=== logic_unit_serial_flat ===
File: src/rtl/logic_unit_serial_pkg.sv
// rtl/logic_unit_serial_pkg.sv - shared op codes and FSM encoding for the slice-serial logic unit
package logic_unit_pkg;

    localparam logic [1:0] OP_AND = 2'b00;
    localparam logic [1:0] OP_OR  = 2'b01;
    localparam logic [1:0] OP_XOR = 2'b10;
    localparam logic [1:0] OP_NOR = 2'b11;

    localparam logic [0:0] ST_IDLE = 1'b0;
    localparam logic [0:0] ST_RUN  = 1'b1;

endpackage

File: src/rtl/logic_unit_serial_if.sv
// rtl/logic_unit_serial_if.sv - request/response bundle for the slice-serial logic unit
//   start/op/a/b : request side, driven by the master
//   busy/done/r/zero : status and result, driven by the unit
interface logic_unit_serial_if #(
    parameter int WIDTH = 32
);
    logic             start;
    logic [1:0]       op;
    logic [WIDTH-1:0] a;
    logic [WIDTH-1:0] b;
    logic             busy;
    logic             done;
    logic [WIDTH-1:0] r;
    logic             zero;

    modport master (
        output start, op, a, b,
        input  busy, done, r, zero
    );

    modport slave (
        input  start, op, a, b,
        output busy, done, r, zero
    );
endinterface

File: src/rtl/logic_unit_serial_slice.sv
// rtl/logic_unit_serial_slice.sv - combinational SLICE-bit AND/OR/XOR/NOR
//   op     : operation code
//   x0, x1 : operand slices
//   y      : op(x0, x1)
module logic_slice
    import logic_unit_pkg::*;
#(
    parameter int SLICE = 8
) (
    input  logic [1:0]       op,
    input  logic [SLICE-1:0] x0,
    input  logic [SLICE-1:0] x1,
    output logic [SLICE-1:0] y
);

    always_comb begin
        y = '0;
        case (op)
            OP_AND:  y = x0 & x1;
            OP_OR:   y = x0 | x1;
            OP_XOR:  y = x0 ^ x1;
            default: y = ~(x0 | x1);
        endcase
    end

endmodule

File: src/rtl/logic_unit_serial.sv
// rtl/logic_unit_serial.sv - slice-serial bitwise logic unit with start/busy/done handshake
//   clk, rst : clock, asynchronous active-high reset
//   bus      : start/op/a/b request, busy/done/r/zero status and result
module logic_unit_serial
    import logic_unit_pkg::*;
#(
    parameter int WIDTH = 32,
    parameter int SLICE = 8
) (
    input  logic                 clk,
    input  logic                 rst,
    logic_unit_serial_if.slave   bus
);

    localparam int NSLICE = WIDTH / SLICE;
    localparam int CNT_W  = (NSLICE > 1) ? $clog2(NSLICE) : 1;
    localparam logic [CNT_W-1:0] CNT_LAST   = CNT_W'(NSLICE - 1);
    localparam logic [WIDTH-1:0] SLICE_MASK = WIDTH'({SLICE{1'b1}});

    logic [0:0]       state_q, state_d;
    logic [CNT_W-1:0] cnt_q, cnt_d;
    logic [1:0]       op_q, op_d;
    logic [WIDTH-1:0] a_q, a_d;
    logic [WIDTH-1:0] b_q, b_d;
    logic [WIDTH-1:0] acc_q, acc_d;
    logic [WIDTH-1:0] r_q, r_d;
    logic             zero_q, zero_d;
    logic             done_q, done_d;

    logic [31:0]      sh_amt;
    logic [SLICE-1:0] x0, x1, y;
    logic [WIDTH-1:0] acc_ins;

    // Slice selection by shifting keeps the select logic width-clean for any SLICE,
    // including SLICE == WIDTH where the shift is always zero.
    always_comb begin
        sh_amt  = 32'(cnt_q) * 32'(SLICE);
        x0      = SLICE'(a_q >> sh_amt);
        x1      = SLICE'(b_q >> sh_amt);
        acc_ins = (acc_q & ~(SLICE_MASK << sh_amt)) | (WIDTH'(y) << sh_amt);
    end

    logic_slice #(.SLICE(SLICE)) u_slice (
        .op (op_q),
        .x0 (x0),
        .x1 (x1),
        .y  (y)
    );

    always_comb begin
        state_d = state_q;
        cnt_d   = cnt_q;
        op_d    = op_q;
        a_d     = a_q;
        b_d     = b_q;
        acc_d   = acc_q;
        r_d     = r_q;
        zero_d  = zero_q;
        done_d  = 1'b0;
        case (state_q)
            ST_IDLE: begin
                if (bus.start) begin
                    a_d     = bus.a;
                    b_d     = bus.b;
                    op_d    = bus.op;
                    cnt_d   = '0;
                    state_d = ST_RUN;
                end
            end
            ST_RUN: begin
                acc_d = acc_ins;
                if (cnt_q == CNT_LAST) begin
                    // Publish the full word including the slice computed this cycle.
                    r_d     = acc_ins;
                    zero_d  = (acc_ins == '0);
                    done_d  = 1'b1;
                    cnt_d   = '0;
                    state_d = ST_IDLE;
                end else begin
                    cnt_d = cnt_q + 1'b1;
                end
            end
            default: state_d = ST_IDLE;
        endcase
    end

    always_ff @(posedge clk or posedge rst) begin
        if (rst) begin
            state_q <= ST_IDLE;
            cnt_q   <= '0;
            op_q    <= '0;
            a_q     <= '0;
            b_q     <= '0;
            acc_q   <= '0;
            r_q     <= '0;
            zero_q  <= 1'b0;
            done_q  <= 1'b0;
        end else begin
            state_q <= state_d;
            cnt_q   <= cnt_d;
            op_q    <= op_d;
            a_q     <= a_d;
            b_q     <= b_d;
            acc_q   <= acc_d;
            r_q     <= r_d;
            zero_q  <= zero_d;
            done_q  <= done_d;
        end
    end

    assign bus.busy = (state_q == ST_RUN);
    assign bus.done = done_q;
    assign bus.r    = r_q;
    assign bus.zero = zero_q;

endmodule

File: src/flat_wrapper.sv
// flat-port wrapper written by rule: the top's interface ports become plain ports
module logic_unit_serial_flat import logic_unit_pkg::*;
#(
    parameter int WIDTH = 32,
    parameter int SLICE = 8
)
  (clk, rst, bus_start, bus_op, bus_a, bus_b, bus_busy, bus_done, bus_r, bus_zero);
  logic_unit_serial_if #(.WIDTH(WIDTH)) bus_i ();
  input  logic clk;
  input  logic rst;
  input wire logic [$bits(bus_i.start)-1:0] bus_start;
  input wire logic [$bits(bus_i.op)-1:0] bus_op;
  input wire logic [$bits(bus_i.a)-1:0] bus_a;
  input wire logic [$bits(bus_i.b)-1:0] bus_b;
  output wire logic [$bits(bus_i.busy)-1:0] bus_busy;
  output wire logic [$bits(bus_i.done)-1:0] bus_done;
  output wire logic [$bits(bus_i.r)-1:0] bus_r;
  output wire logic [$bits(bus_i.zero)-1:0] bus_zero;
  assign bus_i.start = bus_start;
  assign bus_i.op = bus_op;
  assign bus_i.a = bus_a;
  assign bus_i.b = bus_b;
  assign bus_busy = bus_i.busy;
  assign bus_done = bus_i.done;
  assign bus_r = bus_i.r;
  assign bus_zero = bus_i.zero;
  logic_unit_serial #(.WIDTH(WIDTH), .SLICE(SLICE)) u_core (.clk(clk), .rst(rst), .bus(bus_i));
endmodule
File: config.mk
export PLATFORM = sky130hd
export DESIGN_NAME = logic_unit_serial_flat
export DESIGN_NICKNAME = d
export VERILOG_FILES = /design/src/rtl/logic_unit_serial_pkg.sv /design/src/rtl/logic_unit_serial_if.sv /design/src/rtl/logic_unit_serial_slice.sv /design/src/rtl/logic_unit_serial.sv /design/src/flat_wrapper.sv
export SDC_FILE = /design/constraint.sdc
export NUM_CORES = 1
export LEC_CHECK = 0
export CORE_MARGIN = 2
export CORE_UTILIZATION = 43
export DETAILED_ROUTE_END_ITERATION = 8
export GPL_ROUTABILITY_DRIVEN = 0
export GPL_TIMING_DRIVEN = 0
export HOLD_SLACK_MARGIN = 0.05
export PLACE_DENSITY = 0.67
export SLEW_MARGIN = 0
export SYNTH_ARGS = -nofsm -noshare
export SYNTH_HDL_FRONTEND = slang
export SYNTH_SLANG_ARGS = --single-unit
File: constraint.sdc
create_clock -name clk -period 8.75 [get_ports clk]
set_input_delay 1.75 -clock clk [delete_from_list [all_inputs] [get_ports clk]]
set_output_delay 1.75 -clock clk [all_outputs]
set_load 0.01 [all_outputs]
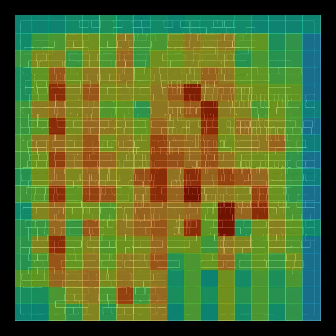
logic_unit_serial_flat: routing congestion
global router's overall resource usage: 20.1%
routing usage on met2: 33.3%

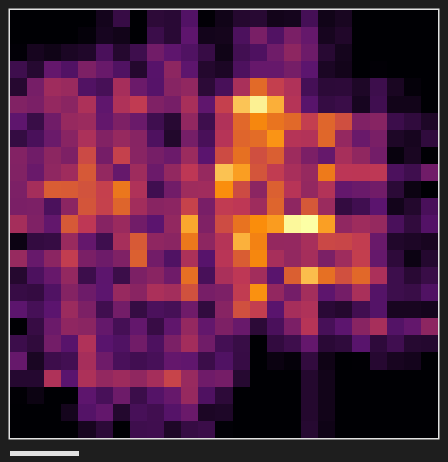
logic_unit_serial_flat: routed metal per tile
The bar under the picture is 20 um long. 25 x 25 tiles, from black (low) to pale yellow (high), scaled to the fullest tile. Values are wire area over tile area, all layers added.
emptiest ninth of the die: lower right
tiles over half the peak: 13%
fullest tile: 0.56
mean over tiles: 0.15
total wire length: 14600 um
average wire per cell in the routed design: 17.2 um

==> run summary <==
Status on the layout run. The slowest stage of the critical path belongs to the cell sky130_fd_sc_hd__clkdlybuf4s50_1. Per the log, the first TritonRoute iteration ended with a DRC count of approximately 270. Sum of negative setup slack landed at 0 ps. Registers take ~0.0034 mm^2.

The largest cell class by area is sequential cells. The finished layout reports a core utilization of 57.3%. In this run the worst setup path terminates at u_core.a_q[27]. Per the GRT log, the top usage layer is met2.

Final worst hold slack landed at just under 500 ps. Post-placement worst setup slack landed at around 4700 ps. For reference, the top cells by area after synthesis are sky130_fd_sc_hd__dfrtp_1 (54%), sky130_fd_sc_hd__mux2_2 (12%), sky130_fd_sc_hd__mux4_2 (5.7%). Warning count from the yosys run landed at 0. Number of global-route vias before repair landed at 4753. Simple logic cell fraction of the synthesized area landed at a little under 8%. Area growth from synthesis to layout landed at 31.3%. The routed layout reports a DRC error count of 0.

In the synthesized netlist, the dominant kind of combinational cell is multiplexers. Fraction of the mapped netlist area in adder cells landed at about 4%. The run finished with clean final reports. For flop-to-flop paths, the worst setup slack is 5250 ps.
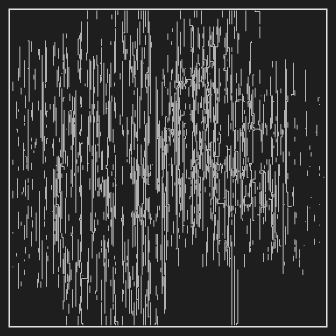
logic_unit_serial_flat: met2 routing
share of all routed wire: 50%
longest straight run: 57.6 um
via count: 4525

## cells in the mapped netlist, types with 10 or more instances
cell	number
sky130_fd_sc_hd__mux2_2	67
sky130_fd_sc_hd__nor2_1	23
sky130_fd_sc_hd__clkbuf_1	13
sky130_fd_sc_hd__o21ai_1	18
sky130_fd_sc_hd__nand2_1	68
sky130_fd_sc_hd__dfrtp_1	135
sky130_fd_sc_hd__inv_1	31
sky130_fd_sc_hd__o21ai_0	40
sky130_fd_sc_hd__a21oi_1	18
sky130_fd_sc_hd__mux4_2	16
sky130_fd_sc_hd__o21a_1	10
sky130_fd_sc_hd__ha_1	20

=== decoupled_router ===
<file path="config.mk">
export PLATFORM = sky130hd
export DESIGN_NAME = decoupled_router
export DESIGN_NICKNAME = d
export VERILOG_FILES = /design/src/rtl/decoupled_router.sv
export SDC_FILE = /design/constraint.sdc
export NUM_CORES = 1
export LEC_CHECK = 0
export ABC_AREA = 1
export CORE_MARGIN = 10
export CORE_UTILIZATION = 55
export CTS_CLUSTER_SIZE = 14
export DETAILED_ROUTE_END_ITERATION = 10
export MAX_ROUTING_LAYER = met4
export PLACE_DENSITY_LB_ADDON = 0.08
export SKIP_LAST_GASP = 1
export SYNTH_ARGS = -nofsm -noshare
export SYNTH_HDL_FRONTEND = slang
export SYNTH_SLANG_ARGS = --single-unit
</file>
<file path="constraint.sdc">
create_clock -name clk -period 4.25 [get_ports clk]
set_input_delay 0.425 -clock clk [delete_from_list [all_inputs] [get_ports clk]]
set_output_delay 0.425 -clock clk [all_outputs]
set_load 0.02 [all_outputs]
</file>
<file path="src/rtl/decoupled_router.sv">
// decoupled_router: steers NUM_IN ready/valid streams onto 2**AW registered outputs,
// with one round-robin arbiter and one output slot per destination.
module decoupled_router #(
    parameter int NUM_IN = 4,
    parameter int DW     = 16,
    parameter int AW     = 2,
    parameter int SW     = $clog2(NUM_IN)
) (
    input  logic                     clk,
    input  logic                     rst_n,
    input  logic [NUM_IN*DW-1:0]     InPld,
    input  logic [NUM_IN*AW-1:0]     InDst,
    input  logic [NUM_IN-1:0]        InVld,
    output logic [NUM_IN-1:0]        InRdy,
    output logic [(2**AW)*DW-1:0]    OutPld,
    output logic [(2**AW)*SW-1:0]    OutSrc,
    output logic [2**AW-1:0]         OutVld,
    input  logic [2**AW-1:0]         OutRdy
);
    localparam int NUM_OUT = 2**AW;

    logic [SW-1:0]      ptr [NUM_OUT];
    logic [SW-1:0]      gnt_idx [NUM_OUT];
    logic [NUM_OUT-1:0] gnt_vld;
    logic [SW:0]        sum;
    logic [SW-1:0]      idx;

    // Scan each output's requesters starting at its pointer; first hit wins.
    always_comb begin
        gnt_vld = '0;
        sum     = '0;
        idx     = '0;
        for (int o = 0; o < NUM_OUT; o++) begin
            gnt_idx[o] = '0;
            for (int k = 0; k < NUM_IN; k++) begin
                sum = {1'b0, ptr[o]} + (SW+1)'(k);
                idx = sum >= (SW+1)'(NUM_IN) ? SW'(sum - (SW+1)'(NUM_IN)) : SW'(sum);
                if ((!OutVld[o] || OutRdy[o]) && !gnt_vld[o] && InVld[idx]
                    && InDst[idx*AW +: AW] == AW'(o)) begin
                    gnt_vld[o] = 1'b1;
                    gnt_idx[o] = idx;
                end
            end
        end
    end

    // Each input targets one output, so at most one grant can reach any InRdy bit.
    always_comb begin
        InRdy = '0;
        for (int o = 0; o < NUM_OUT; o++)
            if (gnt_vld[o] && rst_n) InRdy[gnt_idx[o]] = 1'b1;
    end

    always_ff @(posedge clk or negedge rst_n) begin
        if (!rst_n) begin
            OutVld <= '0;
            OutPld <= '0;
            OutSrc <= '0;
            for (int o = 0; o < NUM_OUT; o++) ptr[o] <= '0;
        end else begin
            for (int o = 0; o < NUM_OUT; o++) begin
                if (gnt_vld[o]) begin
                    OutVld[o]            <= 1'b1;
                    OutPld[o*DW +: DW]   <= InPld[gnt_idx[o]*DW +: DW];
                    OutSrc[o*SW +: SW]   <= gnt_idx[o];
                    ptr[o]               <= gnt_idx[o] == SW'(NUM_IN-1) ? '0 : gnt_idx[o] + 1'b1;
                end else if (OutRdy[o]) begin
                    OutVld[o] <= 1'b0;
                end
            end
        end
    end
endmodule

</file>
==> run summary <==
Status on the layout run. By count the netlist is led by sky130_fd_sc_hd__nand2_1 (497), sky130_fd_sc_hd__nand3_1 (253), sky130_fd_sc_hd__inv_1 (104). In this run the critical path is formed by clkdlybuf4s50_1 -> inv_1 -> o21ai_1 -> nor2_1 -> nand2_1 -> nand2_1 -> nor2_4 -> nand3_2 -> nand3_4 -> nand2_4 -> inv_2 -> ha_1 -> nand3_1 -> nand4_1 -> clkdlybuf4s50_1. Data arrival time of the critical path landed at 3590 ps. Looking at the reg2reg group, the worst path starts from ptr[0]. The number of cells on the worst reg-to-reg path is 13. Total DRC errors in the routed layout landed at 0.

The startpoint identified for the worst hold timing path is OutSrc[7]. Number of endpoints with negative hold slack in the final report landed at 0.

Yosys chip area landed at 0.00727 mm^2. The number of nets handed over by synthesis was 1267. OpenROAD warning count landed at 38. In the layout the commonest cells are sky130_fd_sc_hd__nand2_1 (497), sky130_fd_sc_hd__nand3_1 (253), sky130_fd_sc_hd__clkdlybuf4s50_1 (160). Synthesized area landed at 0.00727 mm^2. STA reports the tightest min-delay check as being of type reg -> reg.

After detailed placement, the total cell area comes to 0.00889 mm^2. Layout cell share with drive strength beyond 1 landed at 7.83%. Iteration tally of the first detailed-router pass landed at 6. The flow ran to the end, and the final reports show no timing, DRC or antenna violations.

Warning count from the yosys run landed at 0. Summed over all nets, wire length on met2 after detailed routing comes to about 12000 um.
metrics by stage:
stage | hold WS, ps
2_1_floorplan | 129
3_5_place_dp | 364
6_report | 478
3_3_place_gp | 365
5_1_grt | 500
4_1_cts | 479
layout make-up:
cell class	count	area [um^2]
clock buffer	9	225
tap	172	215
clock inverter	7	92.6
multi-input combinational	909	4320
sequential	84	2100
timing repair buffer	187	1810
fill	1071	3560
inverter	120	455
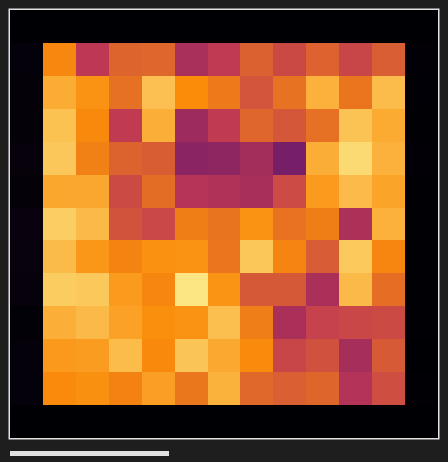
decoupled_router: cell density map
The bar under the picture is 50 um long. 13 x 13 tiles, from black (low) to pale yellow (high), 0 to 100% covered.
emptiest ninth of the die: lower right
mean over tiles: 49%
tiles over 75% full: 28%
fraction of the core area occupied by cells at floorplan: 56.9%
Floorplan Core Area: 0.0128 mm^2
final core utilization: 72.2%

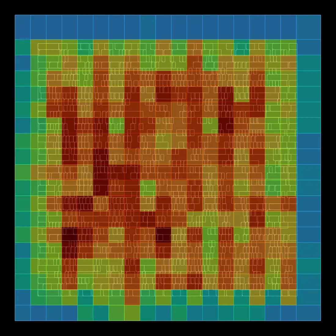
decoupled_router: routing congestion
met1 demand-to-capacity share in global routing: 37.7%
met3 layer usage reported by global route: 6.97%
average wire per cell in the routed design: 18.4 um
most used routing layer: met2


=== instr_sequencer_flat ===
instr_sequencer_flat, met2 routing:
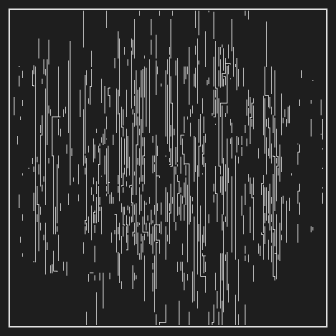
### config.mk
export PLATFORM = sky130hd
export DESIGN_NAME = instr_sequencer_flat
export DESIGN_NICKNAME = d
export VERILOG_FILES = /design/src/rtl/cpu_pkg.sv /design/src/rtl/instr_sequencer_if.sv /design/src/rtl/seq_alu.sv /design/src/rtl/instr_sequencer.sv /design/src/flat_wrapper.sv
export SDC_FILE = /design/constraint.sdc
export NUM_CORES = 1
export LEC_CHECK = 0
export CAP_MARGIN = 20
export CORE_UTILIZATION = 40
export CTS_CLUSTER_DIAMETER = 120
export CTS_CLUSTER_SIZE = 10
export DETAILED_ROUTE_END_ITERATION = 8
export PLACE_DENSITY = 0.66
export SKIP_CTS_REPAIR_TIMING = 1
export SLEW_MARGIN = 40
export SYNTH_ARGS = -nofsm -noshare
export SYNTH_HDL_FRONTEND = slang
export SYNTH_SLANG_ARGS = --single-unit
### constraint.sdc
create_clock -name CLK -period 2.6 [get_ports CLK]
set_input_delay 0.78 -clock CLK [delete_from_list [all_inputs] [get_ports CLK]]
set_output_delay 0.78 -clock CLK [all_outputs]
set_load 0.005 [all_outputs]
### src/rtl/cpu_pkg.sv
// cpu_pkg: opcodes, sequencer state encoding and instruction field positions.
package cpu_pkg;
  localparam logic [1:0] OP_ADD = 2'b00;
  localparam logic [1:0] OP_LI  = 2'b01;
  localparam logic [1:0] OP_SUB = 2'b10;
  localparam logic [1:0] OP_JMP = 2'b11;
  localparam int OP_LSB = 6;
  localparam int RS_LSB = 4;
  localparam int RT_LSB = 2;
  localparam int RD_LSB = 0;
  localparam int IMM_W  = 4;
  localparam int OFF_W  = 6;
  typedef enum logic [2:0] {S_IDLE, S_FETCH, S_DECODE, S_EXEC, S_WB} state_t;
endpackage

### src/rtl/instr_sequencer_if.sv
// instr_sequencer_if: instruction-fetch handshake plus register-unit read/write ports.
interface instr_sequencer_if #(parameter int PC_WIDTH = 8);
  logic                InstrReq;
  logic [PC_WIDTH-1:0] InstrAddr;
  logic                InstrValid;
  logic [7:0]          InstrData;
  logic [1:0]          ReadAddress1;
  logic [7:0]          ReadValue1;
  logic [1:0]          ReadAddress2;
  logic [7:0]          ReadValue2;
  logic                WriteControl;
  logic [1:0]          WriteAddress;
  logic [7:0]          WriteValue;
  modport master (
    output InstrReq, InstrAddr, ReadAddress1, ReadAddress2, WriteControl, WriteAddress, WriteValue,
    input  InstrValid, InstrData, ReadValue1, ReadValue2
  );
  modport slave (
    input  InstrReq, InstrAddr, ReadAddress1, ReadAddress2, WriteControl, WriteAddress, WriteValue,
    output InstrValid, InstrData, ReadValue1, ReadValue2
  );
endinterface

### src/rtl/seq_alu.sv
// seq_alu: combinational ADD/SUB/LI datapath; carry is the sum carry or the subtract borrow.
module seq_alu
  import cpu_pkg::*;
(
  input  logic [1:0]       op,
  input  logic [7:0]       opa,
  input  logic [7:0]       opb,
  input  logic [IMM_W-1:0] imm,
  output logic [7:0]       res,
  output logic             carry
);
  logic [8:0] sum, diff;
  always_comb begin
    sum   = {1'b0, opa} + {1'b0, opb};
    diff  = {1'b0, opa} - {1'b0, opb};
    res   = op == OP_ADD ? sum[7:0] :
            op == OP_SUB ? diff[7:0] :
            op == OP_LI  ? {{(8-IMM_W){imm[IMM_W-1]}}, imm} : 8'h00;
    carry = op == OP_SUB ? diff[8] : sum[8];
  end
endmodule

### src/rtl/instr_sequencer.sv
// instr_sequencer: fetch/decode/execute/writeback controller for the 4-register 8-bit CPU.
module instr_sequencer
  import cpu_pkg::*;
#(
  parameter int PC_WIDTH = 8
) (
  input  logic                      CLK,
  input  logic                      RSTn,
  input  logic                      Run,
  output logic                      Busy,
  output logic                      CarryFlag,
  instr_sequencer_if.master         bus
);
  state_t              state_q;
  logic [PC_WIDTH-1:0] pc_q;
  logic [7:0]          ir_q, opa_q, opb_q, result_q;
  logic                carry_q, req_q, we_q, busy_q;
  logic [1:0]          ra1_q, ra2_q, wa_q;
  logic [1:0]          op;
  logic [7:0]          alu_res;
  logic                alu_c;
  logic [PC_WIDTH-1:0] jmp_off;
  assign op      = ir_q[OP_LSB +: 2];
  assign jmp_off = {{(PC_WIDTH-OFF_W){ir_q[OFF_W-1]}}, ir_q[OFF_W-1:0]};
  seq_alu u_alu (
    .op   (op),
    .opa  (opa_q),
    .opb  (opb_q),
    .imm  (ir_q[IMM_W-1:0]),
    .res  (alu_res),
    .carry(alu_c)
  );
  // Every output is a register updated on the transition into the state that drives it.
  always_ff @(posedge CLK)
    if (!RSTn) begin
      state_q  <= S_IDLE;
      pc_q     <= '0;
      ir_q     <= '0;
      opa_q    <= '0;
      opb_q    <= '0;
      result_q <= '0;
      carry_q  <= 1'b0;
      req_q    <= 1'b0;
      we_q     <= 1'b0;
      busy_q   <= 1'b0;
      ra1_q    <= '0;
      ra2_q    <= '0;
      wa_q     <= '0;
    end else
      case (state_q)
        S_IDLE: if (Run) begin
          state_q <= S_FETCH;
          req_q   <= 1'b1;
          busy_q  <= 1'b1;
        end
        S_FETCH: if (bus.InstrValid) begin
          ir_q    <= bus.InstrData;
          ra1_q   <= bus.InstrData[RS_LSB +: 2];
          ra2_q   <= bus.InstrData[RT_LSB +: 2];
          req_q   <= 1'b0;
          state_q <= S_DECODE;
        end
        S_DECODE: begin
          opa_q   <= bus.ReadValue1;
          opb_q   <= bus.ReadValue2;
          state_q <= S_EXEC;
        end
        S_EXEC: begin
          result_q <= alu_res;
          if (op == OP_ADD || op == OP_SUB) carry_q <= alu_c;
          if (op != OP_JMP) wa_q <= op == OP_LI ? ir_q[RS_LSB +: 2] : ir_q[RD_LSB +: 2];
          we_q    <= op != OP_JMP;
          state_q <= S_WB;
        end
        S_WB: begin
          we_q    <= 1'b0;
          pc_q    <= op == OP_JMP ? pc_q + jmp_off : pc_q + PC_WIDTH'(1);
          state_q <= Run ? S_FETCH : S_IDLE;
          req_q   <= Run;
          busy_q  <= Run;
        end
        default: state_q <= S_IDLE;
      endcase
  assign bus.InstrReq     = req_q;
  assign bus.InstrAddr    = pc_q;
  assign bus.ReadAddress1 = ra1_q;
  assign bus.ReadAddress2 = ra2_q;
  assign bus.WriteControl = we_q;
  assign bus.WriteAddress = wa_q;
  assign bus.WriteValue   = result_q;
  assign Busy             = busy_q;
  assign CarryFlag        = carry_q;
endmodule

### src/flat_wrapper.sv
// flat-port wrapper written by rule: the top's interface ports become plain ports
module instr_sequencer_flat import cpu_pkg::*;
#(
  parameter int PC_WIDTH = 8
)
  (CLK, RSTn, Run, Busy, CarryFlag, bus_InstrReq, bus_InstrAddr, bus_ReadAddress1, bus_ReadAddress2, bus_WriteControl, bus_WriteAddress, bus_WriteValue, bus_InstrValid, bus_InstrData, bus_ReadValue1, bus_ReadValue2);
  instr_sequencer_if #(.PC_WIDTH(PC_WIDTH)) bus_i ();
  input  logic CLK;
  input  logic RSTn;
  input  logic Run;
  output logic Busy;
  output logic CarryFlag;
  output wire logic [$bits(bus_i.InstrReq)-1:0] bus_InstrReq;
  output wire logic [$bits(bus_i.InstrAddr)-1:0] bus_InstrAddr;
  output wire logic [$bits(bus_i.ReadAddress1)-1:0] bus_ReadAddress1;
  output wire logic [$bits(bus_i.ReadAddress2)-1:0] bus_ReadAddress2;
  output wire logic [$bits(bus_i.WriteControl)-1:0] bus_WriteControl;
  output wire logic [$bits(bus_i.WriteAddress)-1:0] bus_WriteAddress;
  output wire logic [$bits(bus_i.WriteValue)-1:0] bus_WriteValue;
  input wire logic [$bits(bus_i.InstrValid)-1:0] bus_InstrValid;
  input wire logic [$bits(bus_i.InstrData)-1:0] bus_InstrData;
  input wire logic [$bits(bus_i.ReadValue1)-1:0] bus_ReadValue1;
  input wire logic [$bits(bus_i.ReadValue2)-1:0] bus_ReadValue2;
  assign bus_InstrReq = bus_i.InstrReq;
  assign bus_InstrAddr = bus_i.InstrAddr;
  assign bus_ReadAddress1 = bus_i.ReadAddress1;
  assign bus_ReadAddress2 = bus_i.ReadAddress2;
  assign bus_WriteControl = bus_i.WriteControl;
  assign bus_WriteAddress = bus_i.WriteAddress;
  assign bus_WriteValue = bus_i.WriteValue;
  assign bus_i.InstrValid = bus_InstrValid;
  assign bus_i.InstrData = bus_InstrData;
  assign bus_i.ReadValue1 = bus_ReadValue1;
  assign bus_i.ReadValue2 = bus_ReadValue2;
  instr_sequencer #(.PC_WIDTH(PC_WIDTH)) u_core (.CLK(CLK), .RSTn(RSTn), .Run(Run), .Busy(Busy), .CarryFlag(CarryFlag), .bus(bus_i));
endmodule
==> run summary <==
Status on the layout run. The flow ran to the end, and the final reports show no timing, DRC or antenna violations. The arrival time of data at the worst endpoint is listed as around 2600 ps. Met3 track demand over resource in global routing landed at 3.39%. Final standard cell area without fillers landed at 0.00369 mm^2.

Per the finish-stage timing summary, setup violations number 0. Number of tap cells added at floorplan landed at 99. The first global-routing pass estimated ~11000 um of wire. Clock transition time at the flip-flop clock pins of the worst setup and hold paths landed at approximately 90 ps. Looking at the max-slew report, the worst-margin pin has a slew of just over 600 ps. For hold timing, the worst endpoint is u_core.opb_q[7]. Number of cells after detailed placement landed at 493. Clock share of power landed at 35.3%.

The number of global-route vias before repair is 2348. Warning count from the yosys run landed at 0. In the synthesized netlist the dominant register cell turns out to be sky130_fd_sc_hd__dfxtp_1.

Standard cell area after detailed placement landed at ~0.0036 mm^2. After technology mapping, the gate count stands at 355. Final number of max-transition violations landed at 0. Looking at the power breakdown, combinational cells take 15.3% of the total. Number of levels in the clock H-tree landed at 2. Non-clock inverter instance count of the final layout landed at 22. Worst-case setup margin in the final layout landed at 262 ps. The finished layout holds 501 standard cells, fillers aside. Yosys cell count landed at roughly 360. The final layout contains routed wiring with a total length of 6650 um. The most common cell in the synthesized netlist is sky130_fd_sc_hd__dfxtp_1.

Across all hold checks on the routed design, the worst slack comes to 477 ps. Synthesized area landed at 0.00296 mm^2. A synthesized cell averages 8.35 um^2.

In the setup report, the worst path falls into the class reg -> reg. Insertion delay to the later sink of the worst-skew pair landed at 300 ps. Iteration tally of the first detailed-router pass landed at 4.
Notes on 'met2 routing' of instr_sequencer_flat above:
nets with wire on the layer: 349
wire length on this layer: 3170 um
share of all routed wire: 48%
main direction: vertical
longest straight run: 54.4 um
via count: 2547
routing usage on met2: 30.9%

## cell families (layout without fill, tap and decap cells)
kind of cell,after synthesis,count (layout),synth area share (%)
AND-OR/OR-AND,86,86,20.1
XOR/XNOR,9,9,2.66
adder cells (fa/ha/maj),25,25,11.3
buffers and inverters,44,91,6.37
flip-flops,49,49,33.1
multiplexers,17,17,5.74
AND/OR/NAND/NOR,125,125,20.7

=== uart_recv ===
uart_recv, met2 routing:
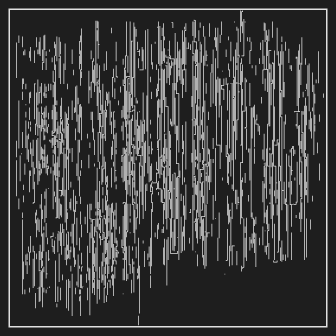
uart_recv, met1 routing:
The bar under the picture is 20 um long.
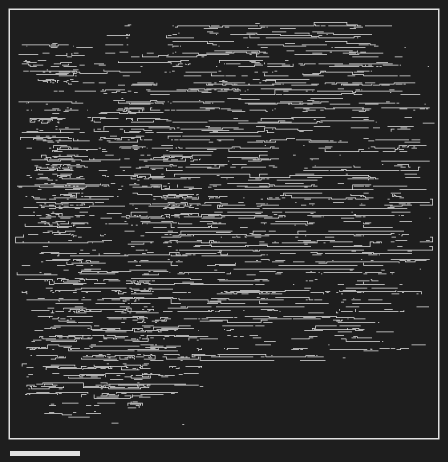
==> config.mk <==
export PLATFORM = sky130hd
export DESIGN_NAME = uart_recv
export DESIGN_NICKNAME = d
export VERILOG_FILES = /design/src/rtl/uart_recv.sv
export SDC_FILE = /design/constraint.sdc
export NUM_CORES = 1
export LEC_CHECK = 0
export ABC_AREA = 0
export CAP_MARGIN = 20
export CORE_MARGIN = 1.5
export CORE_UTILIZATION = 55
export CTS_CLUSTER_DIAMETER = 60
export DETAILED_ROUTE_END_ITERATION = 8
export GPL_ROUTABILITY_DRIVEN = 0
export PLACE_DENSITY = 0.75
export SKIP_LAST_GASP = 1
export SYNTH_ARGS = -nofsm -noshare
export SYNTH_HDL_FRONTEND = slang
export SYNTH_SLANG_ARGS = --single-unit
==> constraint.sdc <==
create_clock -name clk -period 2.49 [get_ports clk]
set_input_delay 0.249 -clock clk [delete_from_list [all_inputs] [get_ports clk]]
set_output_delay 0.249 -clock clk [all_outputs]
set_load 0.01 [all_outputs]
==> src/rtl/uart_recv.sv <==
`default_nettype none
// ============================================================================
// Module   : uart_recv
// Purpose  : Oversampling UART receiver with Hamming(8,4) SECDED decode and
//            nibble reassembly into a first-word-fall-through byte FIFO.
// Revision : 1.0  initial release
// ============================================================================
module uart_recv #(
   parameter int DATA_SIZE = 8,
   parameter int SIZE_FIFO = 16,
   parameter int SYS_FREQ  = 50000000,
   parameter int BAUD_RATE = 115200,
   parameter int SAMPLE    = 16,
   parameter int BAUD_DVSR = SYS_FREQ / (SAMPLE * BAUD_RATE)
) (
   input  logic                 clk,
   input  logic                 reset,
   input  logic                 rx,
   input  logic                 rd,
   input  logic                 clr_status,
   output logic [DATA_SIZE-1:0] bus_data_out,
   output logic                 rx_empty,
   output logic                 rx_full,
   output logic [3:0]           RX_status_register,
   output logic                 s_tick
);

   localparam int TW = (BAUD_DVSR > 1) ? $clog2(BAUD_DVSR) : 1;
   localparam int SW = (SAMPLE > 1) ? $clog2(SAMPLE) : 1;
   localparam int BW = (DATA_SIZE > 1) ? $clog2(DATA_SIZE) : 1;
   localparam int AW = $clog2(SIZE_FIFO);

   typedef enum logic [1:0] {IDLE = 2'd0, START = 2'd1, DATA = 2'd2, STOP = 2'd3} state_t;

   logic [1:0]           r_sync;
   logic                 w_rx;
   logic [TW-1:0]        r_tcnt;
   state_t               r_state, w_state_nx;
   logic [SW-1:0]        r_scnt, w_scnt_nx;
   logic [BW-1:0]        r_bcnt, w_bcnt_nx;
   logic [DATA_SIZE-1:0] r_shift, w_shift_nx;
   logic                 w_cw_done, w_frame_err;

   always_ff @(posedge clk) begin
      if (reset) r_sync <= 2'b11;
      else       r_sync <= {r_sync[0], rx};
   end
   assign w_rx = r_sync[1];

   always_ff @(posedge clk) begin
      if (reset)                              r_tcnt <= '0;
      else if (r_tcnt == TW'(BAUD_DVSR - 1))  r_tcnt <= '0;
      else                                    r_tcnt <= r_tcnt + 1'b1;
   end
   assign s_tick = (r_tcnt == TW'(BAUD_DVSR - 1));

   always_ff @(posedge clk) begin
      if (reset) begin
         r_state <= IDLE;
         r_scnt  <= '0;
         r_bcnt  <= '0;
         r_shift <= '0;
      end else begin
         r_state <= w_state_nx;
         r_scnt  <= w_scnt_nx;
         r_bcnt  <= w_bcnt_nx;
         r_shift <= w_shift_nx;
      end
   end

   always_comb begin
      w_state_nx  = r_state;
      w_scnt_nx   = r_scnt;
      w_bcnt_nx   = r_bcnt;
      w_shift_nx  = r_shift;
      w_cw_done   = 1'b0;
      w_frame_err = 1'b0;
      case (r_state)
         IDLE: begin
            if (!w_rx) begin
               w_state_nx = START;
               w_scnt_nx  = '0;
            end
         end
         START: begin
            if (s_tick) begin
               if (r_scnt == SW'(SAMPLE / 2 - 1)) begin
                  w_scnt_nx  = '0;
                  w_bcnt_nx  = '0;
                  w_state_nx = w_rx ? IDLE : DATA;
               end else begin
                  w_scnt_nx = r_scnt + 1'b1;
               end
            end
         end
         DATA: begin
            if (s_tick) begin
               if (r_scnt == SW'(SAMPLE - 1)) begin
                  w_scnt_nx  = '0;
                  w_shift_nx = {w_rx, r_shift[DATA_SIZE-1:1]};
                  if (r_bcnt == BW'(DATA_SIZE - 1)) w_state_nx = STOP;
                  else                              w_bcnt_nx  = r_bcnt + 1'b1;
               end else begin
                  w_scnt_nx = r_scnt + 1'b1;
               end
            end
         end
         STOP: begin
            if (s_tick) begin
               if (r_scnt == SW'(SAMPLE - 1)) begin
                  w_state_nx  = IDLE;
                  w_cw_done   = w_rx;
                  w_frame_err = ~w_rx;
               end else begin
                  w_scnt_nx = r_scnt + 1'b1;
               end
            end
         end
         default: w_state_nx = IDLE;
      endcase
   end

   // Hamming(8,4) SECDED: syndrome locates a single flipped bit, overall parity
   // distinguishes single (correctable) from double (uncorrectable) errors.
   logic [7:0] w_cw, w_fix;
   logic [2:0] w_syn;
   logic       w_par, w_dbl, w_corr, w_good;
   logic [3:0] w_nib;

   assign w_cw  = r_shift[7:0];
   assign w_syn = {w_cw[4] ^ w_cw[5] ^ w_cw[6] ^ w_cw[3],
                   w_cw[1] ^ w_cw[2] ^ w_cw[5] ^ w_cw[6],
                   w_cw[0] ^ w_cw[2] ^ w_cw[4] ^ w_cw[6]};
   assign w_par = ^w_cw;

   always_comb begin
      w_fix = w_cw;
      if (w_par) begin
         if (w_syn == 3'd0) w_fix[7]            = ~w_cw[7];
         else               w_fix[w_syn - 3'd1] = ~w_cw[w_syn - 3'd1];
      end
   end

   assign w_nib  = {w_fix[6], w_fix[5], w_fix[4], w_fix[2]};
   assign w_dbl  = w_cw_done & ~w_par & (w_syn != 3'd0);
   assign w_corr = w_cw_done & w_par;
   assign w_good = w_cw_done & ~w_dbl;

   logic                 r_phase;
   logic [3:0]           r_low;
   logic                 r_wr_en;
   logic [DATA_SIZE-1:0] r_wr_data;

   always_ff @(posedge clk) begin
      if (reset) begin
         r_phase   <= 1'b0;
         r_low     <= '0;
         r_wr_en   <= 1'b0;
         r_wr_data <= '0;
      end else begin
         r_wr_en <= 1'b0;
         if (w_frame_err || w_dbl) begin
            r_phase <= 1'b0;
         end else if (w_good) begin
            if (!r_phase) begin
               r_low   <= w_nib;
               r_phase <= 1'b1;
            end else begin
               r_wr_en   <= 1'b1;
               r_wr_data <= DATA_SIZE'({w_nib, r_low});
               r_phase   <= 1'b0;
            end
         end
      end
   end

   // FIFO pointers carry one extra wrap bit to separate full from empty.
   logic [DATA_SIZE-1:0] r_mem [SIZE_FIFO];
   logic [AW:0]          r_wptr, r_rptr;
   logic                 w_do_wr, w_do_rd, w_ovr;

   assign rx_empty = (r_wptr == r_rptr);
   assign rx_full  = (r_wptr[AW] != r_rptr[AW]) && (r_wptr[AW-1:0] == r_rptr[AW-1:0]);
   assign w_do_wr  = r_wr_en & (~rx_full | rd);
   assign w_do_rd  = rd & ~rx_empty;
   assign w_ovr    = r_wr_en & rx_full & ~rd;
   assign bus_data_out = rx_empty ? '0 : r_mem[r_rptr[AW-1:0]];

   always_ff @(posedge clk) begin
      if (w_do_wr) r_mem[r_wptr[AW-1:0]] <= r_wr_data;
   end

   always_ff @(posedge clk) begin
      if (reset) begin
         r_wptr <= '0;
         r_rptr <= '0;
      end else begin
         if (w_do_wr) r_wptr <= r_wptr + 1'b1;
         if (w_do_rd) r_rptr <= r_rptr + 1'b1;
      end
   end

   always_ff @(posedge clk) begin
      if (reset) RX_status_register <= '0;
      else       RX_status_register <= (RX_status_register & {4{~clr_status}})
                                     | {w_ovr, w_dbl, w_corr, w_frame_err};
   end

endmodule
`default_nettype wire

==> run summary <==
Status on the layout run. The tool warning count for the run is 32. Register-to-register path setup slack landed at 180 ps. Setup repair after global routing could not meet its margin everywhere. Depth of the worst register-to-register path landed at 7.

Data arrival time of the critical path landed at ~2400 ps. Placed wire-length estimate landed at 10100 um. The worst setup path is captured at an output port.

The checks that failed: negative setup slack. As logged by OpenROAD, the buffers inserted on ports number 19. In the final layout, the share of cells above drive strength 1 is 24.7%. For the worst min-delay path, the startpoint reported by OpenROAD is reset. The pre-antenna-repair detailed-routing pass consisted of 5 iterations.

The mapped netlist covers 0.00788 mm^2. The flow ran to the end, but the final reports show violations. Number of vias per cell after detailed routing landed at 5.97. In the final report, the number of endpoints failing setup comes to 8.

Detailed routing placed a total of 1010 um of wire on met3. Per report_power, the top consumer among the power groups is registers. Number of instances resized during post-cts repair landed at 37. Per STA, the worst path is made up of buf_6 -> buf_12 -> mux4_2 -> mux4_2 -> nor2b_1 -> buf_2. Switching power total landed at 1.24 mW. The H-tree generated during clock tree synthesis spans 4 levels. Of all nets on the critical path, the largest fanout is 5. In the post-route analysis, the smallest setup slack over all paths is -116 ps.

The critical path is of the reg -> out type. Overall power consumption after layout is estimated at 6.04 mW. No sink is reached through more buffers than the 2 on the longest clock path. Per the detail_route log, met2 wirelength is roughly 8200 um. Power attributed to combinational cells is 53.2 uW.

Area growth from synthesis to layout landed at 16.6%. Simple logic cell fraction of the synthesized area landed at 9.41%. Final standard cell area without fillers landed at 0.00919 mm^2. Synthesis produced 537 cells. For hold timing, the worst endpoint is r_shift[3]. The first routing iteration left 484 violations. The slowest stage of the critical path belongs to the cell sky130_fd_sc_hd__mux4_2. Sequential area share after synthesis landed at 63.0%. Share of total power in combinational logic landed at less than 1%. In the hold timing report, the worst path depth is 2.

Post-synthesis average cell area landed at 14.7 um^2. Clock share of power landed at 45.4%. Maximum clock skew at final layout landed at ~14 ps. The detail route stage leaves a number of antenna-violating nets equal to 0. Parity-gate share of the synthesized area counting xor and xnor cells landed at 3.60%.
About 'met2 routing' of uart_recv:
share of all routed wire: 51%
main direction: vertical
wire length on this layer: 8240 um
via count: 4684
routing usage on met2: 39.3%
total wire length: 16200 um

About 'met1 routing' of uart_recv:
main direction: horizontal
share of all routed wire: 41%
wire length on this layer: 6560 um
nets with wire on the layer: 568
longest straight run: 45.5 um
met1 demand-to-capacity share in global routing: 29.4%

-- critical path, delay by kind of cell, from the launching register on --
kind | cells | cell delay (ps)
DFF | 1 | 400
and+or+nand+nor | 1 | 140
muxes | 2 | 990
buffers and inverters | 3 | 390
-- cell type report --
type | instances | share of cell area [%]
Clock buffer | 19 | 4.82
Timing Repair Buffer | 65 | 6.40
Tap cell | 180 | 2.45
Clock inverter | 13 | 1.81
Sequential cell | 184 | 54.1
Inverter | 11 | 0.449
Multi-Input combinational cell | 312 | 30.0

=== bcd_updown_counter ===
bcd_updown_counter, routed metal per tile:
The bar under the picture is 20 um long. 11 x 11 tiles, from black (low) to pale yellow (high), scaled to the fullest tile. Values are wire area over tile area, all layers added.
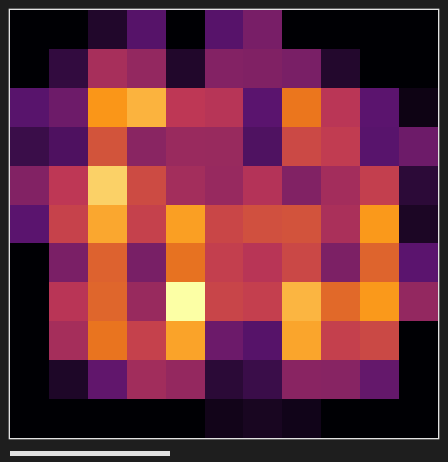
### config.mk
export PLATFORM = sky130hd
export DESIGN_NAME = bcd_updown_counter
export DESIGN_NICKNAME = d
export VERILOG_FILES = /design/src/rtl/bcd_updown_counter.sv
export SDC_FILE = /design/constraint.sdc
export NUM_CORES = 1
export LEC_CHECK = 0
export CAP_MARGIN = 30
export CORE_MARGIN = 2
export CORE_UTILIZATION = 39
export CTS_CLUSTER_DIAMETER = 100
export CTS_CLUSTER_SIZE = 24
export DETAILED_ROUTE_END_ITERATION = 7
export SLEW_MARGIN = 20
export SYNTH_ARGS = -nofsm -noshare
export SYNTH_HDL_FRONTEND = slang
export SYNTH_SLANG_ARGS = --single-unit
### constraint.sdc
create_clock -name clk -period 2.5 [get_ports clk]
set_input_delay 0.25 -clock clk [delete_from_list [all_inputs] [get_ports clk]]
set_output_delay 0.25 -clock clk [all_outputs]
set_load 0.1 [all_outputs]
### src/rtl/bcd_updown_counter.sv
// Multi-digit BCD up/down counter with parallel load and registered terminal-count pulse.
// Optional macro BCD_COUNTER_2421_EN adds a w2421 output carrying the 2421 code of each q digit.
module bcd_updown_counter #(
   parameter int unsigned DIGITS = 2
) (
   input  logic                  clk,
   input  logic                  rst,
   input  logic                  en,
   input  logic                  up,
   input  logic                  load,
   input  logic [4*DIGITS-1:0]   load_val,
`ifdef BCD_COUNTER_2421_EN
   output logic [4*DIGITS-1:0]   w2421,
`endif
   output logic [4*DIGITS-1:0]   q,
   output logic                  tc
);

   localparam int unsigned W = 4 * DIGITS;

   logic [W-1:0] q_q, q_d;
   logic         tc_q, tc_d;

   // Next state: load sanitises nibbles, count ripples carry/borrow through all digits in one cycle.
   always_comb begin
      logic       carry;
      logic [3:0] dig;
      q_d   = q_q;
      tc_d  = 1'b0;
      carry = 1'b0;
      dig   = 4'd0;
      if (load) begin
         for (int i = 0; i < int'(DIGITS); i++) begin
            dig = load_val[4*i +: 4];
            q_d[4*i +: 4] = (dig > 4'd9) ? 4'd0 : dig;
         end
      end else if (en) begin
         carry = 1'b1;
         for (int i = 0; i < int'(DIGITS); i++) begin
            dig = q_q[4*i +: 4];
            if (carry) begin
               if (up) begin
                  if (dig >= 4'd9) begin
                     q_d[4*i +: 4] = 4'd0;
                  end else begin
                     q_d[4*i +: 4] = 4'(dig + 4'd1);
                     carry         = 1'b0;
                  end
               end else begin
                  if (dig == 4'd0) begin
                     q_d[4*i +: 4] = 4'd9;
                  end else begin
                     q_d[4*i +: 4] = 4'(dig - 4'd1);
                     carry         = 1'b0;
                  end
               end
            end
         end
         tc_d = carry;
      end
   end

   always_ff @(posedge clk) begin
      if (rst) begin
         q_q  <= '0;
         tc_q <= 1'b0;
      end else begin
         q_q  <= q_d;
         tc_q <= tc_d;
      end
   end

   assign q  = q_q;
   assign tc = tc_q;

`ifdef BCD_COUNTER_2421_EN
   // 2421 code: digits 5-9 are offset by 6 so the top bit carries weight 2.
   always_comb begin
      logic [3:0] d;
      d     = 4'd0;
      w2421 = '0;
      for (int i = 0; i < int'(DIGITS); i++) begin
         d = q_q[4*i +: 4];
         w2421[4*i +: 4] = (d < 4'd5) ? d : 4'(d + 4'd6);
      end
   end
`endif

endmodule

==> run summary <==
Status on the layout run. Proportion of register bits with asynchronous set or reset after synthesis landed at 0%. Met3 track demand over resource in global routing landed at approximately 6%. The placed instances occupy a cell area of between 0.001 and 0.0015 mm^2. Ranked by instance count, the synthesized netlist is headed by sky130_fd_sc_hd__nor2_1 (11), sky130_fd_sc_hd__inv_1 (10), sky130_fd_sc_hd__dfxtp_1 (9). After filler insertion, the fill cell instance count of the layout stands at 226. By instance count after routing, the leading logic cell type is sky130_fd_sc_hd__buf_4. The layout has 4 clock buffers. Per STA, the highest per-stage delay on the worst path measures ~450 ps.

Timing analysis after detailed placement gives a worst setup slack of 478 ps. In the synthesized netlist, the dominant kind of combinational cell is simple AND/OR/NAND/NOR gates. The violation tally recorded at the end of detailed-routing iteration 0 is 11. The clock passes through at most 2 buffers. The largest individual stage delay along the critical path comes from the cell sky130_fd_sc_hd__or3b_4.

The share of the Yosys chip area taken by registers is a little under a fifth. Per the skew report, the later register of the worst-skew pair sees a clock latency of 260 ps. Post-synthesis average cell area landed at 7.87 um^2. Simple logic cell fraction of the synthesized area landed at 34.0%. Warnings raised by the tools during the run amount to 31. For the final routed database, the setup TNS stands at 0 ps. The region available for standard cell placement spans 0.00228 mm^2. By area, multi-input combinational cells come first.

In the detailed route, the total length drawn on met3 is 82 um. The root buffer cell chosen for the clock tree is sky130_fd_sc_hd__clkbuf_4. Fraction of the mapped netlist area in adder cells landed at 9.13%. Number of enable-type register cells in the synthesized netlist landed at 0.

Per the synthesis report, the AND-OR/OR-AND share of the synthesized area is 27.6%. For the pin with the worst max-slew slack, the measured transition is 480 ps. The run finished with clean final reports.

TritonCTS built the clock tree. The type recorded for the worst min-delay path is in -> reg. The worst setup path is of the reg -> reg kind.
Notes on 'routed metal per tile' of bcd_updown_counter above:
emptiest ninth of the die: upper right
nearly empty tiles: 20%
mean over tiles: 0.13
average wire per cell in the routed design: 13.8 um
global router's overall resource usage: 18.3%
total wire length: 2340 um
via count: 969

## power by group
group | switching [mW] | internal, mW
sequential | 0.0196 | 0.152
clock | 0.0534 | 0.0616
combinational | 0.136 | 0.0889
## cell families after synthesis
group / after synthesis
muxes: 1
adders and majority gates: 7
DFF: 9
and+or+nand+nor: 51
buffers and inverters: 19
AOI/OAI and AO/OA: 35
## worst paths after layout
| check | to | cells after the start |
|---|---|---|
| min reg2reg | q[1] | 2 |
| min | q[4] | 3 |
| max | q[4] | 6 |
| max reg2reg | q[4] | 6 |

=== fwd_stall_unit ===
fwd_stall_unit, routing congestion:
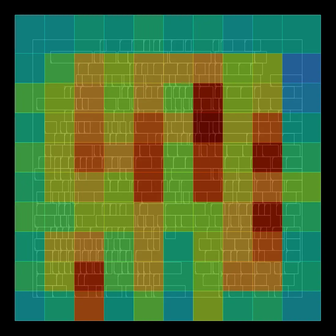
fwd_stall_unit, routed metal per tile:
The bar under the picture is 20 um long. 14 x 14 tiles, from black (low) to pale yellow (high), scaled to the fullest tile. Values are wire area over tile area, all layers added.
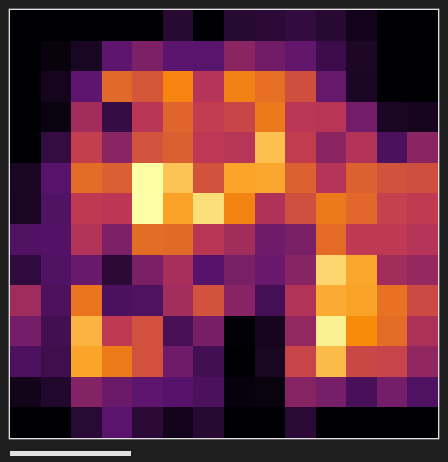
--- config.mk ---
export PLATFORM = sky130hd
export DESIGN_NAME = fwd_stall_unit
export DESIGN_NICKNAME = d
export VERILOG_FILES = /design/src/rtl/fwd_stall_unit.sv
export SDC_FILE = /design/constraint.sdc
export NUM_CORES = 1
export LEC_CHECK = 0
export ABC_AREA = 1
export CORE_MARGIN = 4
export CORE_UTILIZATION = 45
export CTS_CLUSTER_SIZE = 20
export DETAILED_ROUTE_END_ITERATION = 10
export PLACE_DENSITY = 0.82
export SKIP_LAST_GASP = 1
export SLEW_MARGIN = 30
export SYNTH_ARGS = -nofsm -noshare
export SYNTH_HDL_FRONTEND = slang
export SYNTH_SLANG_ARGS = --single-unit
--- constraint.sdc ---
create_clock -name clk -period 1.8 [get_ports clk]
set_clock_uncertainty 0.1 [all_clocks]
set_input_delay 0.18 -clock clk [delete_from_list [all_inputs] [get_ports clk]]
set_output_delay 0.18 -clock clk [all_outputs]
set_load 0.05 [all_outputs]
--- src/rtl/fwd_stall_unit.sv ---
// Forwarding and hazard-control unit: EX operand bypass select, multi-cycle
// load-use stall sequencing, taken-branch flush and a saturating stall counter.
module fwd_stall_unit #(
  parameter int AW         = 5,
  parameter int LOAD_STALL = 1,
  parameter int CNT_W      = 16
) (
  input  logic             clk,
  input  logic             rst_n,
  input  logic [AW-1:0]    rs_id,
  input  logic [AW-1:0]    rt_id,
  input  logic             uses_rt_id,
  input  logic [AW-1:0]    rs_ex,
  input  logic [AW-1:0]    rt_ex,
  input  logic [AW-1:0]    wr_reg_ex,
  input  logic             regwrite_ex,
  input  logic             memread_ex,
  input  logic [AW-1:0]    wr_reg_mem,
  input  logic             regwrite_mem,
  input  logic             memread_mem,
  input  logic [AW-1:0]    wr_reg_wb,
  input  logic             regwrite_wb,
  input  logic             branch_taken_ex,
  output logic [1:0]       fwd_a,
  output logic [1:0]       fwd_b,
  output logic             stall_if_id,
  output logic             bubble_ex,
  output logic             flush_if_id,
  output logic [CNT_W-1:0] stall_count
);

  typedef enum logic {IDLE, STALL} state_t;

  localparam logic [3:0] CNT_INIT = 4'(LOAD_STALL - 1);
  localparam bit         MULTI    = (LOAD_STALL > 1);

  state_t           state_q, state_d;
  logic [3:0]       cnt_q, cnt_d;
  logic [CNT_W-1:0] stall_count_q, stall_count_d;
  logic             mem_ok, wb_ok, load_use, stall;
  logic [1:0]       sel_a, sel_b;

  // A load sitting in MEM has no data yet, so it is excluded as a bypass source.
  function automatic logic [1:0] bypass_sel(input logic [AW-1:0] src,
                                            input logic [AW-1:0] mem_dst,
                                            input logic          mem_en,
                                            input logic [AW-1:0] wb_dst,
                                            input logic          wb_en);
    if (mem_en && (mem_dst == src)) return 2'd2;
    if (wb_en && (wb_dst == src))   return 2'd1;
    return 2'd0;
  endfunction

  always_comb begin
    mem_ok   = regwrite_mem & (wr_reg_mem != '0) & !memread_mem;
    wb_ok    = regwrite_wb & (wr_reg_wb != '0);
    sel_a    = bypass_sel(rs_ex, wr_reg_mem, mem_ok, wr_reg_wb, wb_ok);
    sel_b    = bypass_sel(rt_ex, wr_reg_mem, mem_ok, wr_reg_wb, wb_ok);
    load_use = memread_ex & regwrite_ex & (wr_reg_ex != '0) &
               ((wr_reg_ex == rs_id) | (uses_rt_id & (wr_reg_ex == rt_id)));
    stall    = !branch_taken_ex &
               (((state_q == IDLE) & load_use) | (state_q == STALL));
  end

  // A taken branch squashes the stalled instruction, so any pending stall is dropped.
  always_comb begin
    state_d       = state_q;
    cnt_d         = cnt_q;
    stall_count_d = stall_count_q;
    if (branch_taken_ex) begin
      state_d = IDLE;
      cnt_d   = '0;
    end else if (state_q == STALL) begin
      if (cnt_q == 4'd1) begin
        state_d = IDLE;
        cnt_d   = '0;
      end else begin
        cnt_d = cnt_q - 4'd1;
      end
    end else if (load_use && MULTI) begin
      state_d = STALL;
      cnt_d   = CNT_INIT;
    end
    if (stall && (stall_count_q != '1)) stall_count_d = stall_count_q + CNT_W'(1);
  end

  always_ff @(posedge clk or negedge rst_n) begin
    if (!rst_n) begin
      state_q       <= IDLE;
      cnt_q         <= '0;
      stall_count_q <= '0;
    end else begin
      state_q       <= state_d;
      cnt_q         <= cnt_d;
      stall_count_q <= stall_count_d;
    end
  end

  // Control outputs are held low for the whole reset assertion, not just after an edge.
  assign fwd_a       = rst_n ? sel_a : 2'd0;
  assign fwd_b       = rst_n ? sel_b : 2'd0;
  assign stall_if_id = rst_n & stall;
  assign bubble_ex   = rst_n & (stall | branch_taken_ex);
  assign flush_if_id = rst_n & branch_taken_ex;
  assign stall_count = stall_count_q;

endmodule

==> run summary <==
Status on the layout run. Power consumed by the clock network landed at 311 uW. The area recorded from the Yosys report for this design is around 0.0018 mm^2. TritonCTS built the clock tree. Cell count after synthesis landed at 268. Mux share of post-synthesis cell area landed at 0%. Per the gpl log, the routability congestion estimate is 0.868.

Data arrival time of the critical path landed at about 1500 ps. After synthesis, the largest family of logic cells by area is simple AND/OR/NAND/NOR gates. The flow ran to the end, and the final reports show no timing, DRC or antenna violations. Maximum vdd ir drop landed at around 0.63 mV. For this run, the leading register cell type out of synthesis is sky130_fd_sc_hd__dfrtp_1.

Number of enable-type register cells in the synthesized netlist landed at 0. Nets still carrying antenna violations after routing amount to 0. Maximum number of pins on one net before global-route repair landed at 24. Layout cell share with drive strength beyond 1 landed at just under 20%. Effective utilization at floorplan landed at 47.7%. Sorting the Yosys area breakdown by cell type puts at the top sky130_fd_sc_hd__dfrtp_1.

The worst setup path is launched from an input pin. Number of flip-flops in the largest register landed at 16. After synthesis, the most frequently instantiated cells are sky130_fd_sc_hd__nand2_1 (84), sky130_fd_sc_hd__inv_1 (41), sky130_fd_sc_hd__nand4_1 (26).

X dimension of the die landed at 71.0 um. Share of the cycle needed by the critical path after routing landed at roughly 99%. The worst setup path is captured at an output port.
## Picture notes: 'routing congestion' of fwd_stall_unit
most used routing layer: met2
global router's overall resource usage: 20.3%
met3 layer usage reported by global route: 3.55%

## Picture notes: 'routed metal per tile' of fwd_stall_unit
fullest tile: 0.49
nearly empty tiles: 14%
tiles over half the peak: 32%
mean over tiles: 0.17
total wire length: 5450 um
average wire per cell in the routed design: 13.6 um
via count: 2079

[worst paths after layout]
path,from,to,slack (ps)
max in group asynchronous,rst_n,stall_count[1],1080
hold / removal,rst_n,stall_count[6],280
hold reg to reg,stall_count[15],stall_count[15],450
setup / recovery,rt_ex[4],fwd_b[1],10
min in group clk,stall_count[15],stall_count[15],450
setup reg to reg,stall_count[10],stall_count[12],100
[layout make-up]
| class | count | area share [%] |
|---|---|---|
| clock buffers | 4 | 1.63 |
| inverters | 41 | 5.56 |
| multi-input cells | 200 | 41.1 |
| flip-flops and latches | 21 | 19.2 |
| well taps | 48 | 2.17 |
| repair buffers | 86 | 30.4 |

=== mult8_shift_add_ctrl ===
[config.mk]
export PLATFORM = sky130hd
export DESIGN_NAME = mult8_shift_add_ctrl
export DESIGN_NICKNAME = d
export VERILOG_FILES = /design/src/rtl/mult8_shift_add_ctrl_pkg.sv /design/src/rtl/mult8_shift_add_ctrl_rca.sv /design/src/rtl/mult8_shift_add_ctrl.sv
export SDC_FILE = /design/constraint.sdc
export NUM_CORES = 1
export LEC_CHECK = 0
export CAP_MARGIN = 5
export CORE_UTILIZATION = 51
export DETAILED_ROUTE_END_ITERATION = 16
export GPL_TIMING_DRIVEN = 0
export HOLD_SLACK_MARGIN = 0.05
export PLACE_DENSITY_LB_ADDON = 0.25
export SYNTH_ARGS = -nofsm -noshare
export SYNTH_HDL_FRONTEND = slang
export SYNTH_SLANG_ARGS = --single-unit
[constraint.sdc]
create_clock -name clk -period 6.1 [get_ports clk]
set_input_delay 1.22 -clock clk [delete_from_list [all_inputs] [get_ports clk]]
set_output_delay 1.22 -clock clk [all_outputs]
set_load 0.005 [all_outputs]
[src/rtl/mult8_shift_add_ctrl_pkg.sv]
// ---------------------------------------------------------------------------
// mult8_shift_add_ctrl_pkg
// Shared definitions for the sequential shift-and-add multiplier:
//   - ALU_WIDTH : datapath width of the shared ripple-carry adder
//   - state_e   : controller state encoding (IDLE / RUN / DONE)
//   - gate_operand() : Q[0]-gated multiplicand select feeding the adder
// ---------------------------------------------------------------------------
package mult8_shift_add_ctrl_pkg;

    localparam int unsigned ALU_WIDTH = 8;

    typedef enum logic [1:0] {
        ST_IDLE = 2'd0,
        ST_RUN  = 2'd1,
        ST_DONE = 2'd2
    } state_e;

    // Partial-product select: the multiplicand is added only when the
    // current low multiplier bit is set, otherwise zero is added.
    function automatic logic [ALU_WIDTH-1:0] gate_operand(
        input logic                 sel,
        input logic [ALU_WIDTH-1:0] operand
    );
        logic [ALU_WIDTH-1:0] result;
        if (sel) begin
            result = operand;
        end else begin
            result = {ALU_WIDTH{1'b0}};
        end
        return result;
    endfunction

endpackage

[src/rtl/mult8_shift_add_ctrl_rca.sv]
// ---------------------------------------------------------------------------
// rca_8bit
// Plain 8-bit ripple-carry adder built from a chain of full adders.
// Ports:
//   i_a, i_b  [7:0]  addends
//   i_cin            carry in
//   o_sum     [7:0]  sum
//   o_cout           carry out of bit 7
// ---------------------------------------------------------------------------
module rca_8bit (
    input  logic [7:0] i_a,
    input  logic [7:0] i_b,
    input  logic       i_cin,
    output logic [7:0] o_sum,
    output logic       o_cout
);

    logic [8:0] w_carry;

    assign w_carry[0] = i_cin;

    genvar g;
    generate
        for (g = 0; g < 8; g++) begin : g_fa
            assign o_sum[g]     = i_a[g] ^ i_b[g] ^ w_carry[g];
            assign w_carry[g+1] = (i_a[g] & i_b[g]) |
                                  (i_a[g] & w_carry[g]) |
                                  (i_b[g] & w_carry[g]);
        end
    endgenerate

    assign o_cout = w_carry[8];

endmodule

[src/rtl/mult8_shift_add_ctrl.sv]
// ---------------------------------------------------------------------------
// mult8_shift_add_ctrl
// Sequential 8x8 unsigned shift-and-add multiplier. One shared 8-bit
// ripple-carry adder is reused over 8 iterations to build a 16-bit product.
// Ports:
//   clk           rising-edge clock
//   rst           asynchronous active-high reset
//   start         operation request, sampled only in IDLE
//   abort         cancel, effective only in RUN (also masks start in IDLE)
//   multiplicand  operand M, captured on accepted start
//   multiplier    operand Q, captured on accepted start
//   busy          high in RUN and DONE
//   done          one-cycle pulse, product valid
//   product       {A,Q}; holds the last result until the next accepted start
// WIDTH must stay 8: the shared adder is a fixed 8-bit block.
// ---------------------------------------------------------------------------
module mult8_shift_add_ctrl
    import mult8_shift_add_ctrl_pkg::*;
#(
    parameter int unsigned WIDTH = ALU_WIDTH,
    parameter int unsigned CNT_W = 3
) (
    input  logic                 clk,
    input  logic                 rst,
    input  logic                 start,
    input  logic                 abort,
    input  logic [WIDTH-1:0]     multiplicand,
    input  logic [WIDTH-1:0]     multiplier,
    output logic                 busy,
    output logic                 done,
    output logic [2*WIDTH-1:0]   product
);

    localparam logic [CNT_W-1:0] LAST_ITER = CNT_W'(WIDTH - 1);

    state_e             r_state;
    logic [WIDTH-1:0]   r_m;
    logic [WIDTH-1:0]   r_a;
    logic [WIDTH-1:0]   r_q;
    logic [CNT_W-1:0]   r_cnt;
    logic               r_busy;
    logic               r_done;

    logic [WIDTH-1:0]   w_add_b;
    logic [WIDTH-1:0]   w_sum;
    logic               w_cout;

    // Adder operand: multiplicand gated by the current low multiplier bit.
    assign w_add_b = gate_operand(r_q[0], r_m);

    rca_8bit u_adder (
        .i_a    (r_a),
        .i_b    (w_add_b),
        .i_cin  (1'b0),
        .o_sum  (w_sum),
        .o_cout (w_cout)
    );

    // Controller FSM plus datapath registers; busy/done are registered
    // alongside the state so they change on the same edge as it.
    // The adder carry is shifted straight into A[7], so no separate carry
    // register is kept.
    always_ff @(posedge clk or posedge rst) begin
        if (rst) begin
            r_state <= ST_IDLE;
            r_m     <= {WIDTH{1'b0}};
            r_a     <= {WIDTH{1'b0}};
            r_q     <= {WIDTH{1'b0}};
            r_cnt   <= {CNT_W{1'b0}};
            r_busy  <= 1'b0;
            r_done  <= 1'b0;
        end else begin
            case (r_state)
                ST_IDLE: begin
                    r_done <= 1'b0;
                    // abort masks a simultaneous start
                    if (start && !abort) begin
                        r_m     <= multiplicand;
                        r_q     <= multiplier;
                        r_a     <= {WIDTH{1'b0}};
                        r_cnt   <= {CNT_W{1'b0}};
                        r_busy  <= 1'b1;
                        r_state <= ST_RUN;
                    end else begin
                        r_busy  <= 1'b0;
                        r_state <= ST_IDLE;
                    end
                end
                ST_RUN: begin
                    if (abort) begin
                        r_a     <= {WIDTH{1'b0}};
                        r_q     <= {WIDTH{1'b0}};
                        r_cnt   <= {CNT_W{1'b0}};
                        r_busy  <= 1'b0;
                        r_done  <= 1'b0;
                        r_state <= ST_IDLE;
                    end else begin
                        // 17-bit {C,S,Q} shifted right by one
                        r_a   <= {w_cout, w_sum[WIDTH-1:1]};
                        r_q   <= {w_sum[0], r_q[WIDTH-1:1]};
                        r_cnt <= r_cnt + {{(CNT_W-1){1'b0}}, 1'b1};
                        if (r_cnt == LAST_ITER) begin
                            r_done  <= 1'b1;
                            r_state <= ST_DONE;
                        end else begin
                            r_done  <= 1'b0;
                            r_state <= ST_RUN;
                        end
                        r_busy <= 1'b1;
                    end
                end
                ST_DONE: begin
                    r_busy  <= 1'b0;
                    r_done  <= 1'b0;
                    r_state <= ST_IDLE;
                end
                default: begin
                    r_a     <= {WIDTH{1'b0}};
                    r_q     <= {WIDTH{1'b0}};
                    r_cnt   <= {CNT_W{1'b0}};
                    r_busy  <= 1'b0;
                    r_done  <= 1'b0;
                    r_state <= ST_IDLE;
                end
            endcase
        end
    end

    assign busy    = r_busy;
    assign done    = r_done;
    assign product = {r_a, r_q};

endmodule
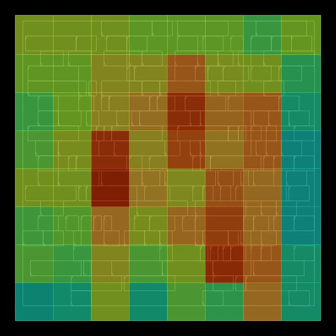
mult8_shift_add_ctrl: routing congestion
most used routing layer: met2
global router's overall resource usage: 23.3%
met1 demand-to-capacity share in global routing: 28.4%
routing usage on met2: 38.2%
final core utilization: 71.1%

==> final timing paths <==
path	slack [ps]	depth (start not counted)	endpoint	start
worst max-delay path	2400	12	r_a[6]	r_q[0]
worst min-delay path	510	1	r_cnt[0]	r_cnt[0]
worst max register to register	2400	12	r_a[6]	r_q[0]
worst min register to register	510	1	r_cnt[0]	r_cnt[0]
max in group asynchronous	4500	3	r_q[4]	rst
min in group asynchronous	1150	2	r_a[7]	rst
==> power by group <==
part / internal (mW) / leakage (nW) / switching [mW]
sequential: 0.242 / 0.390 / 0.0261
clock: 0.0449 / 0.0293 / 0.0719
combinational: 0.0960 / 0.404 / 0.0701
==> run summary <==
Status on the layout run. The number of gates resized after CTS was 0. Among the non-sequential cells, adder cells take the most area. Setup repair after global routing left no endpoint under its margin. Number of tap cells added at floorplan landed at 31. Number of nets at floorplan landed at 145. The path class of the tightest hold or removal check is reg -> reg. The main area contributors are sky130_fd_sc_hd__dfrtp_1 (53%), sky130_fd_sc_hd__fa_1 (9.6%), sky130_fd_sc_hd__mux2_2 (6.2%). The run finished with clean final reports. In the final routing, the length of wire on met1 measures about 1300 um. Share of the cycle needed by the critical path after routing landed at between 60% and 70%. Overall routed net length landed at slightly above 3000 um.

Worst path required time landed at 6360 ps. Routability-driven placement finished with a final weighted congestion of 0.826. Net total in the final layout landed at 190. The first global-routing pass estimated 5410 um of wire.

Final-layout non-clock buffer area share landed at 21.5%. The worst setup path is captured at a flip-flop. Per the synthesis report, the dominant area consumer among library cells is sky130_fd_sc_hd__dfrtp_1. Number of vias per cell after detailed routing landed at 5.68.

Per the skew report, the later register of the worst-skew pair sees a clock latency of 340 ps. TritonCTS built the clock tree. Parity-gate share of the synthesized area counting xor and xnor cells landed at 0%. Clock distribution area overhead in the final layout landed at between 2 and 3%. The buffer_ports step reported a buffer count of 37. The worst setup path is of the reg -> reg kind. The number of antenna violations at the first check in global routing came to 0.

During I/O placement, the number of pins put on the boundary was 38. Yosys cell count landed at 115. Sum of negative setup slack landed at 0 ps. The completed layout was analyzed and its total power is approximately 550 uW. The number of multi-input combinational cells in the layout is 73. The report lists the cells along the critical path as clkbuf_1 -> and2_1 -> ha_1 -> fa_1 -> fa_1 -> inv_1 -> fa_1 -> fa_1 -> fa_1 -> fa_1 -> fa_1 -> o22ai_1.

=== pht_port_scheduler ===
--- src/rtl/pht_pkg.sv ---
// Shared definitions for the PHT port scheduler: counter encodings,
// controller state constants and the saturating counter update.
package pht_pkg;

  localparam logic [1:0] SNT = 2'd0;
  localparam logic [1:0] WNT = 2'd1;
  localparam logic [1:0] WT  = 2'd2;
  localparam logic [1:0] ST  = 2'd3;

  localparam logic [1:0] CTL_INIT = 2'd0;
  localparam logic [1:0] CTL_IDLE = 2'd1;
  localparam logic [1:0] CTL_WR   = 2'd2;

  function automatic logic [1:0] sat_next(input logic [1:0] state, input logic taken);
    if (taken) return (state == ST) ? ST : state + 2'd1;
    return (state == SNT) ? SNT : state - 2'd1;
  endfunction

endpackage

--- src/rtl/pht_update_fifo.sv ---
// Synchronous FIFO of pending {index, taken} updates; head is the oldest entry.
// Push while full and pop while empty are ignored; reset flushes all entries.
module pht_update_fifo #(
  parameter int DEPTH = 4,
  parameter int W     = 7
) (
  input  logic         clk,
  input  logic         reset,
  input  logic         push,
  input  logic [W-1:0] wdata,
  input  logic         pop,
  output logic         full,
  output logic         empty,
  output logic [W-1:0] head
);

  localparam int AW = $clog2(DEPTH);

  logic [W-1:0]  mem [DEPTH];
  logic [AW-1:0] rd_ptr;
  logic [AW-1:0] wr_ptr;
  logic [AW:0]   count;
  logic          do_push;
  logic          do_pop;

  assign full    = (count == (AW+1)'(DEPTH));
  assign empty   = (count == '0);
  assign do_push = push && !full;
  assign do_pop  = pop && !empty;
  assign head    = mem[rd_ptr];

  always_ff @(posedge clk) begin
    if (do_push) mem[wr_ptr] <= wdata;
  end

  always_ff @(posedge clk) begin
    if (reset) begin
      rd_ptr <= '0;
      wr_ptr <= '0;
      count  <= '0;
    end else begin
      if (do_push) wr_ptr <= wr_ptr + 1'b1;
      if (do_pop)  rd_ptr <= rd_ptr + 1'b1;
      count <= count + {{AW{1'b0}}, do_push} - {{AW{1'b0}}, do_pop};
    end
  end

endmodule

--- src/rtl/pht_port_scheduler.sv ---
// Single-ported PHT shared between fetch lookups and buffered RMW updates, with init sweep.
// Optional PHT_PERF_EN adds saturating lookup/update/stall counters.
module pht_port_scheduler #(
  parameter int         INDEX_W    = 6,
  parameter int         FIFO_DEPTH = 4,
  parameter logic [1:0] INIT_STATE = 2'd1
) (
  input  logic               clk,
  input  logic               reset,
  input  logic               lk_valid,
  input  logic [INDEX_W-1:0] lk_index,
  output logic               lk_ready,
  output logic               pred_valid,
  output logic [1:0]         pred_state,
  output logic               pred_taken,
  input  logic               up_valid,
  input  logic [INDEX_W-1:0] up_index,
  input  logic               up_taken,
  output logic               up_ready,
  output logic               init_busy
`ifdef PHT_PERF_EN
  ,
  output logic [15:0]        perf_lookups,
  output logic [15:0]        perf_updates,
  output logic [15:0]        perf_stall
`endif
);

  import pht_pkg::*;

  localparam int ENTRIES = 1 << INDEX_W;

  logic [1:0]         tbl [ENTRIES];
  logic [1:0]         ctl;
  logic [INDEX_W-1:0] init_idx;
  logic [1:0]         rd_state;
  logic               fifo_full;
  logic               fifo_empty;
  logic [INDEX_W:0]   fifo_head;
  logic [INDEX_W-1:0] head_idx;
  logic               head_taken;
  logic               drain_rd;
  logic               lk_grant;
  logic               up_push;
  logic               wb;

  assign head_idx   = fifo_head[INDEX_W:1];
  assign head_taken = fifo_head[0];
  assign lk_ready   = (ctl == CTL_IDLE) && !fifo_full;
  assign up_ready   = (ctl != CTL_INIT) && !fifo_full;
  assign up_push    = up_valid && up_ready;
  assign wb         = (ctl == CTL_WR);
  assign init_busy  = (ctl == CTL_INIT);
  assign pred_taken = pred_state[1];

  // A full FIFO outranks lookups so updates cannot be starved forever.
  always_comb begin
    drain_rd = 1'b0;
    lk_grant = 1'b0;
    if (ctl == CTL_IDLE) begin
      if (fifo_full)       drain_rd = 1'b1;
      else if (lk_valid)   lk_grant = 1'b1;
      else if (!fifo_empty) drain_rd = 1'b1;
    end
  end

  pht_update_fifo #(
    .DEPTH (FIFO_DEPTH),
    .W     (INDEX_W + 1)
  ) u_fifo (
    .clk   (clk),
    .reset (reset),
    .push  (up_push),
    .wdata ({up_index, up_taken}),
    .pop   (wb),
    .full  (fifo_full),
    .empty (fifo_empty),
    .head  (fifo_head)
  );

  // Reset suppresses the write so an in-flight RMW is aborted.
  always_ff @(posedge clk) begin
    if (!reset) begin
      if (ctl == CTL_INIT) tbl[init_idx] <= INIT_STATE;
      else if (wb)         tbl[head_idx] <= sat_next(rd_state, head_taken);
    end
  end

  always_ff @(posedge clk) begin
    if (reset) begin
      ctl        <= CTL_INIT;
      init_idx   <= '0;
      rd_state   <= SNT;
      pred_valid <= 1'b0;
      pred_state <= SNT;
    end else begin
      pred_valid <= lk_grant;
      if (lk_grant) pred_state <= tbl[lk_index];
      case (ctl)
        CTL_INIT: begin
          init_idx <= init_idx + 1'b1;
          if (init_idx == {INDEX_W{1'b1}}) ctl <= CTL_IDLE;
        end
        CTL_IDLE: begin
          if (drain_rd) begin
            rd_state <= tbl[head_idx];
            ctl      <= CTL_WR;
          end
        end
        CTL_WR:  ctl <= CTL_IDLE;
        default: ctl <= CTL_INIT;
      endcase
    end
  end

`ifdef PHT_PERF_EN
  always_ff @(posedge clk) begin
    if (reset) begin
      perf_lookups <= '0;
      perf_updates <= '0;
      perf_stall   <= '0;
    end else begin
      if (lk_valid && lk_ready && perf_lookups != 16'hFFFF) perf_lookups <= perf_lookups + 16'd1;
      if (wb && perf_updates != 16'hFFFF)                   perf_updates <= perf_updates + 16'd1;
      if (lk_valid && !lk_ready && perf_stall != 16'hFFFF)  perf_stall   <= perf_stall + 16'd1;
    end
  end
`endif

endmodule
--- config.mk ---
export PLATFORM = sky130hd
export DESIGN_NAME = pht_port_scheduler
export DESIGN_NICKNAME = d
export VERILOG_FILES = /design/src/rtl/pht_pkg.sv /design/src/rtl/pht_update_fifo.sv /design/src/rtl/pht_port_scheduler.sv
export SDC_FILE = /design/constraint.sdc
export NUM_CORES = 1
export LEC_CHECK = 0
export ABC_AREA = 0
export CELL_PAD_IN_SITES_DETAIL_PLACEMENT = 1
export CELL_PAD_IN_SITES_GLOBAL_PLACEMENT = 1
export CORE_ASPECT_RATIO = 1.2
export CORE_MARGIN = 10
export CORE_UTILIZATION = 48
export CTS_CLUSTER_SIZE = 30
export DETAILED_ROUTE_END_ITERATION = 8
export GPL_TIMING_DRIVEN = 0
export PLACE_DENSITY = 0.76
export SYNTH_ARGS = -nofsm -noshare
export SYNTH_HDL_FRONTEND = slang
export SYNTH_HIERARCHICAL = 1
export SYNTH_SLANG_ARGS = --single-unit
--- constraint.sdc ---
create_clock -name clk -period 13.1 [get_ports clk]
set_clock_uncertainty 0.2 [all_clocks]
set_input_delay 2.62 -clock clk [delete_from_list [all_inputs] [get_ports clk]]
set_output_delay 2.62 -clock clk [all_outputs]
set_load 0.005 [all_outputs]
==> run summary <==
Status on the layout run. The global routing report lists met1 layer usage as 23.4%. Total power normalized to cell area comes to 117 mW/mm^2. Total of clock buffers placed in the layout landed at 17.

In the synthesized netlist the dominant register cell turns out to be sky130_fd_sc_hd__edfxtp_1. Number of flip-flops and latches landed at 178. For this design, the slowest cell found on the critical path is sky130_fd_sc_hd__clkdlybuf4s50_1. The floorplan report gives the top-level pin count as 24.

On the critical path the largest part of the delay comes from buffers and inverters. Number of different library cells in the post-synthesis netlist landed at 53. After detailed placement, the design holds a cell count of 829. The portion of synthesized area spent on multiplexers is 21.0%. OpenSTA, run right after detailed placement, puts the worst setup slack at 7280 ps.

The share of total power dissipated in combinational logic is 3.7%. Fraction of the mapped netlist area in adder cells landed at 1.24%. The analysis attributes to cell leakage a power of between 3 and 4 nW. Per the final report, max-transition violations number 0. Share of the final layout cell area in multi-input gates landed at approximately 34%. The run finished with clean final reports.

According to the cell report, the number of logic gates is around 370. Overall overflow remaining after global route landed at 0. Clock distribution area overhead in the final layout landed at slightly below 6%. Among logic cells in the layout, the one with the most instances is sky130_fd_sc_hd__edfxtp_1.
## per-stage QoR
stage	hold slack [ps]	instance area (um^2)	util (%)	total power, mW
after floorplan	259	8640	-	0.651
after global placement	262	9120	51.7	0.665
after detailed placement	294	9170	52.0	0.667
after CTS	310	9740	55.2	1.15
after global routing	310	9740	55.2	1.18
final	307	9740	55.2	1.14
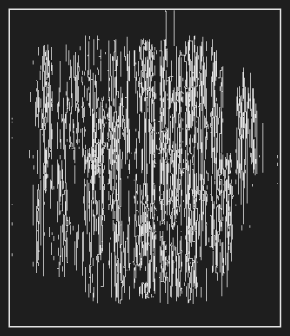
pht_port_scheduler: met2 routing
main direction: vertical
wire length on this layer: 11700 um
nets with wire on the layer: 608
total wire length: 22600 um
routing usage on met2: 33.5%
via count: 5335

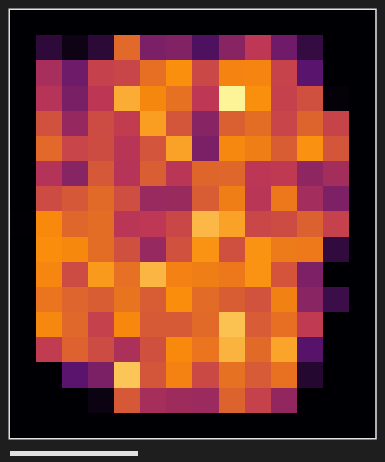
pht_port_scheduler: cell density map
The bar under the picture is 50 um long. 14 x 17 tiles, from black (low) to pale yellow (high), 0 to 100% covered.
nearly empty tiles: 29%
fullest tile: 98%
densest ninth of the die: centre
mean over tiles: 40%
fraction of the core area occupied by cells at floorplan: 49.0%
Floorplan Core Area: 0.0176 mm^2
final core utilization: 55.2%


=== text_screen_dumper_flat ===
## src/rtl/text_screen_dumper_if.sv

```systemverilog
// Bus bundle for the screen dumper: start/busy/done control, buffer read port and UART line.
// master = the side that owns the RAM and issues start; slave = the dumper.
interface text_screen_dumper_if #(
  parameter int ROW_W = 2,
  parameter int COL_W = 5
);
  logic             start;
  logic             busy;
  logic             done;
  logic             tx;
  logic [ROW_W-1:0] rd_row;
  logic [COL_W-1:0] rd_col;
  logic [7:0]       rd_data;

  modport master (
    output start, rd_data,
    input  busy, done, tx, rd_row, rd_col
  );

  modport slave (
    input  start, rd_data,
    output busy, done, tx, rd_row, rd_col
  );
endinterface

```

## src/rtl/text_screen_dumper.sv

```systemverilog
// Streams the ROWSxCOLS character buffer out as 8N1 UART frames, one row per line
// (CR LF after each row), starting each row at column COL_START.
module text_screen_dumper #(
  parameter int CLK_HZ    = 100_000_000,
  parameter int BAUD      = 9600,
  parameter int ROWS      = 4,
  parameter int COLS      = 32,
  parameter int COL_START = 24
) (
  input  logic                 clk,
  input  logic                 reset_n,
  text_screen_dumper_if.slave  bus
);
  localparam int BIT_CLKS = CLK_HZ / BAUD;
  localparam int CNT_W    = (BIT_CLKS > 1) ? $clog2(BIT_CLKS) : 1;
  localparam int ROW_W    = (ROWS > 1) ? $clog2(ROWS) : 1;
  localparam int COL_W    = (COLS > 1) ? $clog2(COLS) : 1;

  localparam logic [CNT_W-1:0] CNT_LAST     = CNT_W'(BIT_CLKS - 1);
  localparam logic [ROW_W-1:0] ROW_LAST     = ROW_W'(ROWS - 1);
  localparam logic [COL_W-1:0] COL_FIRST    = COL_W'(COL_START);
  localparam logic [COL_W-1:0] COL_END      = COL_W'(COLS - 1);
  localparam logic [COL_W-1:0] COL_ROW_LAST = COL_W'((COL_START + COLS - 1) % COLS);

  typedef enum logic [2:0] {S_IDLE, S_FETCH, S_LOAD, S_SEND, S_DONE} state_t;
  typedef enum logic [1:0] {SYM_CHAR, SYM_CR, SYM_LF} sym_t;

  state_t           state_q, state_d;
  sym_t             sym_q,   sym_d;
  logic [ROW_W-1:0] row_q,   row_d;
  logic [COL_W-1:0] col_q,   col_d;
  logic [CNT_W-1:0] cnt_q,   cnt_d;
  logic [3:0]       bit_q,   bit_d;
  logic [8:0]       shift_q, shift_d;
  logic             tx_q,    tx_d;
  logic [7:0]       char_byte;

  assign char_byte = (bus.rd_data == 8'h00) ? 8'h20 : bus.rd_data;

  // The address register already points at the next character when FETCH is
  // entered, so FETCH is the RAM latency cycle and LOAD sees valid rd_data.
  always_comb begin
    state_d = state_q;
    sym_d   = sym_q;
    row_d   = row_q;
    col_d   = col_q;
    cnt_d   = cnt_q;
    bit_d   = bit_q;
    shift_d = shift_q;
    tx_d    = tx_q;

    case (state_q)
      S_IDLE, S_DONE: begin
        row_d   = '0;
        col_d   = COL_FIRST;
        sym_d   = SYM_CHAR;
        tx_d    = 1'b1;
        state_d = bus.start ? S_FETCH : S_IDLE;
      end
      S_FETCH: state_d = S_LOAD;
      S_LOAD: begin
        shift_d = {1'b1, char_byte};
        tx_d    = 1'b0;
        cnt_d   = '0;
        bit_d   = '0;
        state_d = S_SEND;
      end
      S_SEND: begin
        if (cnt_q != CNT_LAST) begin
          cnt_d = cnt_q + CNT_W'(1);
        end else begin
          cnt_d = '0;
          if (bit_q != 4'd9) begin
            // Ones shift in behind the data so the stop bit falls out for free.
            tx_d    = shift_q[0];
            shift_d = {1'b1, shift_q[8:1]};
            bit_d   = bit_q + 4'd1;
          end else begin
            case (sym_q)
              SYM_CHAR: begin
                col_d = (col_q == COL_END) ? '0 : col_q + COL_W'(1);
                if (col_q == COL_ROW_LAST) begin
                  sym_d   = SYM_CR;
                  shift_d = {1'b1, 8'h0D};
                  tx_d    = 1'b0;
                  bit_d   = '0;
                end else begin
                  state_d = S_FETCH;
                end
              end
              SYM_CR: begin
                sym_d   = SYM_LF;
                shift_d = {1'b1, 8'h0A};
                tx_d    = 1'b0;
                bit_d   = '0;
              end
              default: begin
                sym_d = SYM_CHAR;
                if (row_q == ROW_LAST) begin
                  row_d   = '0;
                  state_d = S_DONE;
                end else begin
                  row_d   = row_q + ROW_W'(1);
                  state_d = S_FETCH;
                end
              end
            endcase
          end
        end
      end
      default: state_d = S_IDLE;
    endcase
  end

  always_ff @(posedge clk or negedge reset_n) begin
    if (!reset_n) begin
      state_q <= S_IDLE;
      sym_q   <= SYM_CHAR;
      row_q   <= '0;
      col_q   <= COL_FIRST;
      cnt_q   <= '0;
      bit_q   <= '0;
      shift_q <= '1;
      tx_q    <= 1'b1;
    end else begin
      state_q <= state_d;
      sym_q   <= sym_d;
      row_q   <= row_d;
      col_q   <= col_d;
      cnt_q   <= cnt_d;
      bit_q   <= bit_d;
      shift_q <= shift_d;
      tx_q    <= tx_d;
    end
  end

  assign bus.tx     = tx_q;
  assign bus.rd_row = row_q;
  assign bus.rd_col = col_q;
  assign bus.done   = (state_q == S_DONE);
  assign bus.busy   = (state_q == S_FETCH) || (state_q == S_LOAD) || (state_q == S_SEND);
endmodule
```

## src/flat_wrapper.sv

```systemverilog
// flat-port wrapper written by rule: the top's interface ports become plain ports
module text_screen_dumper_flat 
#(
  parameter int CLK_HZ    = 100_000_000,
  parameter int BAUD      = 9600,
  parameter int ROWS      = 4,
  parameter int COLS      = 32,
  parameter int COL_START = 24
)
  (clk, reset_n, bus_start, bus_rd_data, bus_busy, bus_done, bus_tx, bus_rd_row, bus_rd_col);
  text_screen_dumper_if bus_i ();
  input  logic clk;
  input  logic reset_n;
  input wire logic [$bits(bus_i.start)-1:0] bus_start;
  input wire logic [$bits(bus_i.rd_data)-1:0] bus_rd_data;
  output wire logic [$bits(bus_i.busy)-1:0] bus_busy;
  output wire logic [$bits(bus_i.done)-1:0] bus_done;
  output wire logic [$bits(bus_i.tx)-1:0] bus_tx;
  output wire logic [$bits(bus_i.rd_row)-1:0] bus_rd_row;
  output wire logic [$bits(bus_i.rd_col)-1:0] bus_rd_col;
  assign bus_i.start = bus_start;
  assign bus_i.rd_data = bus_rd_data;
  assign bus_busy = bus_i.busy;
  assign bus_done = bus_i.done;
  assign bus_tx = bus_i.tx;
  assign bus_rd_row = bus_i.rd_row;
  assign bus_rd_col = bus_i.rd_col;
  text_screen_dumper #(.CLK_HZ(CLK_HZ), .BAUD(BAUD), .ROWS(ROWS), .COLS(COLS), .COL_START(COL_START)) u_core (.clk(clk), .reset_n(reset_n), .bus(bus_i));
endmodule
```

## config.mk

```make
export PLATFORM = sky130hd
export DESIGN_NAME = text_screen_dumper_flat
export DESIGN_NICKNAME = d
export VERILOG_FILES = /design/src/rtl/text_screen_dumper_if.sv /design/src/rtl/text_screen_dumper.sv /design/src/flat_wrapper.sv
export SDC_FILE = /design/constraint.sdc
export NUM_CORES = 1
export LEC_CHECK = 0
export CORE_AREA = 2 2 75 77
export CTS_CLUSTER_DIAMETER = 200
export DETAILED_ROUTE_END_ITERATION = 7
export DIE_AREA = 0 0 77 79
export PLACE_DENSITY = 0.69
export SLEW_MARGIN = 0
export SYNTH_ARGS = -nofsm -noshare
export SYNTH_HDL_FRONTEND = slang
export SYNTH_SLANG_ARGS = --single-unit
```

## constraint.sdc

```tcl
create_clock -name clk -period 4.8 [get_ports clk]
set_input_delay 0.96 -clock clk [delete_from_list [all_inputs] [get_ports clk]]
set_output_delay 0.96 -clock clk [all_outputs]
set_load 0.02 [all_outputs]
```

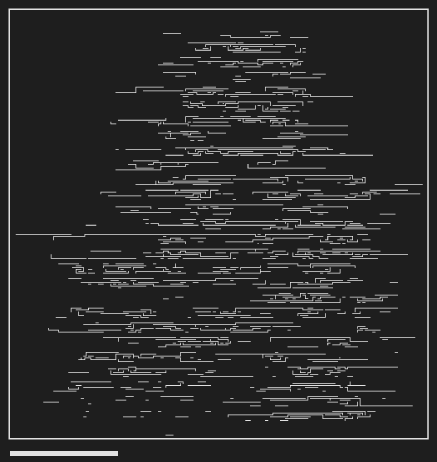
text_screen_dumper_flat: met1 routing
The bar under the picture is 20 um long.
share of all routed wire: 51%
nets with wire on the layer: 260
main direction: horizontal
via count: 1875
total wire length: 4810 um
met1 demand-to-capacity share in global routing: 23.9%

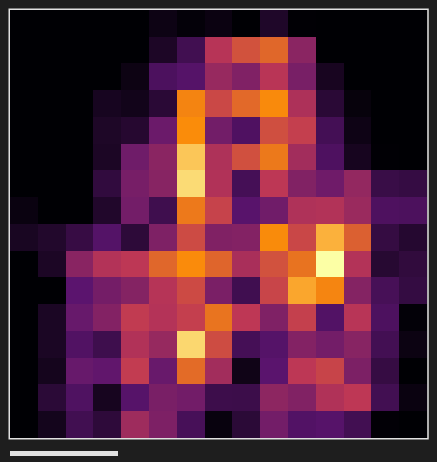
text_screen_dumper_flat: routed metal per tile
The bar under the picture is 20 um long. 15 x 16 tiles, from black (low) to pale yellow (high), scaled to the fullest tile. Values are wire area over tile area, all layers added.
tiles over half the peak: 17%
mean over tiles: 0.12
densest ninth of the die: centre
nearly empty tiles: 25%
emptiest ninth of the die: upper left
global router's overall resource usage: 17.2%
average wire per cell in the routed design: 14.6 um

==> run summary <==
Status on the layout run. Data arrival time of the critical path landed at 1940 ps. The worst hold path begins at u_core.shift_q[6]. Number of buffers and inverters on the critical path landed at 1. Achievable frequency landed at approximately 0.34 GHz. The cell family contributing the most delay on the critical path is buffers and inverters. The DRC violation total left in the routed layout is recorded as 0. Reported leakage power landed at 1.07 nW. After detailed routing, the number of vias per cell comes to 5.70. Total of fill cells in the finished design landed at about 540. In this run the critical register-to-register path is launched from u_core.cnt_q[0]. The last timing report of the flow puts the setup violation total at 0.

The worst setup path is captured at an output port. Switching power total landed at 240 uW. Minimum clock period after layout landed at 2900 ps.

Per the run summary, max-cap violations total 0. For the sequential group, total power comes out at 449 uW. The flow ran to the end, and the final reports show no timing, DRC or antenna violations. Share of the core filled with cells landed at 48.2%. The layer flagged by global routing as most heavily used is met2.

Post-placement worst setup slack landed at 2160 ps. Global-route met2 utilization landed at 27.5%. The report lists the number of standard-cell rows as 27. Total of clock buffers placed in the layout landed at 6. In the layout the commonest cells are sky130_fd_sc_hd__dfrtp_1 (28), sky130_fd_sc_hd__o21ai_0 (26), sky130_fd_sc_hd__nand2_1 (25). The largest individual stage delay along the critical path comes from the cell sky130_fd_sc_hd__clkdlybuf4s50_1. During I/O placement, the number of pins put on the boundary was 21. The registers of the reported paths see a clock transition of 80 ps. In this run the remaining antenna-violating nets after routing total 0.

RePlAce ended its routability-driven mode at a weighted congestion of around 0.82. Hold analysis lists the worst path endpoint as u_core.shift_q[6]. Per the Yosys statistics, synthesis produced between 200 and 250 cells. Per STA, the worst path is made up of nor2_1 -> and2_1 -> clkdlybuf4s50_1.

Relative slew slack landed at 31.6%. Max fanout on the critical path was recorded as 13. In the final run the clock tree shows a worst skew of 10.9 ps.

Layout cell share with drive strength beyond 1 landed at 13.6%. Setup repair after global routing left no endpoint under its margin.
==> sequential cells by signal, indices dropped and copies added, names as in the netlist <==
name,flops
u_core.cnt_q,14
u_core.shift_q,8
u_core.bus.rd_col,5
u_core.bit_q,4
u_core.state_q,3
u_core.bus.rd_row,2
u_core.sym_q,2
u_core.bus.tx,1
==> worst reg2reg max path, delay by kind of cell (launching register included) <==
kind	cells	cell delay [ps]
adder cells (fa/ha/maj)	1	230
AND/OR/NAND/NOR	1	260
AND-OR/OR-AND	3	1600
flip-flops	1	480


==> notes/layouts.md <==
Pictures saved along the way, in no particular order.

Met2 routing.
shot_01.png
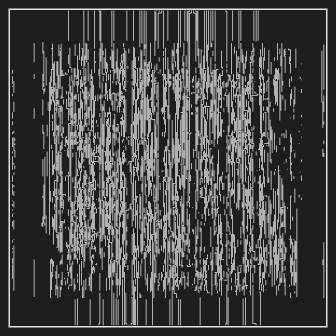
shot_02.png
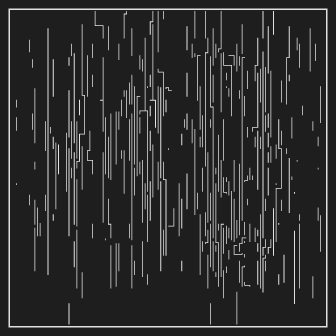
shot_03.png
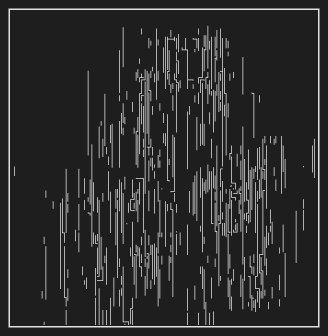
shot_04.png
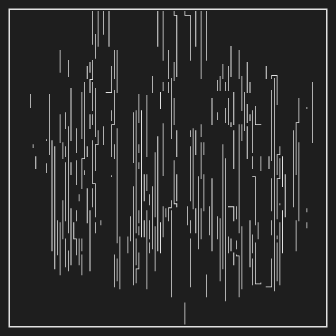
shot_05.png
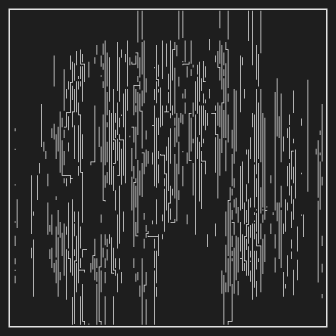
| from | picture |
|---|---|
| text_screen_dumper_flat | shot_03.png |
| fwd_stall_unit | shot_05.png |
| mult8_shift_add_ctrl | shot_02.png |
| bcd_updown_counter | shot_04.png |
| decoupled_router | shot_01.png |


==> notes/layouts.md <==
Pictures saved along the way, in no particular order.

Met1 routing.
(a)
The bar under the picture is 50 um long.
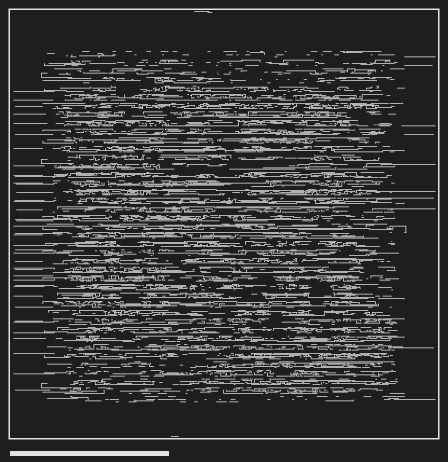
(b)
The bar under the picture is 20 um long.
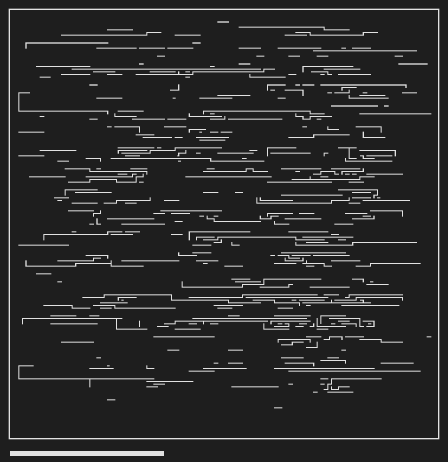
(c)
The bar under the picture is 20 um long.
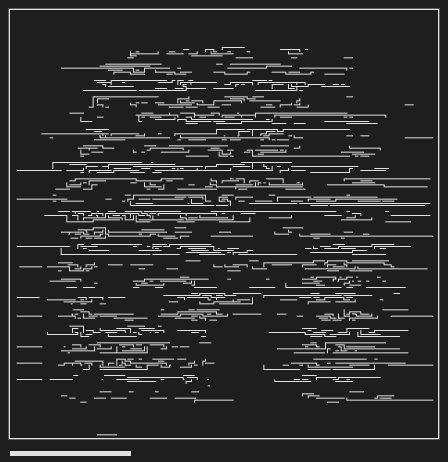
(d)
The bar under the picture is 50 um long.
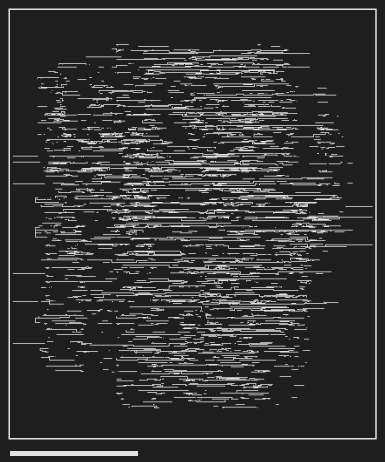
(e)
The bar under the picture is 20 um long.
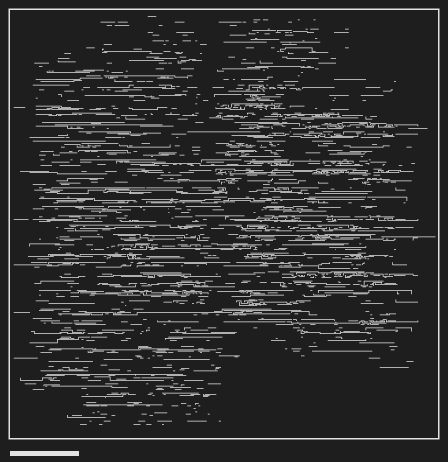
(f)
The bar under the picture is 20 um long.
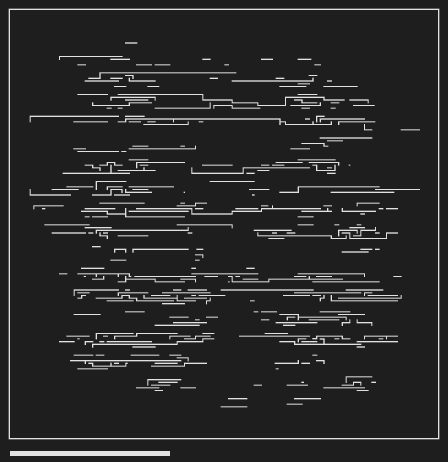
| from | picture |
|---|---|
| pht_port_scheduler | (d) |
| decoupled_router | (a) |
| mult8_shift_add_ctrl | (b) |
| bcd_updown_counter | (f) |
| fwd_stall_unit | (c) |
| logic_unit_serial_flat | (e) |
Of these, largest die: (d)

Power figures rest on the tool's default switching activity, not on a simulated workload.
